=== d5m_stream_gen ===
$ cat config.mk
export PLATFORM = sky130hd
export DESIGN_NAME = d5m_stream_gen
export DESIGN_NICKNAME = d
export VERILOG_FILES = /design/src/rtl/d5m_gen_pkg.sv /design/src/rtl/d5m_pattern_lut.sv /design/src/rtl/d5m_stream_gen.sv
export SDC_FILE = /design/constraint.sdc
export NUM_CORES = 1
export LEC_CHECK = 0
export CAP_MARGIN = 10
export CORE_ASPECT_RATIO = 1.25
export CORE_MARGIN = 1
export CORE_UTILIZATION = 35
export CTS_CLUSTER_SIZE = 16
export DETAILED_ROUTE_END_ITERATION = 10
export GPL_ROUTABILITY_DRIVEN = 1
export PLACE_DENSITY = 0.55
export REMOVE_ABC_BUFFERS = 1
export SYNTH_ARGS = -nofsm -noshare
export SYNTH_HDL_FRONTEND = slang
export SYNTH_SLANG_ARGS = --single-unit
$ cat constraint.sdc
create_clock -name iCLK -period 4.6 [get_ports iCLK]
set_input_delay 0.92 -clock iCLK [delete_from_list [all_inputs] [get_ports iCLK]]
set_output_delay 0.92 -clock iCLK [all_outputs]
set_load 0.005 [all_outputs]
$ cat src/rtl/d5m_gen_pkg.sv
// d5m_gen_pkg: shared state encoding, pattern codes, Bayer phases and LFSR constants
// for the synthetic D5M stream generator.
package d5m_gen_pkg;

    typedef enum logic [2:0] {
        ST_IDLE,
        ST_FRONT,
        ST_ACTIVE,
        ST_HBLANK,
        ST_TAIL,
        ST_VBLANK
    } state_t;

    localparam logic [1:0] PAT_RAMP  = 2'd0;
    localparam logic [1:0] PAT_BARS  = 2'd1;
    localparam logic [1:0] PAT_CHECK = 2'd2;
    localparam logic [1:0] PAT_TAG   = 2'd3;

    // Bayer phase indexed by {Y[0], X[0]}
    localparam logic [1:0] PH_G_EVEN = 2'b00;
    localparam logic [1:0] PH_R      = 2'b01;
    localparam logic [1:0] PH_B      = 2'b10;
    localparam logic [1:0] PH_G_ODD  = 2'b11;

    // x^16+x^14+x^13+x^11+1 in right-shift Fibonacci form: feedback from bits 0,2,3,5
    localparam logic [15:0] LFSR_SEED = 16'hACE1;
    localparam logic [15:0] LFSR_TAPS = 16'h002D;

    function automatic logic [15:0] lfsr_next(input logic [15:0] l);
        return {^(l & LFSR_TAPS), l[15:1]};
    endfunction

endpackage

$ cat src/rtl/d5m_pattern_lut.sv
// d5m_pattern_lut: combinational pixel value for the selected test pattern
// at column x and line y; tag_i carries the frame tag or LFSR noise.
module d5m_pattern_lut
    import d5m_gen_pkg::*;
#(
    parameter int H_ACTIVE = 1280
) (
    input  logic [1:0]  pattern_i,
    input  logic [15:0] x_i,
    input  logic        y0_i,
    input  logic        y4_i,
    input  logic [11:0] tag_i,
    output logic [11:0] pix_o
);

    logic [2:0] bar;
    logic [1:0] phase;
    logic       on;

    assign bar   = 3'(x_i / 16'(H_ACTIVE / 8));
    assign phase = {y0_i, x_i[0]};

    always_comb begin
        on    = phase == PH_R ? bar[2] : phase == PH_B ? bar[0] : bar[1];
        pix_o = pattern_i == PAT_RAMP  ? x_i[11:0] :
                pattern_i == PAT_BARS  ? {12{on}} :
                pattern_i == PAT_CHECK ? {12{x_i[4] ^ y4_i}} : tag_i;
    end

endmodule

$ cat src/rtl/d5m_stream_gen.sv
// d5m_stream_gen: D5M sensor emulator driving FVAL/LVAL/12-bit Bayer test patterns.
// Define D5M_GEN_LFSR_EN to turn pattern 3 into per-frame repeatable LFSR noise.
module d5m_stream_gen
    import d5m_gen_pkg::*;
#(
    parameter int H_ACTIVE = 1280,
    parameter int V_ACTIVE = 960,
    parameter int H_BLANK  = 32,
    parameter int V_BLANK  = 64,
    parameter int FV_TO_LV = 4,
    parameter int LV_TO_FV = 4
) (
    input  logic        iCLK,
    input  logic        iRST,
    input  logic        iSTART,
    input  logic        iEND,
    input  logic [1:0]  iPATTERN,
    output logic [11:0] oDATA,
    output logic        oFVAL,
    output logic        oLVAL,
    output logic [15:0] oX_Cont,
    output logic [15:0] oY_Cont,
    output logic [31:0] oFrame_Cont,
    output logic        oBUSY
);

    state_t      state_q;
    logic        run_q, run_d;
    logic [15:0] cnt_q, x_q, y_q, nx;
    logic [31:0] frame_q;
    logic [1:0]  pat_q;
    logic [11:0] data_q, pix, tag;
    logic        fval_q, lval_q, busy_q;

    // iEND beats iSTART; the FSM only looks at this in IDLE and at the end of VBLANK
    assign run_d = iEND ? 1'b0 : (iSTART | run_q);
    // column of the pixel about to be loaded into data_q
    assign nx    = state_q == ST_ACTIVE ? x_q + 16'd1 : 16'd0;

`ifdef D5M_GEN_LFSR_EN
    logic [15:0] lfsr_q;
    logic        fv_rise, lv_load;

    assign fv_rise = run_d && (state_q == ST_IDLE ||
                     (state_q == ST_VBLANK && cnt_q == 16'(V_BLANK - 1)));
    assign lv_load = (state_q == ST_ACTIVE && x_q != 16'(H_ACTIVE - 1)) ||
                     (state_q == ST_FRONT && cnt_q == 16'(FV_TO_LV - 1)) ||
                     (state_q == ST_HBLANK && cnt_q == 16'(H_BLANK - 1));
    assign tag     = lfsr_q[11:0];

    always_ff @(posedge iCLK or posedge iRST)
        if (iRST)
            lfsr_q <= LFSR_SEED;
        else if (fv_rise)
            lfsr_q <= LFSR_SEED;
        else if (lv_load)
            lfsr_q <= lfsr_next(lfsr_q);
`else
    assign tag = frame_q[11:0];
`endif

    d5m_pattern_lut #(.H_ACTIVE(H_ACTIVE)) u_lut (
        .pattern_i (pat_q),
        .x_i       (nx),
        .y0_i      (y_q[0]),
        .y4_i      (y_q[4]),
        .tag_i     (tag),
        .pix_o     (pix)
    );

    always_ff @(posedge iCLK or posedge iRST) begin
        if (iRST) begin
            state_q <= ST_IDLE;
            run_q   <= 1'b0;
            cnt_q   <= '0;
            x_q     <= '0;
            y_q     <= '0;
            frame_q <= '0;
            pat_q   <= PAT_RAMP;
            data_q  <= '0;
            fval_q  <= 1'b0;
            lval_q  <= 1'b0;
            busy_q  <= 1'b0;
        end else begin
            run_q <= run_d;
            case (state_q)
                ST_IDLE:
                    if (run_d) begin
                        state_q <= ST_FRONT;
                        fval_q  <= 1'b1;
                        busy_q  <= 1'b1;
                        pat_q   <= iPATTERN;
                        cnt_q   <= '0;
                    end
                ST_FRONT:
                    if (cnt_q == 16'(FV_TO_LV - 1)) begin
                        state_q <= ST_ACTIVE;
                        lval_q  <= 1'b1;
                        data_q  <= pix;
                        x_q     <= '0;
                    end else
                        cnt_q <= cnt_q + 16'd1;
                ST_ACTIVE:
                    if (x_q == 16'(H_ACTIVE - 1)) begin
                        lval_q  <= 1'b0;
                        data_q  <= '0;
                        x_q     <= '0;
                        cnt_q   <= '0;
                        state_q <= y_q == 16'(V_ACTIVE - 1) ? ST_TAIL : ST_HBLANK;
                        y_q     <= y_q == 16'(V_ACTIVE - 1) ? y_q : y_q + 16'd1;
                    end else begin
                        x_q    <= nx;
                        data_q <= pix;
                    end
                ST_HBLANK:
                    if (cnt_q == 16'(H_BLANK - 1)) begin
                        state_q <= ST_ACTIVE;
                        lval_q  <= 1'b1;
                        data_q  <= pix;
                    end else
                        cnt_q <= cnt_q + 16'd1;
                ST_TAIL:
                    if (cnt_q == 16'(LV_TO_FV - 1)) begin
                        state_q <= ST_VBLANK;
                        fval_q  <= 1'b0;
                        frame_q <= frame_q + 32'd1;
                        y_q     <= '0;
                        cnt_q   <= '0;
                    end else
                        cnt_q <= cnt_q + 16'd1;
                ST_VBLANK:
                    if (cnt_q == 16'(V_BLANK - 1)) begin
                        state_q <= run_d ? ST_FRONT : ST_IDLE;
                        fval_q  <= run_d;
                        busy_q  <= run_d;
                        pat_q   <= run_d ? iPATTERN : pat_q;
                        cnt_q   <= '0;
                    end else
                        cnt_q <= cnt_q + 16'd1;
                default: state_q <= ST_IDLE;
            endcase
        end
    end

    assign oDATA       = data_q;
    assign oFVAL       = fval_q;
    assign oLVAL       = lval_q;
    assign oX_Cont     = x_q;
    assign oY_Cont     = y_q;
    assign oFrame_Cont = frame_q;
    assign oBUSY       = busy_q;

endmodule

=== fwd_stall_unit_flat ===
--- config.mk ---
export PLATFORM = sky130hd
export DESIGN_NAME = fwd_stall_unit_flat
export DESIGN_NICKNAME = d
export VERILOG_FILES = /design/src/rtl/cpu_pkg.sv /design/src/rtl/fwd_stall_unit_if.sv /design/src/rtl/fwd_sel_cmp.sv /design/src/rtl/fwd_stall_unit.sv /design/src/flat_wrapper.sv
export SDC_FILE = /design/constraint.sdc
export NUM_CORES = 1
export LEC_CHECK = 0
export ABC_AREA = 0
export ABC_CLOCK_PERIOD_IN_PS = 2300
export CORE_ASPECT_RATIO = 1.25
export CORE_MARGIN = 2
export CORE_UTILIZATION = 46
export CTS_CLUSTER_DIAMETER = 40
export CTS_CLUSTER_SIZE = 8
export DETAILED_ROUTE_END_ITERATION = 12
export PLACE_DENSITY = 0.75
export SLEW_MARGIN = 10
export SYNTH_ARGS = -nofsm -noshare
export SYNTH_HDL_FRONTEND = slang
export SYNTH_SLANG_ARGS = --single-unit
--- constraint.sdc ---
create_clock -name clk -period 2.3 [get_ports clk]
set_clock_uncertainty 0.2 [all_clocks]
set_input_delay 0.345 -clock clk [delete_from_list [all_inputs] [get_ports clk]]
set_output_delay 0.345 -clock clk [all_outputs]
set_load 0.01 [all_outputs]
--- src/rtl/cpu_pkg.sv ---
// Shared pipeline-control definitions: mux select codes, $zero address, stage record.
// Latency: n/a (types and constants only).
// Backpressure: n/a.
package cpu_pkg;

    localparam int REG_W = 5;

    typedef logic [1:0] sel_t;

    // ALU operand mux selects; 2'b11 is never produced.
    localparam sel_t SEL_RF    = 2'b00;
    localparam sel_t SEL_EXMEM = 2'b01;
    localparam sel_t SEL_MEMWB = 2'b10;

    localparam logic [REG_W-1:0] REG_ZERO = 5'd0;

    // Destination-side view of one pipeline stage.
    typedef struct packed {
        logic             valid;
        logic             wreg;
        logic [REG_W-1:0] dst;
        logic             is_load;
    } stage_rec_t;

    // A stage only produces a forwardable value if it really writes a
    // register other than $zero.
    function automatic logic is_writer(input logic             valid,
                                       input logic             wreg,
                                       input logic [REG_W-1:0] dst);
        return valid & wreg & (dst != REG_ZERO);
    endfunction

endpackage

--- src/rtl/fwd_stall_unit_if.sv ---
// ID-stage hazard query bundle between the pipeline and the forwarding/stall unit.
// Latency: n/a (wires only).
// Backpressure: stall flows back to the pipeline; no other handshake.
// Ports: id_* describe the instruction in ID, flush kills it; the unit returns
// the two operand select codes, the stall request and the stall counter.
interface fwd_stall_unit_if
    import cpu_pkg::*;
#(
    parameter int RA_W  = 5,
    parameter int CNT_W = 32
);
    logic             id_valid;
    logic [RA_W-1:0]  id_rs;
    logic [RA_W-1:0]  id_rt;
    logic             id_use_rs;
    logic             id_use_rt;
    logic             id_wreg;
    logic [RA_W-1:0]  id_wdst;
    logic             id_is_load;
    logic             flush;
    sel_t             fwd_a_sel;
    sel_t             fwd_b_sel;
    logic             stall;
    logic [CNT_W-1:0] stall_cnt;

    // Pipeline side.
    modport master (
        output id_valid, id_rs, id_rt, id_use_rs, id_use_rt,
               id_wreg, id_wdst, id_is_load, flush,
        input  fwd_a_sel, fwd_b_sel, stall, stall_cnt
    );

    // Hazard unit side.
    modport slave (
        input  id_valid, id_rs, id_rt, id_use_rs, id_use_rt,
               id_wreg, id_wdst, id_is_load, flush,
        output fwd_a_sel, fwd_b_sel, stall, stall_cnt
    );

endinterface

--- src/rtl/fwd_sel_cmp.sv ---
// Per-operand forwarding comparator: picks RF, EX/MEM or MEM/WB for one EX source.
// Latency: purely combinational.
// Backpressure: none.
// Ports: ex_valid/ex_use/ex_src describe the EX operand; mem_*/wb_* the older
// producers (mem_wr/wb_wr already include the $zero and valid checks); sel out.
module fwd_sel_cmp
    import cpu_pkg::*;
#(
    parameter int RA_W = 5
) (
    input  logic            ex_valid,
    input  logic            ex_use,
    input  logic [RA_W-1:0] ex_src,
    input  logic            mem_wr,
    input  logic [RA_W-1:0] mem_dst,
    input  logic            mem_is_load,
    input  logic            wb_wr,
    input  logic [RA_W-1:0] wb_dst,
    output sel_t            sel
);

    always_comb begin
        sel = SEL_RF;
        if (ex_valid && ex_use) begin
            // MEM is younger than WB, so it wins. Load data is not yet
            // available at the EX/MEM latch, hence never forwarded from there.
            if (mem_wr && (mem_dst == ex_src) && !mem_is_load) begin
                sel = SEL_EXMEM;
            end else if (wb_wr && (wb_dst == ex_src)) begin
                sel = SEL_MEMWB;
            end
        end
    end

endmodule

--- src/rtl/fwd_stall_unit.sv ---
// Forwarding and load-use hazard controller for the 5-stage pipeline.
// Latency: stall is combinational from ID inputs; selects are combinational from registered EX/MEM/WB shadows.
// Backpressure: stall freezes PC and IF/ID for one cycle per load-use hazard and bubbles EX.
// Ports: clk, rst (async, active-high); bus (slave modport) carries ID query,
// flush, fwd_a_sel/fwd_b_sel, stall and the saturating stall_cnt.
module fwd_stall_unit
    import cpu_pkg::*;
#(
    parameter int RA_W  = 5,
    parameter int CNT_W = 32
) (
    input  logic             clk,
    input  logic             rst,
    fwd_stall_unit_if.slave  bus
);

    // EX carries source info as well, since forwarding serves the EX instruction.
    stage_rec_t       ex_q;
    logic [RA_W-1:0]  ex_rs_q;
    logic [RA_W-1:0]  ex_rt_q;
    logic             ex_use_rs_q;
    logic             ex_use_rt_q;

    stage_rec_t       mem_q;

    // WB needs no is_load: nothing downstream cares.
    logic             wb_valid_q;
    logic             wb_wreg_q;
    logic [RA_W-1:0]  wb_dst_q;

    logic [CNT_W-1:0] stall_cnt_q;

    logic             ex_wr;
    logic             mem_wr;
    logic             wb_wr;
    logic             stall_w;
    logic             ex_load;

    assign ex_wr  = is_writer(ex_q.valid, ex_q.wreg, ex_q.dst);
    assign mem_wr = is_writer(mem_q.valid, mem_q.wreg, mem_q.dst);
    assign wb_wr  = is_writer(wb_valid_q, wb_wreg_q, wb_dst_q);

    // Load in EX feeding the ID instruction: its data only exists after MEM,
    // so ID waits one cycle. A flushed ID instruction needs no data.
    assign stall_w = bus.id_valid & ~bus.flush & ex_wr & ex_q.is_load &
                     ((bus.id_use_rs & (bus.id_rs == ex_q.dst)) |
                      (bus.id_use_rt & (bus.id_rt == ex_q.dst)));

    assign ex_load = bus.id_valid & ~bus.flush & ~stall_w;

    always_ff @(posedge clk or posedge rst) begin
        if (rst) begin
            ex_q        <= '0;
            ex_rs_q     <= '0;
            ex_rt_q     <= '0;
            ex_use_rs_q <= 1'b0;
            ex_use_rt_q <= 1'b0;
            mem_q       <= '0;
            wb_valid_q  <= 1'b0;
            wb_wreg_q   <= 1'b0;
            wb_dst_q    <= '0;
            stall_cnt_q <= '0;
        end else begin
            // Bubbles are fully zeroed so no stale field can ever match.
            if (ex_load) begin
                ex_q.valid   <= 1'b1;
                ex_q.wreg    <= bus.id_wreg;
                ex_q.dst     <= bus.id_wdst;
                ex_q.is_load <= bus.id_is_load;
                ex_rs_q      <= bus.id_rs;
                ex_rt_q      <= bus.id_rt;
                ex_use_rs_q  <= bus.id_use_rs;
                ex_use_rt_q  <= bus.id_use_rt;
            end else begin
                ex_q        <= '0;
                ex_rs_q     <= '0;
                ex_rt_q     <= '0;
                ex_use_rs_q <= 1'b0;
                ex_use_rt_q <= 1'b0;
            end

            mem_q      <= ex_q;
            wb_valid_q <= mem_q.valid;
            wb_wreg_q  <= mem_q.wreg;
            wb_dst_q   <= mem_q.dst;

            if (stall_w && (stall_cnt_q != {CNT_W{1'b1}})) begin
                stall_cnt_q <= stall_cnt_q + CNT_W'(1);
            end
        end
    end

    fwd_sel_cmp #(.RA_W(RA_W)) u_cmp_a (
        .ex_valid    (ex_q.valid),
        .ex_use      (ex_use_rs_q),
        .ex_src      (ex_rs_q),
        .mem_wr      (mem_wr),
        .mem_dst     (mem_q.dst),
        .mem_is_load (mem_q.is_load),
        .wb_wr       (wb_wr),
        .wb_dst      (wb_dst_q),
        .sel         (bus.fwd_a_sel)
    );

    fwd_sel_cmp #(.RA_W(RA_W)) u_cmp_b (
        .ex_valid    (ex_q.valid),
        .ex_use      (ex_use_rt_q),
        .ex_src      (ex_rt_q),
        .mem_wr      (mem_wr),
        .mem_dst     (mem_q.dst),
        .mem_is_load (mem_q.is_load),
        .wb_wr       (wb_wr),
        .wb_dst      (wb_dst_q),
        .sel         (bus.fwd_b_sel)
    );

    assign bus.stall     = stall_w;
    assign bus.stall_cnt = stall_cnt_q;

endmodule

--- src/flat_wrapper.sv ---
// flat-port wrapper written by rule: the top's interface ports become plain ports
module fwd_stall_unit_flat import cpu_pkg::*;
#(
    parameter int RA_W  = 5,
    parameter int CNT_W = 32
)
  (clk, rst, bus_id_valid, bus_id_rs, bus_id_rt, bus_id_use_rs, bus_id_use_rt, bus_id_wreg, bus_id_wdst, bus_id_is_load, bus_flush, bus_fwd_a_sel, bus_fwd_b_sel, bus_stall, bus_stall_cnt);
  fwd_stall_unit_if #(.RA_W(RA_W), .CNT_W(CNT_W)) bus_i ();
  input  logic clk;
  input  logic rst;
  input wire logic [$bits(bus_i.id_valid)-1:0] bus_id_valid;
  input wire logic [$bits(bus_i.id_rs)-1:0] bus_id_rs;
  input wire logic [$bits(bus_i.id_rt)-1:0] bus_id_rt;
  input wire logic [$bits(bus_i.id_use_rs)-1:0] bus_id_use_rs;
  input wire logic [$bits(bus_i.id_use_rt)-1:0] bus_id_use_rt;
  input wire logic [$bits(bus_i.id_wreg)-1:0] bus_id_wreg;
  input wire logic [$bits(bus_i.id_wdst)-1:0] bus_id_wdst;
  input wire logic [$bits(bus_i.id_is_load)-1:0] bus_id_is_load;
  input wire logic [$bits(bus_i.flush)-1:0] bus_flush;
  output wire logic [$bits(bus_i.fwd_a_sel)-1:0] bus_fwd_a_sel;
  output wire logic [$bits(bus_i.fwd_b_sel)-1:0] bus_fwd_b_sel;
  output wire logic [$bits(bus_i.stall)-1:0] bus_stall;
  output wire logic [$bits(bus_i.stall_cnt)-1:0] bus_stall_cnt;
  assign bus_i.id_valid = bus_id_valid;
  assign bus_i.id_rs = bus_id_rs;
  assign bus_i.id_rt = bus_id_rt;
  assign bus_i.id_use_rs = bus_id_use_rs;
  assign bus_i.id_use_rt = bus_id_use_rt;
  assign bus_i.id_wreg = bus_id_wreg;
  assign bus_i.id_wdst = bus_id_wdst;
  assign bus_i.id_is_load = bus_id_is_load;
  assign bus_i.flush = bus_flush;
  assign bus_fwd_a_sel = bus_i.fwd_a_sel;
  assign bus_fwd_b_sel = bus_i.fwd_b_sel;
  assign bus_stall = bus_i.stall;
  assign bus_stall_cnt = bus_i.stall_cnt;
  fwd_stall_unit #(.RA_W(RA_W), .CNT_W(CNT_W)) u_core (.clk(clk), .rst(rst), .bus(bus_i));
endmodule
=== mcctrl ===
[src/rtl/mcctrl.sv]
// rtl/mcctrl.sv - multi-cycle MIPS-subset control FSM
module mcctrl #(
    parameter bit MEM_WAIT_EN = 1'b1
) (
    input  logic       clk,
    input  logic       rst,
    input  logic [5:0] Op,
    input  logic [5:0] Funct,
    input  logic       Zero,
    input  logic       mem_ready,
    output logic       PCWrite,
    output logic       IRWrite,
    output logic       RegWrite,
    output logic       MemWrite,
    output logic       MemRead,
    output logic       EXTOp,
    output logic [2:0] ALUOp,
    output logic [1:0] NPCOp,
    output logic       ALUSrcA,
    output logic       ALUSrcB,
    output logic [1:0] GPRSel,
    output logic [1:0] WDSel,
    output logic [2:0] state,
    output logic       illegal
);

    typedef enum logic [2:0] {
        FETCH = 3'd0,
        DCODE = 3'd1,
        EXE   = 3'd2,
        MEM   = 3'd3,
        WB    = 3'd4
    } state_t;

    localparam logic [2:0] ALU_ADD = 3'b001, ALU_SUB = 3'b010, ALU_AND = 3'b011,
                           ALU_OR  = 3'b100, ALU_SLT = 3'b101, ALU_SLL = 3'b110,
                           ALU_SRL = 3'b111;

    state_t r_state;
    state_t w_next;

    logic w_ready;
    logic w_rtype, w_addu, w_subu, w_and, w_or, w_slt, w_sll, w_srl, w_jr;
    logic w_lw, w_sw, w_beq, w_bne, w_addi, w_ori, w_j, w_jal;
    logic w_r_alu, w_legal;
    logic [2:0] w_aluop;
    logic w_ext, w_srca, w_srcb;

    assign w_ready = MEM_WAIT_EN ? mem_ready : 1'b1;

    assign w_rtype = (Op == 6'b000000);
    assign w_addu  = w_rtype && (Funct == 6'b100001);
    assign w_subu  = w_rtype && (Funct == 6'b100011);
    assign w_and   = w_rtype && (Funct == 6'b100100);
    assign w_or    = w_rtype && (Funct == 6'b100101);
    assign w_slt   = w_rtype && (Funct == 6'b101010);
    assign w_sll   = w_rtype && (Funct == 6'b000000);
    assign w_srl   = w_rtype && (Funct == 6'b000010);
    assign w_jr    = w_rtype && (Funct == 6'b001000);
    assign w_lw    = (Op == 6'b100011);
    assign w_sw    = (Op == 6'b101011);
    assign w_beq   = (Op == 6'b000100);
    assign w_bne   = (Op == 6'b000101);
    assign w_addi  = (Op == 6'b001000);
    assign w_ori   = (Op == 6'b001101);
    assign w_j     = (Op == 6'b000010);
    assign w_jal   = (Op == 6'b000011);

    assign w_r_alu = w_addu | w_subu | w_and | w_or | w_slt | w_sll | w_srl;
    assign w_legal = w_r_alu | w_jr | w_lw | w_sw | w_beq | w_bne | w_addi | w_ori | w_j | w_jal;

    // ALU controls depend only on the instruction, so EXE/MEM/WB all reuse them
    always_comb begin
        w_aluop = 3'b000;
        if (w_addu | w_lw | w_sw | w_addi)      w_aluop = ALU_ADD;
        else if (w_subu | w_beq | w_bne)        w_aluop = ALU_SUB;
        else if (w_and)                         w_aluop = ALU_AND;
        else if (w_or | w_ori)                  w_aluop = ALU_OR;
        else if (w_slt)                         w_aluop = ALU_SLT;
        else if (w_sll)                         w_aluop = ALU_SLL;
        else if (w_srl)                         w_aluop = ALU_SRL;
    end

    assign w_ext  = w_lw | w_sw | w_beq | w_bne | w_addi;
    assign w_srca = w_sll | w_srl;
    assign w_srcb = w_lw | w_sw | w_addi | w_ori;

    always_ff @(posedge clk) begin
        if (rst) r_state <= FETCH;
        else     r_state <= w_next;
    end

    always_comb begin
        w_next   = FETCH;
        PCWrite  = 1'b0;
        IRWrite  = 1'b0;
        RegWrite = 1'b0;
        MemWrite = 1'b0;
        MemRead  = 1'b0;
        EXTOp    = 1'b0;
        ALUOp    = 3'b000;
        NPCOp    = 2'b00;
        ALUSrcA  = 1'b0;
        ALUSrcB  = 1'b0;
        GPRSel   = 2'b00;
        WDSel    = 2'b00;
        illegal  = 1'b0;
        if (!rst) begin
            case (r_state)
                FETCH: begin
                    MemRead = 1'b1;
                    if (w_ready) begin
                        IRWrite = 1'b1;
                        PCWrite = 1'b1;
                        w_next  = DCODE;
                    end else begin
                        w_next  = FETCH;
                    end
                end
                DCODE: begin
                    if (w_j) begin
                        PCWrite = 1'b1;
                        NPCOp   = 2'b10;
                    end else if (w_jal) begin
                        // link value is the PC already advanced in FETCH
                        PCWrite  = 1'b1;
                        NPCOp    = 2'b10;
                        RegWrite = 1'b1;
                        GPRSel   = 2'b10;
                        WDSel    = 2'b10;
                    end else if (w_jr) begin
                        PCWrite = 1'b1;
                        NPCOp   = 2'b11;
                    end else if (w_legal) begin
                        w_next  = EXE;
                    end else begin
                        illegal = 1'b1;
                    end
                end
                EXE: begin
                    EXTOp   = w_ext;
                    ALUOp   = w_aluop;
                    ALUSrcA = w_srca;
                    ALUSrcB = w_srcb;
                    if (w_beq | w_bne) begin
                        NPCOp   = 2'b01;
                        PCWrite = w_beq ? Zero : ~Zero;
                    end else if (w_lw | w_sw) begin
                        w_next  = MEM;
                    end else if (w_r_alu | w_addi | w_ori) begin
                        w_next  = WB;
                    end
                end
                MEM: begin
                    EXTOp   = w_ext;
                    ALUOp   = w_aluop;
                    ALUSrcA = w_srca;
                    ALUSrcB = w_srcb;
                    if (w_lw) begin
                        MemRead = 1'b1;
                        w_next  = w_ready ? WB : MEM;
                    end else if (w_sw) begin
                        MemWrite = 1'b1;
                        w_next   = w_ready ? FETCH : MEM;
                    end
                end
                WB: begin
                    EXTOp    = w_ext;
                    ALUOp    = w_aluop;
                    ALUSrcA  = w_srca;
                    ALUSrcB  = w_srcb;
                    RegWrite = 1'b1;
                    GPRSel   = w_rtype ? 2'b00 : 2'b01;
                    WDSel    = w_lw ? 2'b01 : 2'b00;
                end
                default: w_next = FETCH;
            endcase
        end
    end

    assign state = r_state;

endmodule

[config.mk]
export PLATFORM = sky130hd
export DESIGN_NAME = mcctrl
export DESIGN_NICKNAME = d
export VERILOG_FILES = /design/src/rtl/mcctrl.sv
export SDC_FILE = /design/constraint.sdc
export NUM_CORES = 1
export LEC_CHECK = 0
export ABC_AREA = 1
export CAP_MARGIN = 25
export CORE_ASPECT_RATIO = 1.1
export CORE_MARGIN = 3
export CORE_UTILIZATION = 43
export CTS_BUF_LIST = sky130_fd_sc_hd__clkbuf_16
export DETAILED_ROUTE_END_ITERATION = 6
export GPL_TIMING_DRIVEN = 0
export MAX_ROUTING_LAYER = met4
export PLACE_DENSITY = 0.85
export SYNTH_ARGS = -nofsm -noshare
export SYNTH_HDL_FRONTEND = slang
export SYNTH_SLANG_ARGS = --single-unit
[constraint.sdc]
create_clock -name clk -period 3.57 [get_ports clk]
set_clock_uncertainty 0.1 [all_clocks]
set_input_delay 0.714 -clock clk [delete_from_list [all_inputs] [get_ports clk]]
set_output_delay 0.714 -clock clk [all_outputs]
set_load 0.01 [all_outputs]
=== fetch_unit ===
$ cat config.mk
export PLATFORM = sky130hd
export DESIGN_NAME = fetch_unit
export DESIGN_NICKNAME = d
export VERILOG_FILES = /design/src/rtl/fetch_unit_pkg.sv /design/src/rtl/fetch_skid.sv /design/src/rtl/fetch_unit.sv
export SDC_FILE = /design/constraint.sdc
export NUM_CORES = 1
export LEC_CHECK = 0
export ABC_AREA = 1
export CORE_MARGIN = 2
export CORE_UTILIZATION = 25
export CTS_CLUSTER_DIAMETER = 60
export DETAILED_ROUTE_END_ITERATION = 7
export PLACE_DENSITY = 0.43
export SETUP_SLACK_MARGIN = 0.2
export SYNTH_ARGS = -nofsm -noshare
export SYNTH_HDL_FRONTEND = slang
export SYNTH_SLANG_ARGS = --single-unit
export TNS_END_PERCENT = 100
$ cat constraint.sdc
create_clock -name clk -period 2.1 [get_ports clk]
set_input_delay 0.42 -clock clk [delete_from_list [all_inputs] [get_ports clk]]
set_output_delay 0.42 -clock clk [all_outputs]
set_load 0.1 [all_outputs]
$ cat src/rtl/fetch_unit_pkg.sv
// Shared fetch/decode types: the fetchStruct pair handed from fetch to decode
// and the fetch-width constants used by the fetch stage.
package typedefs;

  localparam int unsigned FETCH_WIDTH = 2;           // instructions per pair
  localparam int unsigned FETCH_BYTES = 8;           // bytes consumed per pair
  localparam logic [31:0] NOP_WORD    = 32'h0;       // opcode 0, a bubble in decode

  typedef struct packed {
    logic [31:0] inst_a;
    logic [31:0] inst_b;
    logic [31:0] pc_a;
    logic [31:0] pc_b;
  } fetchStruct;

endpackage

$ cat src/rtl/fetch_skid.sv
// One-entry fetchStruct holding register. Catches a response that arrives
// while decode is stalled so it is not lost; drain empties it.
module fetch_skid
  import typedefs::*;
(
  input  logic       clk,
  input  logic       reset,
  input  logic       i_load,
  input  logic       i_drain,
  input  fetchStruct i_data,
  output fetchStruct o_data,
  output logic       o_valid
);

  fetchStruct r_data;
  logic       r_valid;

  // Capture on load, clear on drain or reset (drain wins over load).
  always_ff @(posedge clk) begin
    if (reset || i_drain) begin
      r_valid <= 1'b0;
      r_data  <= '0;
    end else if (i_load) begin
      r_valid <= 1'b1;
      r_data  <= i_data;
    end
  end

  assign o_data  = r_data;
  assign o_valid = r_valid;

endmodule

$ cat src/rtl/fetch_unit.sv
// Dual-issue fetch stage: owns the PC, issues paired reads to a synchronous
// instruction memory, buffers one response under stall and drives fd_reg.
// Optional feature: define FETCH_REDIRECT_EN to add redirect_valid/redirect_pc.
module fetch_unit
  import typedefs::*;
#(
  parameter int unsigned IMEM_DEPTH = 256,
  parameter logic [31:0] RESET_PC   = 32'h0
) (
  input  logic        clk,
  input  logic        reset,
  input  logic        stall,
  output logic        imem_req,
  output logic [31:0] imem_addr_a,
  output logic [31:0] imem_addr_b,
  input  logic [31:0] imem_rdata_a,
  input  logic [31:0] imem_rdata_b,
  output fetchStruct  fd_reg,
  output logic        fd_valid,
  output logic        done
`ifdef FETCH_REDIRECT_EN
  ,
  input  logic        redirect_valid,
  input  logic [31:0] redirect_pc
`endif
);

  localparam logic [31:0] PC_LIMIT = 32'(IMEM_DEPTH * 4);
  localparam logic [31:0] PC_STEP  = 32'(FETCH_BYTES);
  localparam fetchStruct  BUBBLE   = '{inst_a: NOP_WORD, inst_b: NOP_WORD,
                                       pc_a: 32'h0, pc_b: 32'h0};

  logic [31:0] r_pc;
  logic        r_running;
  logic        r_inflight;
  fetchStruct  r_fd;
  logic        r_fd_valid;
  logic        r_done;

  logic        w_redirect;
  logic [31:0] w_redirect_pc;
  logic [31:0] w_pc_next;
  fetchStruct  w_response;
  fetchStruct  w_skid_data;
  logic        w_skid_valid;
  logic        w_skid_load;
  logic        w_skid_drain;

`ifdef FETCH_REDIRECT_EN
  assign w_redirect    = redirect_valid;
  assign w_redirect_pc = redirect_pc;
`else
  assign w_redirect    = 1'b0;
  assign w_redirect_pc = RESET_PC;
`endif

  assign imem_req    = r_running && !stall && !reset && !w_redirect;
  assign imem_addr_a = r_pc;
  assign imem_addr_b = r_pc + 32'd4;
  assign w_pc_next   = r_pc + PC_STEP;

  // The pc has already advanced past the pair whose data arrives now.
  assign w_response = '{inst_a: imem_rdata_a, inst_b: imem_rdata_b,
                        pc_a: r_pc - PC_STEP, pc_b: r_pc - 32'd4};

  // Fill only when a response arrives that decode cannot take this edge.
  assign w_skid_load  = !reset && !w_redirect && stall && r_inflight;
  assign w_skid_drain = w_redirect || (!stall && w_skid_valid);

  fetch_skid u_skid (
    .clk     (clk),
    .reset   (reset),
    .i_load  (w_skid_load),
    .i_drain (w_skid_drain),
    .i_data  (w_response),
    .o_data  (w_skid_data),
    .o_valid (w_skid_valid)
  );

  // PC advance, halt detection, fd_reg update and sticky done.
  always_ff @(posedge clk) begin
    if (reset) begin
      r_pc       <= RESET_PC;
      r_running  <= 1'b1;
      r_inflight <= 1'b0;
      r_fd       <= BUBBLE;
      r_fd_valid <= 1'b0;
      r_done     <= 1'b0;
    end else if (w_redirect) begin
      r_pc       <= w_redirect_pc;
      r_running  <= w_redirect_pc < PC_LIMIT;
      r_inflight <= 1'b0;
      r_fd       <= BUBBLE;
      r_fd_valid <= 1'b0;
      r_done     <= 1'b0;
    end else begin
      if (imem_req) begin
        r_pc      <= w_pc_next;
        r_running <= w_pc_next < PC_LIMIT;
      end
      r_inflight <= imem_req;
      if (!stall) begin
        if (w_skid_valid) begin
          r_fd       <= w_skid_data;
          r_fd_valid <= 1'b1;
        end else if (r_inflight) begin
          r_fd       <= w_response;
          r_fd_valid <= 1'b1;
        end else begin
          r_fd       <= BUBBLE;
          r_fd_valid <= 1'b0;
        end
      end
      r_done <= r_done || (!r_running && !r_inflight && !w_skid_valid && !r_fd_valid);
    end
  end

  assign fd_reg   = r_fd;
  assign fd_valid = r_fd_valid;
  assign done     = r_done;

  // Skid only fills under stall, and a stall cycle issues no request.
  a_skid_inflight_excl: assert property (@(posedge clk) disable iff (reset)
    !(w_skid_valid && r_inflight));

endmodule

fetch_unit, drive-strength map:
Drawn at 1.5 px/um.
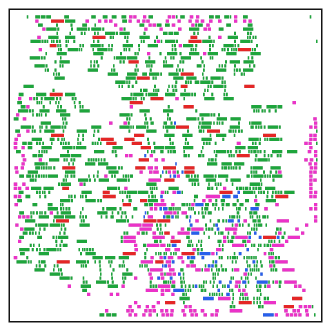
| colour | size | cells | share | most used |
|---|---|---|---|---|
| red | drive 6 and up | 54 | 3.2% | clkbuf_16 |
| green | drive 1 or less | 1251 | 75% | o21ai_0 |
| blue | drive 2 | 64 | 3.8% | nor2_2 |
| magenta | drive 3 to 4 | 302 | 18% | buf_4 |

==> run summary, fetch_unit <==
clk buf depth: 3
fin cells: 2203
WP data required: 1.68 ns
Residual DRC: 0
# placed instances: 2125
Sw Ratio: 36.79%
Synthesized registers: 220
GR peak layer: met2
met3 WL: 1.884 mm
Seq pwr share: 36.7%
layout filler cell count: 4351
routed via count: 10173
Worst Tran Pin Value: 0.6209 ns
Gate Area: 0.005025 mm^2
Area leader share: 42.63%
gpl congestion: 0.8366
antenna-violating nets left: 0
Flop area: 0.004501 mm^2
CP Cell Sequence: inv_1 > nor2_2 > buf_6 > buf_12
status: finished, final reports clean
Post-Syn Instances: 1451
critical-path maximum fanout: 3
WL/cell: 17.32 um
Setup Crit Path Kind: register to output pin
WL met1: 17.80 mm
Final Skew: 0.008716 ns
Power Total: 12.39 mW
clock tree from TritonCTS: built
[fetch_unit: path summary, 6_finish.rpt]
path                          start           endpoint  slack, ns
setup reg to reg     imem_addr_a[4]         fd_reg[62]       0.26
hold reg to reg   u_skid.o_data[73]  u_skid.o_data[73]       0.51
setup / recovery          r_running           imem_req       0.25
hold / removal                stall         fd_reg[42]       0.23
[fetch_unit: final cells by class]
class / instances / area share, %
multi-input combinational: 992 / 35.30
sequential: 220 / 31.62
timing repair buffer: 330 / 20.06
clock buffer: 43 / 5.740
tap: 532 / 4.676
inverter: 78 / 2.162
clock inverter: 8 / 0.4483
[fetch_unit: cell families (layout without fill, tap and decap cells)]
logic type / count (synthesis) / in the layout
simple gates: 493 / 493
compound gates: 453 / 453
buf+inv: 248 / 459
flops: 220 / 220
xor+xnor: 33 / 33
fa+ha+maj: 2 / 2
other cells: 2 / 11
[fetch_unit: power groups by stage]
stage          Combinational [mW]  Sequential, mW  Clock [mW]
6_report                     3.23            4.55        4.61
5_1_grt                      3.41            4.57        4.93
4_1_cts                      3.18            4.56        4.77
3_5_place_dp                 3.13            4.65           0
3_3_place_gp                 3.14            4.66           0
2_1_floorplan                1.42            5.53           0
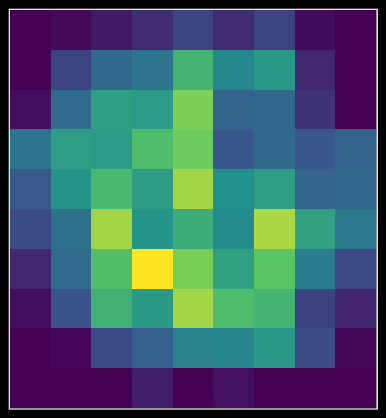
mcctrl: signal metal coverage by tile
Drawn at 8 px/um. 9 x 10 tiles, from dark purple (low) to yellow (high), scaled to the fullest tile. Values are wire area over tile area, all layers added.
fullest tile: 0.58
nearly empty tiles: 17%
mean over tiles: 0.20
tiles over half the peak: 33%
densest ninth of the die: middle

==> run summary, mcctrl <==
status: finished, final reports clean
Post-Syn Instances: 148
cell type with the largest total area: nand2_1
flop2flop setup slack: 2.17 ns
Mux area share: 0%
Die Y: 49.79 um
input/output buffers: 36
syn nets: 164
met3 WL: 192 um
total wire length: 2.853 mm
WP data arrival: 2.74 ns
initial drt markers: 36
NonClk Buf Share: 31.26%
GR peak layer: met2
Clk Latency, worst-skew pair: 0.22 ns
Area leader share: 17.03%
grt ovf: 0
Buffers excl. clock: 40
n_taps: 17
pwr/cell area: 223.6 mW/mm^2
WP data required: 2.76 ns
flip-flop and latch count: 3
fin. max-slew vios: 0
CTS sink count: 3
critical-path maximum fanout: 3
Gate Area: 583.1 um^2
clkbuf count: 3
tally of OpenROAD warnings: 27
Tot GR Track Use: 25.86%
chip area: 0.002280 mm^2
max FFs per register: 3
[mcctrl: critical path, delay by kind of cell]
kind	cells	cell delay, ns
buffers and inverters	4	1.31
AND/OR/NAND/NOR	5	0.70
[mcctrl: cells by family after synthesis]
kind of cell / after synthesis
AND/OR/NAND/NOR: 95
flip-flops: 3
buffers and inverters: 35
AND-OR/OR-AND: 15
[mcctrl: power by group through the flow]
stage / registers (mW) / logic [mW] / clock network (mW)
finish: 0.0354 / 0.0701 / 0.177
CTS: 0.0354 / 0.0656 / 0.176
floorplan: 0.0361 / 0.0304 / 0
global placement: 0.0358 / 0.0628 / 0
global route: 0.0356 / 0.0767 / 0.179
detailed placement: 0.0359 / 0.0642 / 0
[mcctrl: path summary, 6_finish.rpt]
check                               from  cells after the start  endpoint
worst max-delay path               Op[3]                      9   illegal
worst min-delay path            state[2]                      3  state[2]
worst max register to register  state[1]                      6  state[1]
worst min register to register  state[2]                      3  state[2]
[mcctrl: per-stage QoR]
step	cell area (um^2)	cells	hold slack [ns]	TNS (ns)
CTS	1225	207	0.5587	0
global placement	1131	201	0.5227	0
floorplan	749.5	148	0.5358	0
finish	1265	207	0.5655	0
global route	1265	207	0.6151	-0.1806
detailed placement	1131	201	0.5451	0
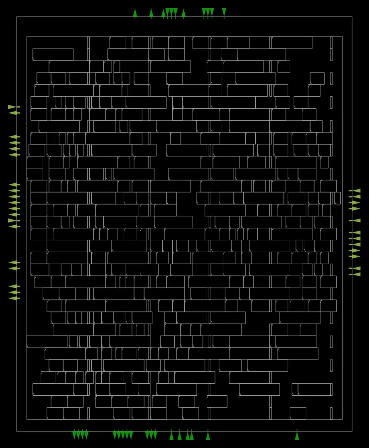
fwd_stall_unit_flat: cell placement
layout filler cell count: 500
flip-flop and latch count: 67
Core ar.: 0.006246 mm^2

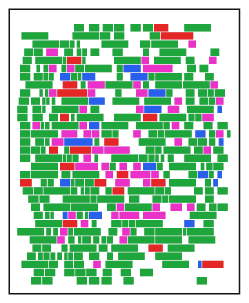
fwd_stall_unit_flat: drive-strength map
Drawn at 3 px/um.
| colour | size | cells | share | most used |
|---|---|---|---|---|
| blue | drive 2 | 21 | 5.7% | nor3_2 |
| green | drive 1 or less | 274 | 74% | dfrtp_1 |
| magenta | drive 3 to 4 | 56 | 15% | buf_4 |
| red | drive 6 and up | 19 | 5.1% | clkbuf_8 |
Buffers excl. clock: 102
final worst slack: -0.1785 ns
Area Overhead vs Synth: 46.14%
fin area: 0.004387 mm^2

==> run summary, fwd_stall_unit_flat <==
met3 WL: 252 um
Seq pwr share: 51.2%
# placed instances: 431
Hold Crit Depth: 0
global-route wire length before repair: 11.32 mm
EDFF count, synth: 0
shortest period the worst path allows: 2.479 ns
Setup violations, final: 4
top-count cell post-synth: dfrtp_1
syn nets: 279
tally of OpenROAD warnings: 28
WP depth: 7
failing checks: setup timing
Final Hold Viols: 0
CP most frequent cell: nor3_2
initial antenna violation count: 0
type of origin of the critical path: register
FP Util: 48.06%
met1 Usage GRT: 24.08%
grt ovf: 0
GR Layer Usage met3: 3.269%
pwr/cell area: 543.2 mW/mm^2
Placed Area: 0.003961 mm^2
status: finished, violations left
WHS: 0.1708 ns
gpl congestion: 0.8155
max-cap viol count: 0
Top FF cell, synth: dfrtp_1
layout cell share with drive strength beyond 1: 25.95%
final worst slack: -0.1785 ns
flop2flop setup slack: 0 ns
Slew headroom: 65.65%
max FFs per register: 32
Die Y: 94.32 um
[fwd_stall_unit_flat: layout by cell type (no fill, tap or decap), types with 2 or more instances in the layout]
cell / synthesis / final
clkinvlp_4: 0 / 3
nand3_1: 13 / 12
inv_1: 6 / 5
buf_6: 2 / 4
nor3b_4: 0 / 2
xnor2_1: 32 / 27
buf_12: 0 / 2
nor3_1: 18 / 14
nand2_1: 12 / 12
buf_4: 0 / 37
nor4_1: 3 / 3
dfrtp_1: 67 / 66
nor2_1: 10 / 9
xnor2_2: 0 / 4
and2_1: 21 / 21
nor3_2: 2 / 5
nand4_1: 16 / 16
clkbuf_8: 0 / 9
xor2_1: 29 / 29
and3_1: 2 / 2
clkdlybuf4s50_1: 0 / 53
and4_4: 2 / 2
or4_4: 1 / 3
inv_6: 0 / 2
buf_2: 2 / 4
[fwd_stall_unit_flat: area by class of cell]
type	count	area share, %
clock buffer	9	2.824
clock inverter	7	1.711
inverter	6	0.5134
multi-input combinational	179	32.54
sequential	67	38.25
tap	85	2.424
timing repair buffer	102	21.73
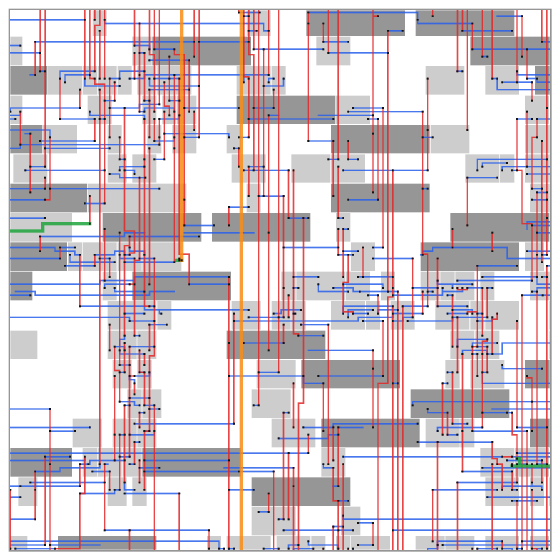
d5m_stream_gen: layout detail
Region (37, 83) to (87, 133) um. Cells in grey, sequential cells in the stronger grey; small squares are vias.
| colour | layer |
|---|---|
| red | met2 |
| orange | met4 |
| blue | met1 |
| green | met3 |
cells with their middle in the window: 120
sequential cells in the window: 21
most frequent: dfrtp_1 (21), nand2_1 (16), nor2_1 (11)
netlist names of flops here include: `oFrame_Cont` (10), `oY_Cont` (8), `pat_q` (2)

==> run summary, d5m_stream_gen <==
Crit. End Element: register
total wire length: 18.26 mm
initial drt markers: 464
postcts setup bufs: 0
WP data required: 4.88 ns
vias per cell: 5.663
Logic inverters: 14
type of origin of the critical path: register
Ant. Diodes: 0
distinct lib cells: 83
capture point of the worst reg-to-reg path: oDATA[9]
Flop area: 0.002535 mm^2
Setup violations, final: 0
WP data arrival: 4.69 ns
H-tree levels: 3
antenna-violating nets left: 0
status: finished, final reports clean
clk buf depth: 2
Worst Hold End: oFrame_Cont[31]
launch point of the worst path: oX_Cont[9]
critical-path maximum fanout: 11
Synth logic family: AND-OR/OR-AND gates
clock tree from TritonCTS: built
Worst Tran Pin Value: 0.9033 ns
yosys aoi share: 23.44%
Setup crit end: oDATA[9]
die outline width: 124.0 um
post-DP HPWL: 13.16 mm
P_sw: 0.6892 mW
Comb area share: 47.64%
slowest cell delay on critical path: 0.45 ns
n_taps: 228
Main area contributors: dfrtp_1 39%, xnor2_1 5.5%, nand2_1 4.9%
tally of OpenROAD warnings: 25
shortest period the worst path allows: 4.413 ns
CP Buf/Inv Count: 3
ys cells: 743
Sw Ratio: 31.71%
FF-to-FF Start: oX_Cont[9]
Leakage: 3.266 nW
Synth Area in Adders: 0.9231%
-- d5m_stream_gen: power by group through the flow --
stage / Sequential [mW] / Combinational [mW] / Clock (mW)
2_1_floorplan: 1.03 / 0.241 / 0
3_3_place_gp: 1.05 / 0.337 / 0
3_5_place_dp: 1.05 / 0.341 / 0
4_1_cts: 1.04 / 0.343 / 0.820
5_1_grt: 1.05 / 0.394 / 0.853
6_report: 1.04 / 0.340 / 0.795
-- d5m_stream_gen: metal layers --
metal | up-vias | track usage [%] | part of all wire [%]
met1 | 2965 | 26.10 | 45
met4 | 0 | 6.293 | 1.7
met5 | - | 0 | 0
li1 | 2917 | - | -
met2 | 172 | 32.06 | 49
met3 | 22 | 3.466 | 4.4
-- d5m_stream_gen: Yosys cell counts, types with 11 or more instances --
cell      count
nand2_1      85
inv_1        13
nand4_1      26
a22oi_1      14
o21ai_0      61
nand3_1      29
a21oi_1      28
xor2_1       29
clkbuf_1     26
o21ai_2      11
and3_1       14
nand2b_1     11
nor2_1       70
xnor2_1      41
o211ai_1     18
dfrtp_1     101

==> screenshots <==
Power grid.
shot_01.png
Drawn at 3 px/um. Pins as bars on the die edge.
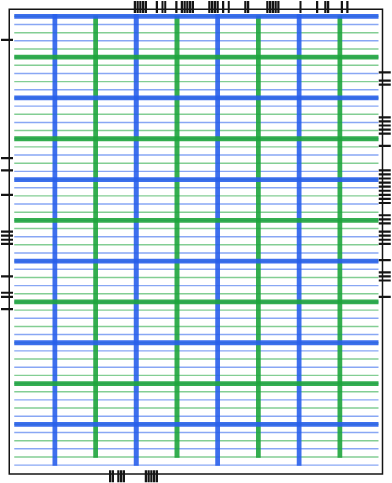
shot_02.png
Drawn at 2 px/um. Pins as bars on the die edge.
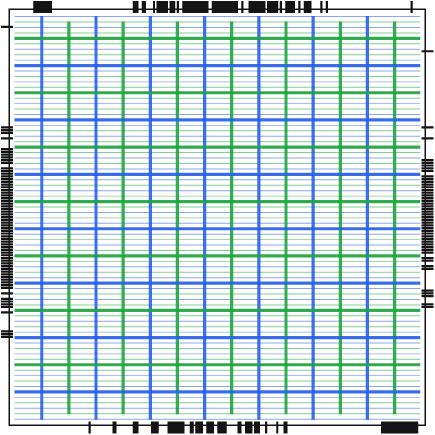
shot_03.png
Drawn at 4 px/um. Pins as bars on the die edge.
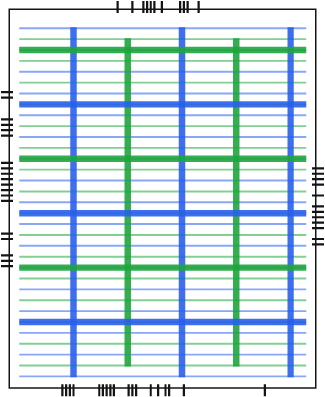
shot_04.png
Drawn at 10 px/um. Pins as bars on the die edge.
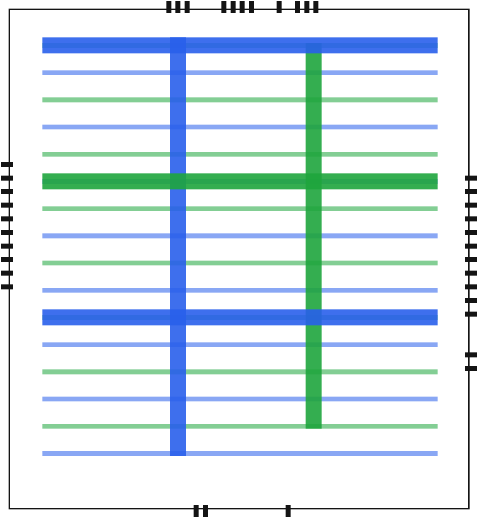
shot_03.png is fwd_stall_unit_flat.
shot_01.png is d5m_stream_gen.
shot_04.png is mcctrl.
shot_02.png is fetch_unit.
Of these, most pins: shot_02.png
Of these, smallest die: shot_04.png

Key to shot_04.png:
| colour | net |
|---|---|
| green | VDD |
| blue | VSS |
rows: 15
met1 rails: 16
met4 straps: 2
met5 straps: 3
signal pins: 37


=== lcd_digit_scanner ===
lcd_digit_scanner, cell placement:
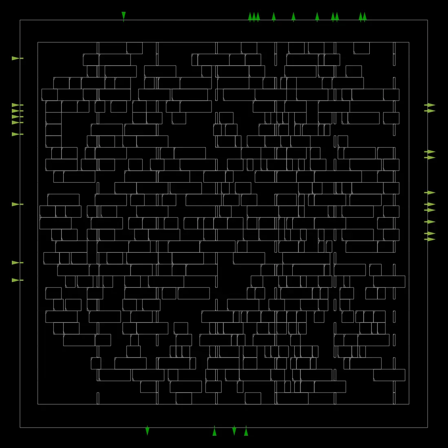

--- src/rtl/lcd_digit_scanner.sv ---
// Double-buffered hex display scanner: 7-segment decode, one-hot digit scan, frame-aligned commit.
// Optional macro LEADING_ZERO_BLANK_EN suppresses segments of leading zero digits above digit 0.
module lcd_digit_scanner #(
   parameter int unsigned DIGITS    = 4,
   parameter int unsigned SCAN_CNT  = 50000,
   parameter int unsigned BLANK_CNT = 500
) (
   input  logic              clk,
   input  logic              rst,
   input  logic              wr_en,
   input  logic [2:0]        wr_addr,
   input  logic [4:0]        wr_data,
   input  logic              commit,
   output logic [7:0]        seg_pos,
   output logic [7:0]        seg_neg,
   output logic [DIGITS-1:0] digit_sel,
   output logic              frame_start,
   output logic              commit_done
);
   localparam int unsigned CW = $clog2(SCAN_CNT);
   localparam int unsigned IW = $clog2(DIGITS);

   logic [CW-1:0]            cnt_q, cnt_d;
   logic [IW-1:0]            idx_q, idx_d;
   logic [DIGITS-1:0][4:0]   shadow_q, shadow_d;
   logic [DIGITS-1:0][4:0]   active_q, active_d;
   logic                     pending_q, pending_d;
   logic [7:0]               seg_pos_q, seg_pos_d;
   logic [7:0]               seg_neg_q, seg_neg_d;
   logic [DIGITS-1:0]        digit_sel_q, digit_sel_d;
   logic                     frame_start_q, frame_start_d;
   logic                     commit_done_q, commit_done_d;
   logic                     boundary;
   logic [4:0]               cur;

   function automatic logic [6:0] hex_to_seg(input logic [3:0] hex);
      case (hex)
         4'h0:    return 7'h3F;
         4'h1:    return 7'h06;
         4'h2:    return 7'h5B;
         4'h3:    return 7'h4F;
         4'h4:    return 7'h66;
         4'h5:    return 7'h6D;
         4'h6:    return 7'h7D;
         4'h7:    return 7'h07;
         4'h8:    return 7'h7F;
         4'h9:    return 7'h6F;
         4'hA:    return 7'h77;
         4'hB:    return 7'h7C;
         4'hC:    return 7'h39;
         4'hD:    return 7'h5E;
         4'hE:    return 7'h79;
         default: return 7'h71;
      endcase
   endfunction

`ifdef LEADING_ZERO_BLANK_EN
   // lz_blank[i]: digit i and every digit above it are zero without dp; digit 0 never blanks.
   logic [DIGITS-1:0] lz_blank;
   always_comb begin
      lz_blank = '0;
      lz_blank[DIGITS-1] = (active_q[DIGITS-1] == 5'd0);
      for (int i = DIGITS - 2; i >= 1; i--) begin
         lz_blank[i] = lz_blank[i+1] && (active_q[i] == 5'd0);
      end
   end
`endif

   assign boundary = (cnt_q == '0) && (idx_q == '0);
   assign cur      = active_q[idx_q];

   always_comb begin
      cnt_d = cnt_q + CW'(1);
      idx_d = idx_q;
      if (cnt_q == CW'(SCAN_CNT - 1)) begin
         cnt_d = '0;
         idx_d = (idx_q == IW'(DIGITS - 1)) ? '0 : idx_q + IW'(1);
      end

      shadow_d = shadow_q;
      for (int i = 0; i < DIGITS; i++) begin
         if (wr_en && (wr_addr == 3'(i))) shadow_d[i] = wr_data;
      end

      // Copy uses pre-write shadow so a same-cycle write waits for the next commit.
      active_d      = active_q;
      pending_d     = pending_q | commit;
      commit_done_d = 1'b0;
      if (boundary && (pending_q || commit)) begin
         active_d      = shadow_q;
         pending_d     = 1'b0;
         commit_done_d = 1'b1;
      end

      frame_start_d = boundary;
      seg_pos_d     = '0;
      seg_neg_d     = '0;
      digit_sel_d   = '0;
      if (cnt_q >= CW'(BLANK_CNT)) begin
         seg_pos_d = {cur[4], hex_to_seg(cur[3:0])};
`ifdef LEADING_ZERO_BLANK_EN
         if (lz_blank[idx_q]) seg_pos_d = '0;
`endif
         seg_neg_d          = ~seg_pos_d;
         digit_sel_d[idx_q] = 1'b1;
      end
   end

   always_ff @(posedge clk) begin
      if (!rst) begin
         cnt_q         <= '0;
         idx_q         <= '0;
         shadow_q      <= '0;
         active_q      <= '0;
         pending_q     <= 1'b0;
         seg_pos_q     <= '0;
         seg_neg_q     <= '0;
         digit_sel_q   <= '0;
         frame_start_q <= 1'b0;
         commit_done_q <= 1'b0;
      end else begin
         cnt_q         <= cnt_d;
         idx_q         <= idx_d;
         shadow_q      <= shadow_d;
         active_q      <= active_d;
         pending_q     <= pending_d;
         seg_pos_q     <= seg_pos_d;
         seg_neg_q     <= seg_neg_d;
         digit_sel_q   <= digit_sel_d;
         frame_start_q <= frame_start_d;
         commit_done_q <= commit_done_d;
      end
   end

   assign seg_pos     = seg_pos_q;
   assign seg_neg     = seg_neg_q;
   assign digit_sel   = digit_sel_q;
   assign frame_start = frame_start_q;
   assign commit_done = commit_done_q;

endmodule

--- config.mk ---
export PLATFORM = sky130hd
export DESIGN_NAME = lcd_digit_scanner
export DESIGN_NICKNAME = d
export VERILOG_FILES = /design/src/rtl/lcd_digit_scanner.sv
export SDC_FILE = /design/constraint.sdc
export NUM_CORES = 1
export LEC_CHECK = 0
export CAP_MARGIN = 20
export CORE_MARGIN = 4
export CORE_UTILIZATION = 45
export CTS_CLUSTER_DIAMETER = 40
export DETAILED_ROUTE_END_ITERATION = 8
export PLACE_DENSITY_LB_ADDON = 0.12
export SYNTH_ARGS = -nofsm -noshare
export SYNTH_HDL_FRONTEND = slang
export SYNTH_SLANG_ARGS = --single-unit
--- constraint.sdc ---
create_clock -name clk -period 7.1 [get_ports clk]
set_clock_uncertainty 0.15 [all_clocks]
set_input_delay 1.065 -clock clk [delete_from_list [all_inputs] [get_ports clk]]
set_output_delay 1.065 -clock clk [all_outputs]
set_load 0.02 [all_outputs]
=== pc_sequencer ===
**src/rtl/pc_sequencer_pkg.sv**
```systemverilog
// pc_sequencer_pkg
//   Shared types and helpers for the program-counter sequencer.
//   - next_sel_e  : which source feeds the next PC
//   - sext_shift  : sign-extends a branch offset and converts words to bytes
package pc_sequencer_pkg;

    typedef enum logic [2:0] {
        SEL_HOLD,
        SEL_SEQ,
        SEL_BR,
        SEL_JMP,
        SEL_RET
    } next_sel_e;

    // Sign-extends the low off_w bits of offset to 64 bits, then shifts left.
    // Callers truncate the result to their address width; wrap-around is intended.
    function automatic logic [63:0] sext_shift(input logic [63:0] offset,
                                               input int unsigned off_w,
                                               input int unsigned shift);
        logic signed [63:0] v;
        v = $signed(offset << (64 - off_w));
        v = v >>> (64 - off_w);
        return v << shift;
    endfunction

endpackage

```
**src/rtl/pc_sequencer_ras.sv**
```systemverilog
// return_addr_stack
//   Circular LIFO of return addresses with sticky overflow/underflow flags.
//   Ports:
//     clk, rst_n     : clock, asynchronous active-low reset
//     push_i         : write push_data_i above the current top
//     pop_i          : discard the current top (push_i and pop_i are never both high)
//     push_data_i    : address to store on push
//     top_data_o     : entry at the top pointer
//     empty_o/full_o : count == 0 / count == DEPTH
//     overflow_o     : sticky, push seen while full
//     underflow_o    : sticky, pop seen while empty
module return_addr_stack #(
    parameter int unsigned ADDR_W = 32,
    parameter int unsigned DEPTH  = 4
) (
    input  logic              clk,
    input  logic              rst_n,
    input  logic              push_i,
    input  logic              pop_i,
    input  logic [ADDR_W-1:0] push_data_i,
    output logic [ADDR_W-1:0] top_data_o,
    output logic              empty_o,
    output logic              full_o,
    output logic              overflow_o,
    output logic              underflow_o
);

    localparam int unsigned PTR_W = $clog2(DEPTH);
    localparam int unsigned CNT_W = PTR_W + 1;

    logic [ADDR_W-1:0] mem_q [DEPTH];
    logic [PTR_W-1:0]  ptr_q, ptr_d;
    logic [CNT_W-1:0]  cnt_q, cnt_d;
    logic              ovf_q, ovf_d;
    logic              unf_q, unf_d;

    assign empty_o     = (cnt_q == '0);
    assign full_o      = (cnt_q == CNT_W'(DEPTH));
    assign overflow_o  = ovf_q;
    assign underflow_o = unf_q;
    assign top_data_o  = mem_q[ptr_q];

    // Pointer wraps naturally at DEPTH (power of two), so a push while full
    // lands on the oldest entry.
    always_comb begin
        ptr_d = ptr_q;
        cnt_d = cnt_q;
        ovf_d = ovf_q;
        unf_d = unf_q;
        if (push_i) begin
            ptr_d = ptr_q + PTR_W'(1);
            if (full_o) begin
                ovf_d = 1'b1;
            end else begin
                cnt_d = cnt_q + CNT_W'(1);
            end
        end else if (pop_i) begin
            if (empty_o) begin
                unf_d = 1'b1;
            end else begin
                ptr_d = ptr_q - PTR_W'(1);
                cnt_d = cnt_q - CNT_W'(1);
            end
        end
    end

    always_ff @(posedge clk or negedge rst_n) begin
        if (!rst_n) begin
            ptr_q <= '0;
            cnt_q <= '0;
            ovf_q <= 1'b0;
            unf_q <= 1'b0;
        end else begin
            ptr_q <= ptr_d;
            cnt_q <= cnt_d;
            ovf_q <= ovf_d;
            unf_q <= unf_d;
        end
    end

    // Storage contents are don't-care after reset.
    always_ff @(posedge clk) begin
        if (push_i) begin
            mem_q[ptr_q + PTR_W'(1)] <= push_data_i;
        end
    end

endmodule

```
**src/rtl/pc_sequencer.sv**
```systemverilog
// pc_sequencer
//   Registered program counter with prioritised next-address selection
//   (stall > ret > call/jump > branch > sequential) and a return-address stack.
//   Ports:
//     clk, rst_n           : clock, asynchronous active-low reset
//     stall                : hold PC and RAS
//     branch_taken         : PC-relative branch by branch_offset words (signed)
//     jump / call          : absolute target jump_index words (call also pushes pc+INC)
//     ret                  : jump to popped RAS top (pc+INC if RAS empty)
//     pc                   : registered PC
//     pc_next              : combinational next PC
//     ras_empty/ras_full   : RAS occupancy
//     ras_overflow/underflow : sticky RAS error flags
module pc_sequencer
    import pc_sequencer_pkg::*;
#(
    parameter int unsigned       ADDR_W    = 32,
    parameter int unsigned       OFF_W     = 16,
    parameter int unsigned       SHIFT     = 2,
    parameter int unsigned       INC       = 4,
    parameter int unsigned       RAS_DEPTH = 4,
    parameter logic [ADDR_W-1:0] RESET_VEC = '0
) (
    input  logic              clk,
    input  logic              rst_n,
    input  logic              stall,
    input  logic              branch_taken,
    input  logic [OFF_W-1:0]  branch_offset,
    input  logic              jump,
    input  logic              call,
    input  logic [OFF_W-1:0]  jump_index,
    input  logic              ret,
    output logic [ADDR_W-1:0] pc,
    output logic [ADDR_W-1:0] pc_next,
    output logic              ras_empty,
    output logic              ras_full,
    output logic              ras_overflow,
    output logic              ras_underflow
);

    logic [ADDR_W-1:0] pc_q, pc_d;
    logic [ADDR_W-1:0] seq, br, jt, ras_top;
    logic              push, pop;
    next_sel_e         sel;

    assign seq = pc_q + ADDR_W'(INC);
    assign br  = pc_q + ADDR_W'(sext_shift(64'(branch_offset), OFF_W, SHIFT));
    assign jt  = ADDR_W'(jump_index) << SHIFT;

    always_comb begin
        sel = SEL_SEQ;
        if (stall) begin
            sel = SEL_HOLD;
        end else if (ret) begin
            sel = SEL_RET;
        end else if (call || jump) begin
            sel = SEL_JMP;
        end else if (branch_taken) begin
            sel = SEL_BR;
        end
    end

    always_comb begin
        pc_d = seq;
        unique case (sel)
            SEL_HOLD: pc_d = pc_q;
            SEL_RET:  pc_d = ras_empty ? seq : ras_top;
            SEL_JMP:  pc_d = jt;
            SEL_BR:   pc_d = br;
            default:  pc_d = seq;
        endcase
    end

    // Pre-empted requests leave no trace: push only when call actually wins.
    assign push = (sel == SEL_JMP) && call;
    assign pop  = (sel == SEL_RET);

    always_ff @(posedge clk or negedge rst_n) begin
        if (!rst_n) begin
            pc_q <= RESET_VEC;
        end else begin
            pc_q <= pc_d;
        end
    end

    assign pc      = pc_q;
    assign pc_next = pc_d;

    return_addr_stack #(
        .ADDR_W (ADDR_W),
        .DEPTH  (RAS_DEPTH)
    ) u_ras (
        .clk         (clk),
        .rst_n       (rst_n),
        .push_i      (push),
        .pop_i       (pop),
        .push_data_i (seq),
        .top_data_o  (ras_top),
        .empty_o     (ras_empty),
        .full_o      (ras_full),
        .overflow_o  (ras_overflow),
        .underflow_o (ras_underflow)
    );

endmodule

```
**config.mk**
```make
export PLATFORM = sky130hd
export DESIGN_NAME = pc_sequencer
export DESIGN_NICKNAME = d
export VERILOG_FILES = /design/src/rtl/pc_sequencer_pkg.sv /design/src/rtl/pc_sequencer_ras.sv /design/src/rtl/pc_sequencer.sv
export SDC_FILE = /design/constraint.sdc
export NUM_CORES = 1
export LEC_CHECK = 0
export CAP_MARGIN = 10
export CORE_MARGIN = 8
export CORE_UTILIZATION = 40
export DETAILED_ROUTE_END_ITERATION = 10
export PLACE_DENSITY_LB_ADDON = 0.25
export SLEW_MARGIN = 20
export SYNTH_ARGS = -nofsm -noshare
export SYNTH_HDL_FRONTEND = slang
export SYNTH_SLANG_ARGS = --single-unit
```
**constraint.sdc**
```tcl
create_clock -name clk -period 4.9 [get_ports clk]
set_input_delay 0.98 -clock clk [delete_from_list [all_inputs] [get_ports clk]]
set_output_delay 0.98 -clock clk [all_outputs]
set_load 0.005 [all_outputs]
```
=== frame_align_ctrl ===
[config.mk]
export PLATFORM = sky130hd
export DESIGN_NAME = frame_align_ctrl
export DESIGN_NICKNAME = d
export VERILOG_FILES = /design/src/rtl/frame_align_ctrl.sv
export SDC_FILE = /design/constraint.sdc
export NUM_CORES = 1
export LEC_CHECK = 0
export CORE_ASPECT_RATIO = 0.7
export CORE_MARGIN = 1
export CORE_UTILIZATION = 45
export CTS_CLUSTER_DIAMETER = 120
export DETAILED_ROUTE_END_ITERATION = 8
export PLACE_DENSITY_LB_ADDON = 0.12
export SYNTH_ARGS = -nofsm -noshare
export SYNTH_HDL_FRONTEND = slang
export SYNTH_SLANG_ARGS = --single-unit
[constraint.sdc]
create_clock -name sample_clk -period 1.91 [get_ports sample_clk]
set_input_delay 0.191 -clock sample_clk [delete_from_list [all_inputs] [get_ports sample_clk]]
set_output_delay 0.191 -clock sample_clk [all_outputs]
set_load 0.01 [all_outputs]
[src/rtl/frame_align_ctrl.sv]
// Word-alignment controller for an ISERDES LVDS receiver: bitslips the frame and data
// deserialisers until the frame word matches FRAME_PATTERN, then supervises lock.
module frame_align_ctrl #(
  parameter int             S             = 8,
  parameter int             N_CH          = 1,
  parameter logic [S-1:0]   FRAME_PATTERN = 8'h0F,
  parameter int             SETTLE        = 4,
  parameter int             LOCK_CNT      = 16,
  parameter int             LOSS_CNT      = 4
) (
  input  logic                  sample_clk,
  input  logic                  reset,
  input  logic                  enable,
  input  logic [S-1:0]          frame_in,
  input  logic [N_CH*S-1:0]     data_in,
  output logic                  bitslip,
  output logic [N_CH*S-1:0]     data_out,
  output logic                  data_valid,
  output logic                  locked,
  output logic [$clog2(S):0]    slip_count,
  output logic                  align_err
);

  localparam int SW = $clog2(S) + 1;
  localparam int MW = $clog2(LOCK_CNT + 1);
  localparam int LW = $clog2(LOSS_CNT + 1);
  localparam int TW = $clog2(SETTLE + 1);

  typedef enum logic [2:0] {
    ST_IDLE,
    ST_CHECK,
    ST_SLIP,
    ST_SETTLE,
    ST_LOCKED
  } state_t;

  state_t          state, state_n;
  logic [MW-1:0]   match_cnt, match_n;
  logic [LW-1:0]   loss_cnt, loss_n;
  logic [TW-1:0]   settle_cnt, settle_n;
  logic [SW-1:0]   slip_n;
  logic            err_n;
  logic            bitslip_n;
  logic            locked_n;
  logic            frame_match;

  assign frame_match = (frame_in == FRAME_PATTERN);

  always_comb begin
    state_n   = state;
    match_n   = match_cnt;
    loss_n    = loss_cnt;
    settle_n  = settle_cnt;
    slip_n    = slip_count;
    err_n     = align_err;

    unique case (state)
      ST_IDLE: begin
        match_n  = '0;
        loss_n   = '0;
        settle_n = '0;
        slip_n   = '0;
        err_n    = 1'b0;
        if (enable) state_n = ST_CHECK;
      end
      ST_CHECK: begin
        if (slip_count == SW'(S)) err_n = 1'b1;
        if (frame_match) begin
          if (match_cnt == MW'(LOCK_CNT - 1)) begin
            match_n = '0;
            state_n = ST_LOCKED;
          end else begin
            match_n = match_cnt + MW'(1);
          end
        end else begin
          match_n = '0;
          state_n = ST_SLIP;
        end
      end
      ST_SLIP: begin
        settle_n = '0;
        state_n  = ST_SETTLE;
      end
      ST_SETTLE: begin
        if (settle_cnt == TW'(SETTLE - 1)) begin
          settle_n = '0;
          match_n  = '0;
          state_n  = ST_CHECK;
        end else begin
          settle_n = settle_cnt + TW'(1);
        end
      end
      ST_LOCKED: begin
        if (frame_match) begin
          loss_n = '0;
        end else if (loss_cnt == LW'(LOSS_CNT - 1)) begin
          loss_n  = '0;
          state_n = ST_SLIP;
        end else begin
          loss_n = loss_cnt + LW'(1);
        end
      end
      default: state_n = ST_IDLE;
    endcase

    // Dropping enable wins over everything, so a slip decided this cycle is never issued.
    if (!enable) begin
      state_n = ST_IDLE;
      err_n   = 1'b0;
    end

    if (state_n == ST_SLIP && slip_count != SW'(S)) slip_n = slip_count + SW'(1);

    bitslip_n = (state_n == ST_SLIP);
    locked_n  = (state == ST_LOCKED) && (state_n == ST_LOCKED);
  end

  always_ff @(posedge sample_clk) begin
    if (!reset) begin
      state      <= ST_IDLE;
      match_cnt  <= '0;
      loss_cnt   <= '0;
      settle_cnt <= '0;
      slip_count <= '0;
      align_err  <= 1'b0;
      bitslip    <= 1'b0;
      locked     <= 1'b0;
      data_valid <= 1'b0;
      data_out   <= '0;
    end else begin
      state      <= state_n;
      match_cnt  <= match_n;
      loss_cnt   <= loss_n;
      settle_cnt <= settle_n;
      slip_count <= slip_n;
      align_err  <= err_n;
      bitslip    <= bitslip_n;
      locked     <= locked_n;
      data_valid <= locked_n;
      data_out   <= data_in;
    end
  end

endmodule

=== keyboard_inpr ===
File: src/rtl/keyboard_inpr.sv
`default_nettype none
// +--------------------------------------------------------------------------+
// | Module      : keyboard_inpr                                              |
// | Description : PS/2 scan-code to ASCII input register (INPR/FGI) with a   |
// |               synchronized, edge-detected capture of kbd_flag, a         |
// |               saturating drop counter, and either a single holding       |
// |               register or a FIFO_DEPTH-entry character queue.            |
// | Config      : define KBD_FIFO_EN to build the character queue; without   |
// |               it a single holding register is used and FIFO_DEPTH is     |
// |               unused.                                                    |
// | Revision    : 1.0  initial release                                       |
// +--------------------------------------------------------------------------+
module keyboard_inpr #(
  parameter int FIFO_DEPTH = 4
) (
  input  logic       clk,
  input  logic       reset,
  input  logic [7:0] kbd_data,
  input  logic       kbd_flag,
  input  logic       inp_ack,
  output logic [7:0] inpr,
  output logic       fgi,
  output logic [3:0] drop_count
);

  // Depth must be a power of two in 2..16 (the queue pointers wrap naturally).
  if ((FIFO_DEPTH < 2) || (FIFO_DEPTH > 16) ||
      ((FIFO_DEPTH & (FIFO_DEPTH - 1)) != 0)) begin : g_bad_depth
    $error("keyboard_inpr: FIFO_DEPTH must be a power of two in 2..16");
  end

  logic       r_sync1;
  logic       r_sync2;
  logic       r_sync3;
  logic [1:0] r_warm;
  logic       r_armed;
  logic       w_capture;
  logic [7:0] w_ascii;
  logic       w_mapped;
  logic       w_drop_evt;
  logic [3:0] r_drop;

  // Synchronize kbd_flag, keep the previous value for edge detection, and
  // arm edge detection only once a real low level has been observed, so a
  // flag already high at reset release does not count as a new key.
  always_ff @(posedge clk or posedge reset) begin
    if (reset) begin
      r_sync1 <= 1'b0;
      r_sync2 <= 1'b0;
      r_sync3 <= 1'b0;
      r_warm  <= 2'b00;
      r_armed <= 1'b0;
    end else begin
      r_sync1 <= kbd_flag;
      r_sync2 <= r_sync1;
      r_sync3 <= r_sync2;
      r_warm  <= {r_warm[0], 1'b1};
      if (r_warm[1] && !r_sync2) begin
        r_armed <= 1'b1;
      end
    end
  end

  // r_sync2 only carries a genuinely sampled value once r_warm[1] is set.
  assign w_capture = r_sync2 & ~r_sync3 & r_armed;

  // Scan code to ASCII translation; anything not listed is unmapped.
  always_comb begin
    w_ascii  = 8'h00;
    w_mapped = 1'b1;
    case (kbd_data)
      8'h1C: w_ascii = 8'h41;  8'h32: w_ascii = 8'h42;  8'h21: w_ascii = 8'h43;
      8'h23: w_ascii = 8'h44;  8'h24: w_ascii = 8'h45;  8'h2B: w_ascii = 8'h46;
      8'h34: w_ascii = 8'h47;  8'h33: w_ascii = 8'h48;  8'h43: w_ascii = 8'h49;
      8'h3B: w_ascii = 8'h4A;  8'h42: w_ascii = 8'h4B;  8'h4B: w_ascii = 8'h4C;
      8'h3A: w_ascii = 8'h4D;  8'h31: w_ascii = 8'h4E;  8'h44: w_ascii = 8'h4F;
      8'h4D: w_ascii = 8'h50;  8'h15: w_ascii = 8'h51;  8'h2D: w_ascii = 8'h52;
      8'h1B: w_ascii = 8'h53;  8'h2C: w_ascii = 8'h54;  8'h3C: w_ascii = 8'h55;
      8'h2A: w_ascii = 8'h56;  8'h1D: w_ascii = 8'h57;  8'h22: w_ascii = 8'h58;
      8'h35: w_ascii = 8'h59;  8'h1A: w_ascii = 8'h5A;
      8'h45: w_ascii = 8'h30;  8'h16: w_ascii = 8'h31;  8'h1E: w_ascii = 8'h32;
      8'h26: w_ascii = 8'h33;  8'h25: w_ascii = 8'h34;  8'h2E: w_ascii = 8'h35;
      8'h36: w_ascii = 8'h36;  8'h3D: w_ascii = 8'h37;  8'h3E: w_ascii = 8'h38;
      8'h46: w_ascii = 8'h39;
      8'h29: w_ascii = 8'h20;
      8'h5A: w_ascii = 8'h0D;
      8'h66: w_ascii = 8'h08;
      default: w_mapped = 1'b0;
    endcase
  end

`ifdef KBD_FIFO_EN
  localparam int PTR_W = $clog2(FIFO_DEPTH);
  localparam logic [PTR_W:0]   c_FULL    = (PTR_W + 1)'(FIFO_DEPTH);
  localparam logic [PTR_W:0]   c_CNT_ONE = (PTR_W + 1)'(1);
  localparam logic [PTR_W-1:0] c_PTR_ONE = PTR_W'(1);

  logic [7:0]       r_mem [FIFO_DEPTH];
  logic [PTR_W-1:0] r_wr_ptr;
  logic [PTR_W-1:0] r_rd_ptr;
  logic [PTR_W:0]   r_count;
  logic             w_empty;
  logic             w_pop;
  logic             w_push;

  assign w_empty = (r_count == '0);
  assign w_pop   = inp_ack & ~w_empty;
  // A push into a full queue still succeeds when the head leaves this cycle.
  assign w_push  = w_capture & w_mapped & ((r_count != c_FULL) | w_pop);
  assign w_drop_evt = w_capture & ~w_push;

  // Queue pointers and occupancy counter.
  always_ff @(posedge clk or posedge reset) begin
    if (reset) begin
      r_wr_ptr <= '0;
      r_rd_ptr <= '0;
      r_count  <= '0;
    end else begin
      if (w_push) begin
        r_wr_ptr <= r_wr_ptr + c_PTR_ONE;
      end
      if (w_pop) begin
        r_rd_ptr <= r_rd_ptr + c_PTR_ONE;
      end
      case ({w_push, w_pop})
        2'b10:   r_count <= r_count + c_CNT_ONE;
        2'b01:   r_count <= r_count - c_CNT_ONE;
        default: r_count <= r_count;
      endcase
    end
  end

  // Character storage; contents are only visible while the queue is non-empty.
  always_ff @(posedge clk) begin
    if (w_push) begin
      r_mem[r_wr_ptr] <= w_ascii;
    end
  end

  assign inpr = w_empty ? 8'h00 : r_mem[r_rd_ptr];
  assign fgi  = ~w_empty;
`else
  logic [7:0] r_inpr;
  logic       r_fgi;
  logic       w_ack_ok;
  logic       w_load;

  assign w_ack_ok   = inp_ack & r_fgi;
  // The register is free if empty or being read in this same cycle.
  assign w_load     = w_capture & w_mapped & (~r_fgi | w_ack_ok);
  assign w_drop_evt = w_capture & ~w_load;

  // Single holding register: load on accepted capture, clear flag on ack.
  always_ff @(posedge clk or posedge reset) begin
    if (reset) begin
      r_inpr <= 8'h00;
      r_fgi  <= 1'b0;
    end else if (w_load) begin
      r_inpr <= w_ascii;
      r_fgi  <= 1'b1;
    end else if (w_ack_ok) begin
      r_fgi  <= 1'b0;
    end
  end

  assign inpr = r_inpr;
  assign fgi  = r_fgi;
`endif

  // Saturating count of discarded characters; only reset clears it.
  always_ff @(posedge clk or posedge reset) begin
    if (reset) begin
      r_drop <= 4'd0;
    end else if (w_drop_evt && (r_drop != 4'hF)) begin
      r_drop <= r_drop + 4'd1;
    end
  end

  assign drop_count = r_drop;

endmodule
`default_nettype wire

File: config.mk
export PLATFORM = sky130hd
export DESIGN_NAME = keyboard_inpr
export DESIGN_NICKNAME = d
export VERILOG_FILES = /design/src/rtl/keyboard_inpr.sv
export SDC_FILE = /design/constraint.sdc
export NUM_CORES = 1
export LEC_CHECK = 0
export CAP_MARGIN = 20
export CORE_MARGIN = 5
export CORE_UTILIZATION = 45
export DETAILED_ROUTE_END_ITERATION = 8
export GPL_ROUTABILITY_DRIVEN = 1
export PLACE_DENSITY = 0.71
export RECOVER_POWER = 25
export SLEW_MARGIN = 40
export SYNTH_ARGS = -nofsm -noshare
export SYNTH_HDL_FRONTEND = slang
export SYNTH_SLANG_ARGS = --single-unit
File: constraint.sdc
create_clock -name clk -period 1.4 [get_ports clk]
set_input_delay 0.14 -clock clk [delete_from_list [all_inputs] [get_ports clk]]
set_output_delay 0.14 -clock clk [all_outputs]
set_load 0.005 [all_outputs]
lcd_digit_scanner, signal metal coverage by tile:
Drawn at 4 px/um. 19 x 19 tiles, from dark purple (low) to yellow (high), scaled to the fullest tile. Values are wire area over tile area, all layers added.
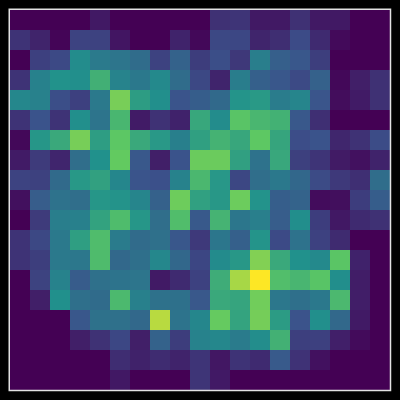
nearly empty tiles: 18%
fullest tile: 0.37
densest ninth of the die: middle
tiles over half the peak: 19%
mean over tiles: 0.11

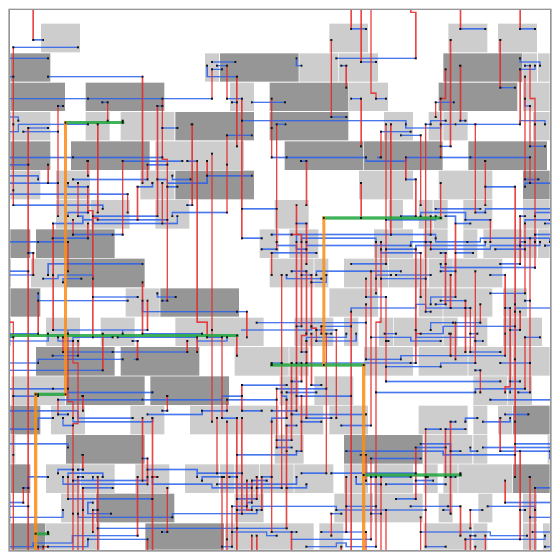
lcd_digit_scanner: layout detail
Region (22, 41) to (72, 91) um. Cells in grey, sequential cells in the stronger grey; small squares are vias.
| colour | layer |
|---|---|
| red | met2 |
| green | met3 |
| orange | met4 |
| blue | met1 |
netlist names of flops here include: `active_q` (13), `seg_neg` (4), `seg_pos` (4)
sequential cells in the window: 26
cells with their middle in the window: 137
most frequent: dfxtp_1 (26), a22o_1 (14), mux2i_1 (13)

## Picture notes: 'cell placement' of lcd_digit_scanner
Core ar.: 0.007292 mm^2
standard-cell row count: 31
n_taps: 99
final core occ: 55.28%

==> run summary, lcd_digit_scanner <==
Largest cell class: multi-input combinational cells
layout cell share with drive strength beyond 1: 8.011%
Mux area share: 12.80%
Regs by FF count: active_q x20, shadow_q x20, cnt_q x16
Sw Ratio: 20.73%
top cells by count: 81 x dfxtp_1, 31 x nor2_1, 30 x mux2i_1, 28 x nor2b_1, 20 x a22o_1
EDFF count, synth: 0
Post-Syn Instances: 326
status: finished, final reports clean
Final Hold Viols: 0
flop2flop setup slack: 4.40 ns
Setup violations, final: 0
Yosys warning total: 0
max layer used: met4
pwr/cell area: 214.9 mW/mm^2
yosys aoi share: 9.047%
total negative slack: 0 ns
Comb area share: 40.97%
Synth logic family: simple AND/OR/NAND/NOR gates
Worst path slowest cell: clkdlybuf4s50_1
Slew headroom: 44.18%
antenna-violating nets left: 0
XOR Share, Synth: 3.604%
postcts setup bufs: 0
logic gate share of total power: 5.1%
P_sw: 0.1796 mW
flip-flop and latch count: 81
Logic inverters: 16
Synth Area in Adders: 4.413%
CP delay by family, top: buffers and inverters
vias per cell: 4.998
clkbuf count: 12
global-route wire length before repair: 10.61 mm
WP data arrival: 3.06 ns
CP Cell Sequence: clkdlybuf4s50_1 > o21ai_0 > nor3_2 > buf_6 > a22o_1
WL/cell: 13.14 um
Top FF cell, synth: dfxtp_1
mean post-synth cell area: 10.44 um^2
Die Y: 94.95 um
Flop area: 0.001622 mm^2
grt ovf: 0
fin nets: 382
routed via count: 2304
Power Total: 0.8664 mW
Main area contributors: dfxtp_1 48%, mux2i_1 8.8%, a22o_1 5.1%
-- lcd_digit_scanner: worst paths after layout --
path | from | end | depth (start not counted)
worst max register to register | idx_q[0] | seg_pos[0] | 6
worst min register to register | shadow_q[14] | active_q[14] | 1
worst max-delay path | rst | active_q[13] | 5
worst min-delay path | shadow_q[14] | active_q[14] | 1
-- lcd_digit_scanner: power groups by stage --
stage	Combinational [mW]	Sequential, mW	Clock, mW
3_3_place_gp	0.0424	0.475	0
6_report	0.0439	0.465	0.358
4_1_cts	0.0445	0.465	0.369
5_1_grt	0.0483	0.466	0.391
2_1_floorplan	0.0273	0.476	0
3_5_place_dp	0.0443	0.476	0
-- lcd_digit_scanner: metrics by stage --
stage | utilization, % | worst slack [ns] | cells | hold WS [ns]
2_1_floorplan | - | 4.743 | 326 | 0.2877
3_3_place_gp | 52.25 | 3.357 | 445 | 0.3034
3_5_place_dp | 52.40 | 3.793 | 446 | 0.3021
4_1_cts | 55.28 | 4.134 | 461 | 0.3250
5_1_grt | 55.28 | 4.006 | 461 | 0.3437
6_report | 55.28 | 4.186 | 461 | 0.3188
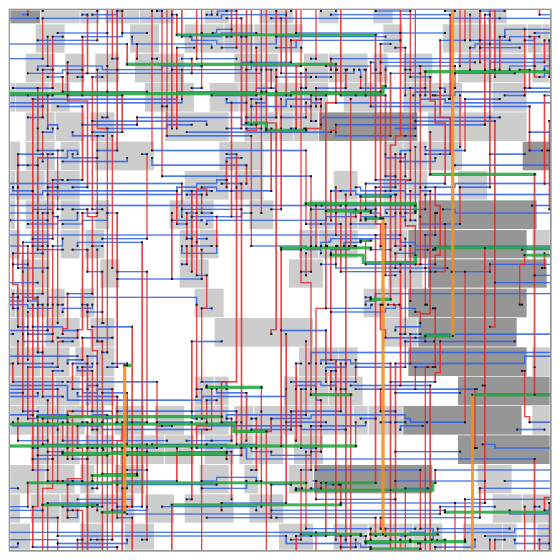
pc_sequencer: layout detail
Region (57, 90) to (107, 140) um. Cells in grey, sequential cells in the stronger grey; small squares are vias.
| colour | layer |
|---|---|
| orange | met4 |
| green | met3 |
| red | met2 |
| blue | met1 |
most frequent: buf_4 (20)
netlist names of flops here include: `u_ras.mem_q` (9), `pc` (2)
cells with their middle in the window: 163
sequential cells in the window: 11

==> run summary, pc_sequencer <==
shortest period the worst path allows: 4.835 ns
# placed instances: 1106
Internal: 4.202 mW
FF-to-FF Start: pc[3]
global-route wire length before repair: 40.01 mm
WP data arrival: 3.86 ns
clock-pin slew on the worst setup and hold paths: 0.06 ns
Synth logic family: AND-OR/OR-AND gates
status: finished, final reports clean
yosys aoi share: 13.45%
Gate Area: 0.003935 mm^2
Ports: 107
final worst slack: 0.06490 ns
slowest cell delay on critical path: 0.51 ns
tally of OpenROAD warnings: 30
Cell Area, Synth: 0.008751 mm^2
Slew headroom: 40.76%
Leakage: 4.324 nW
type of origin of the critical path: primary input
die outline width: 163.9 um
P_sw: 2.382 mW
Top cell excl fill/tap: edfxtp_1
layout cell share with drive strength beyond 1: 23.50%
fin nets: 930
Comb area share: 34.36%
pc_sequencer: worst min path at each step:
stage	to	cells past startpoint	slack (ns)
after floorplan	u_ras.cnt_q[2]	1	0.46
after global placement	u_ras.overflow_o	1	0.45
after detailed placement	u_ras.underflow_o	1	0.46
after CTS	u_ras.underflow_o	1	0.47
after global routing	u_ras.cnt_q[2]	1	0.51
final	u_ras.underflow_o	1	0.47
pc_sequencer: metrics by stage:
step	util [%]	area, um^2
finish	52.96	11450
CTS	52.33	11310
global placement	49.24	10650
floorplan	-	8751
global route	52.96	11450
detailed placement	49.24	10650
pc_sequencer: worst max-delay path, delay by kind of cell:
kind	cells	cell delay, ns
AOI/OAI and AO/OA	5	0.89
adders and majority gates	1	0.35
buffers and inverters	3	1.09
and+or+nand+nor	2	0.52
pc_sequencer: flip-flops by register name, indices dropped and copies added (netlist names):
name,count
u_ras.overflow_o,1
u_ras.cnt_q,3
pc,32
u_ras.underflow_o,1
u_ras.mem_q,128
u_ras.ptr_q,2
pc_sequencer: repair_timing:
item                                    in CTS  in global routing
pin swaps                                   14                 13
hold endpoints to repair                     0                  0
hold buffers                                 0                  0
endpoints found under the setup margin      15                 13
resized                                     48                 22
setup buffers                                6                  4
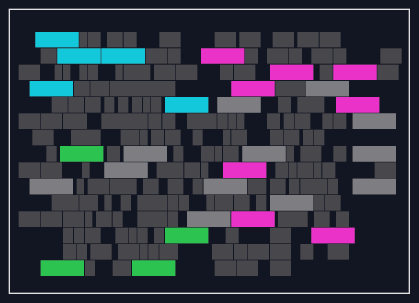
frame_align_ctrl: register map, names as in the netlist
Drawn at 6 px/um.
| colour | netlist name | placed flops |
|---|---|---|
| cyan | `match_cnt` | 5 |
| magenta | `data_out` | 8 |
| green | `slip_count` | 4 |
not coloured: 12

==> run summary, frame_align_ctrl <==
Synth logic family: simple AND/OR/NAND/NOR gates
Top FF cell, synth: dfxtp_1
XOR Share, Synth: 0%
final core occ: 69.69%
Hold Crit Depth: 2
EDFF count, synth: 0
status: finished, final reports clean
FP Util: 50.12%
critical-path maximum fanout: 3
unrepaired setup endpoints after global routing: false
Leakage: 0.6704 nW
top-count cell post-synth: dfxtp_1
Hold-fix buffers, CTS: 0
sequential power: 0.625 mW
CP Buf/Inv Count: 1
YS chip area: 0.001308 mm^2
Sw Ratio: 20.29%
maximum vdd ir drop: 0.4561 mV
clk buf depth: 2
WP data required: 2.08 ns
clock tree from TritonCTS: built
P_clk: 0.656 mW
Internal: 1.110 mW
grt ovf: 0
max FFs per register: 8
pwr/cell area: 766.2 mW/mm^2
final worst slack: 0.05909 ns
-- frame_align_ctrl: layout by cell type, fill, tap and decap left out, types with 3 or more instances in the layout --
master and count:
clkdlybuf4s50_1 34, nand3_1 13, nand2b_1 6, a21boi_0 3
nor2b_1 4, buf_4 5, dfxtp_1 29, a21oi_1 4
clkbuf_8 6, and2_1 11, nor2_1 7, o21ai_0 9
inv_1 5, nand2_1 9, ha_1 5, o31ai_1 3
-- frame_align_ctrl: area by class of cell --
type / count / area, um^2 / share of cell area [%]
clock buffers: 7 / 86.33 / 4.749
clock inverters: 1 / 30.03 / 1.652
inverters: 5 / 18.77 / 1.032
multi-input cells: 105 / 681.9 / 37.51
flip-flops and latches: 29 / 580.6 / 31.93
well taps: 34 / 42.54 / 2.340
repair buffers: 39 / 377.9 / 20.78
-- frame_align_ctrl: metal layers --
metal | vias to the layer above | share of wire, % | GRT usage, %
li1 | 594 | - | -
met1 | 554 | 49 | 27.03
met2 | 24 | 45 | 33.27
met3 | 4 | 4.6 | 8.738
met4 | 0 | 0.78 | 5.106
met5 | - | 0 | 0
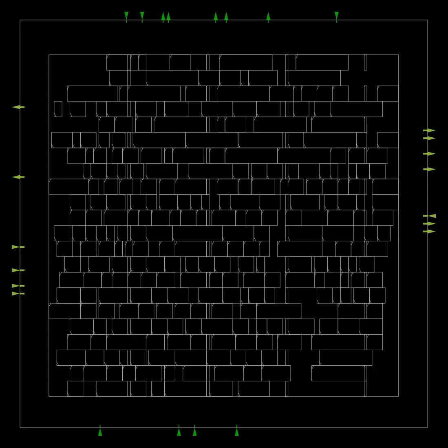
keyboard_inpr: cell placement
standard-cell row count: 22
Seq/total area: 16.01%
final core occ: 76.86%
layout filler cell count: 243
flip-flop and latch count: 18

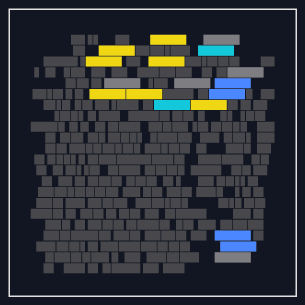
keyboard_inpr: register map, names as in the netlist
Drawn at 4 px/um.
| colour | netlist name | placed flops |
|---|---|---|
| cyan | `r_warm` | 2 |
| yellow | `inpr` | 7 |
| blue | `drop_count` | 4 |
not coloured: 5
sequential power: 0.698 mW
Flop area: 450.4 um^2

==> run summary, keyboard_inpr <==
Buffers excl. clock: 107
status: finished, violations left
critical-path maximum fanout: 5
global-route wire length before repair: 9.887 mm
layout cell share with drive strength beyond 1: 45.83%
final worst slack: -0.4211 ns
Setup Crit Path Kind: primary input to register
pwr/cell area: 816.9 mW/mm^2
Final clock-cell share: 1.956%
Leakage: 1.238 nW
antenna-violating nets left: 0
clock network power share: 18.5%
Top cells excl fill/tap: 70 x buf_4, 18 x dfrtp_1, 15 x buf_6
Hold Path Class: register to register
failing checks: setup timing
WP data required: 1.54 ns
fmax: 0.5491 GHz
Setup violations, final: 12
unrepaired setup endpoints after global routing: true
clk buf depth: 2
total negative slack: -4.402 ns
Final Hold Viols: 0
Power Total: 2.299 mW
fin crit share: 130.1%
total wire length: 6.092 mm
Logic Gate Count: 153
Worst Tran Pin Value: 0.9593 ns
Post-Syn Instances: 192
post_cts resized: 89
Hold Crit Depth: 0
Synthesized registers: 18
P_sw: 0.7298 mW
Main area contributors: dfrtp_1 27%, mux2i_1 3.5%, mux2_2 3.3%
grt ovf: 0
syn nets: 205
launch point of the worst path: kbd_data[7]
fin cells: 336
distinct lib cells: 61
Crit. End Element: register
Largest cell class: multi-input combinational cells
Slew headroom: 36.05%
==> keyboard_inpr: worst max-delay path, cell delays in order <==
cell	delay [ns]
buf_8	0.10
or4b_4	0.53
mux2i_1	0.19
a22oi_2	0.10
o21a_4	0.25
a31oi_4	0.21
buf_6	0.14
mux2_4	0.30
==> keyboard_inpr: per-layer routing <==
layer  vias up  track usage (%)
li1        928                -
met1       965            29.44
met2       118            41.73
met3        25            2.805
met4         0            11.48
met5         -                0
==> keyboard_inpr: power by group through the flow <==
stage | Combinational (mW) | Sequential, mW | Clock, mW
after global routing | 1.27 | 0.707 | 0.455
after CTS | 1.08 | 0.695 | 0.433
after floorplan | 0.400 | 0.745 | 0
final | 1.18 | 0.698 | 0.426
after global placement | 0.965 | 0.700 | 0
after detailed placement | 1.00 | 0.704 | 0
==> keyboard_inpr: cells by family after synthesis <==
group	Yosys count	synth area share, %
AOI/OAI and AO/OA	60	26.59
other	2	0.4433
adders and majority gates	1	0.7384
DFF	18	26.59
buffers and inverters	21	7.237
xor gates and xnor gates	1	0.5171
muxes	11	6.868
and+or+nand+nor	78	31.02

==> layout pictures side by side <==
Power grid.
panel A
Drawn at 4 px/um. Pins as bars on the die edge.
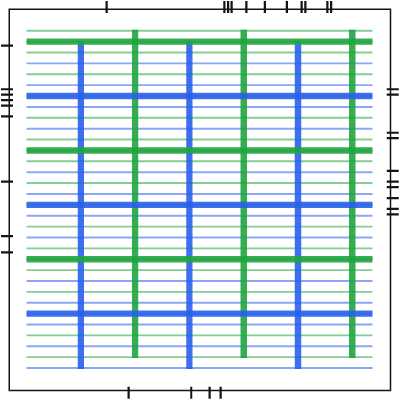
panel B
Drawn at 3 px/um. Pins as bars on the die edge.
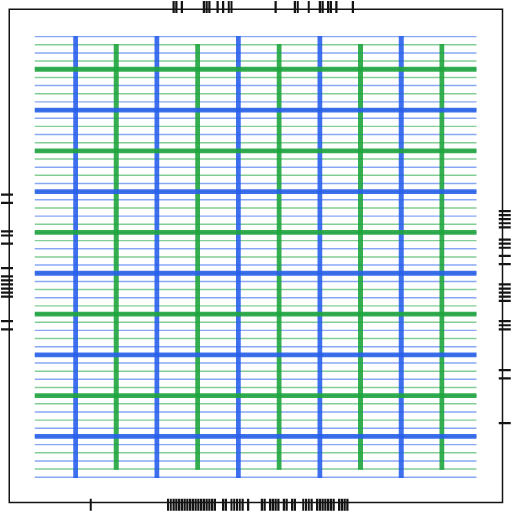
panel C
Drawn at 6 px/um. Pins as bars on the die edge.
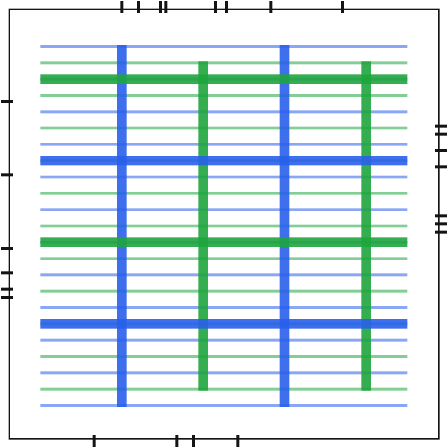
panel D
Drawn at 8 px/um. Pins as bars on the die edge.
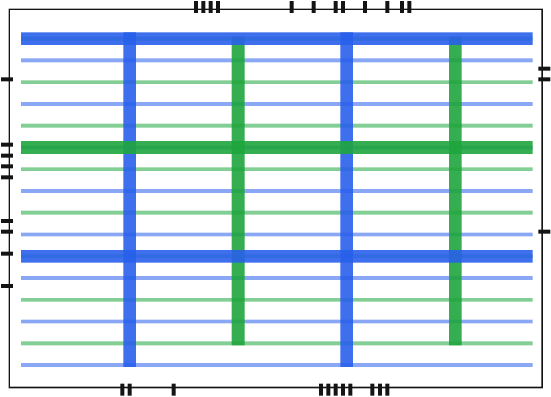
Panel D comes from frame_align_ctrl.
Panel B comes from pc_sequencer.
Panel A comes from lcd_digit_scanner.
Panel C comes from keyboard_inpr.

Key to panel C:
| colour | net |
|---|---|
| green | VDD |
| blue | VSS |
met4 straps: 4
signal pins: 25
rows: 22



## Gallery

Drive-strength map.
image #1
Drawn at 6 px/um.
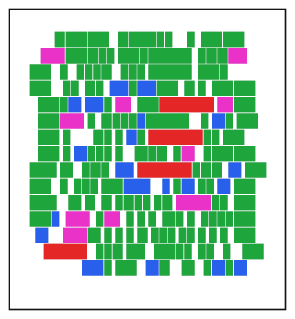
image #2
Drawn at 4 px/um.
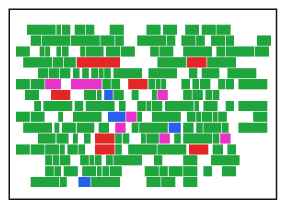
image #3
Drawn at 4 px/um.
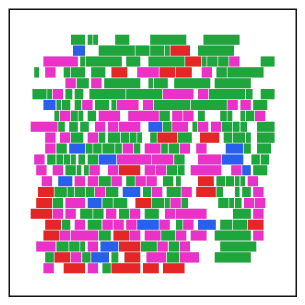
image #4
Drawn at 3 px/um.
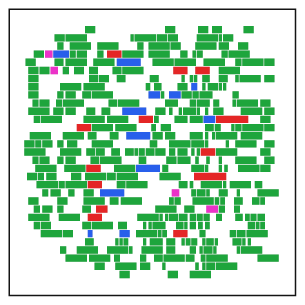
image #5
Drawn at 2 px/um.
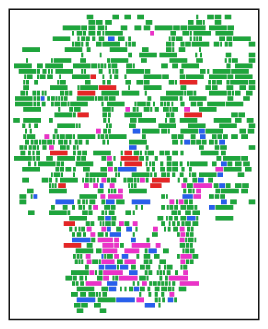
image #6
Drawn at 1.5 px/um.
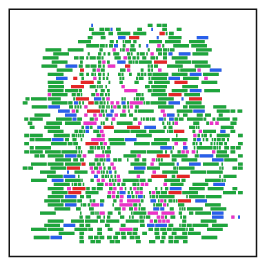
Image #5 is d5m_stream_gen.
Image #1 is mcctrl.
Image #3 is keyboard_inpr.
Image #4 is lcd_digit_scanner.
Image #2 is frame_align_ctrl.
Image #6 is pc_sequencer.

Key to image #5:
| colour | size | cells | share | most used |
|---|---|---|---|---|
| blue | drive 2 | 42 | 5.0% | o21ai_2 |
| green | drive 1 or less | 729 | 86% | dfrtp_1 |
| red | drive 6 and up | 15 | 1.8% | clkbuf_16 |
| magenta | drive 3 to 4 | 59 | 7.0% | buf_4 |


## Gallery

Signal metal coverage by tile.
(a)
Drawn at 2 px/um. 33 x 33 tiles, from dark purple (low) to yellow (high), scaled to the fullest tile. Values are wire area over tile area, all layers added.
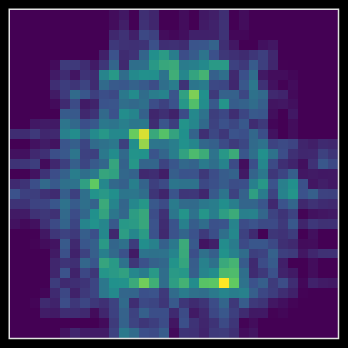
(b)
Drawn at 4 px/um. 15 x 19 tiles, from dark purple (low) to yellow (high), scaled to the fullest tile. Values are wire area over tile area, all layers added.
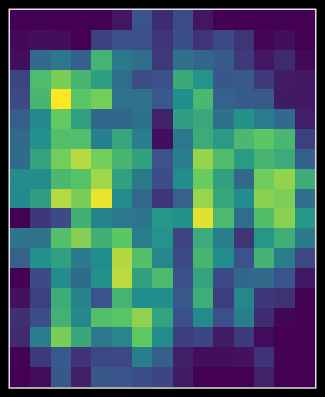
(c)
Drawn at 6 px/um. 13 x 9 tiles, from dark purple (low) to yellow (high), scaled to the fullest tile. Values are wire area over tile area, all layers added.
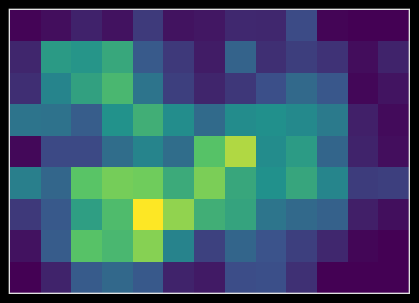
(d)
Drawn at 2 px/um. 25 x 31 tiles, from dark purple (low) to yellow (high), scaled to the fullest tile. Values are wire area over tile area, all layers added.
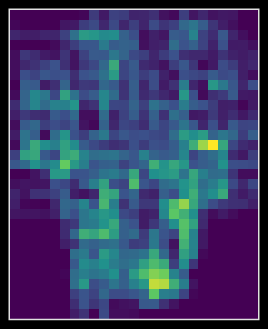
(e)
Drawn at 4 px/um. 14 x 14 tiles, from dark purple (low) to yellow (high), scaled to the fullest tile. Values are wire area over tile area, all layers added.
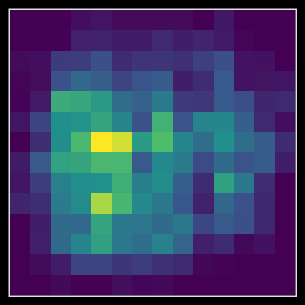
(f)
Drawn at 2 px/um. 21 x 21 tiles, from dark purple (low) to yellow (high), scaled to the fullest tile. Values are wire area over tile area, all layers added.
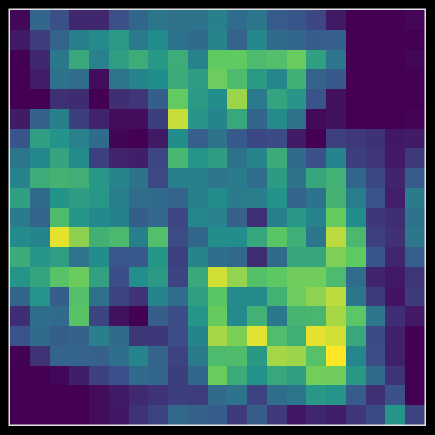
- smallest die: (c)
- largest die: (f)
(f): fetch_unit
(a): pc_sequencer
(e): keyboard_inpr
(d): d5m_stream_gen
(b): fwd_stall_unit_flat
(c): frame_align_ctrl

Power is estimated from default activity; no workload was simulated.
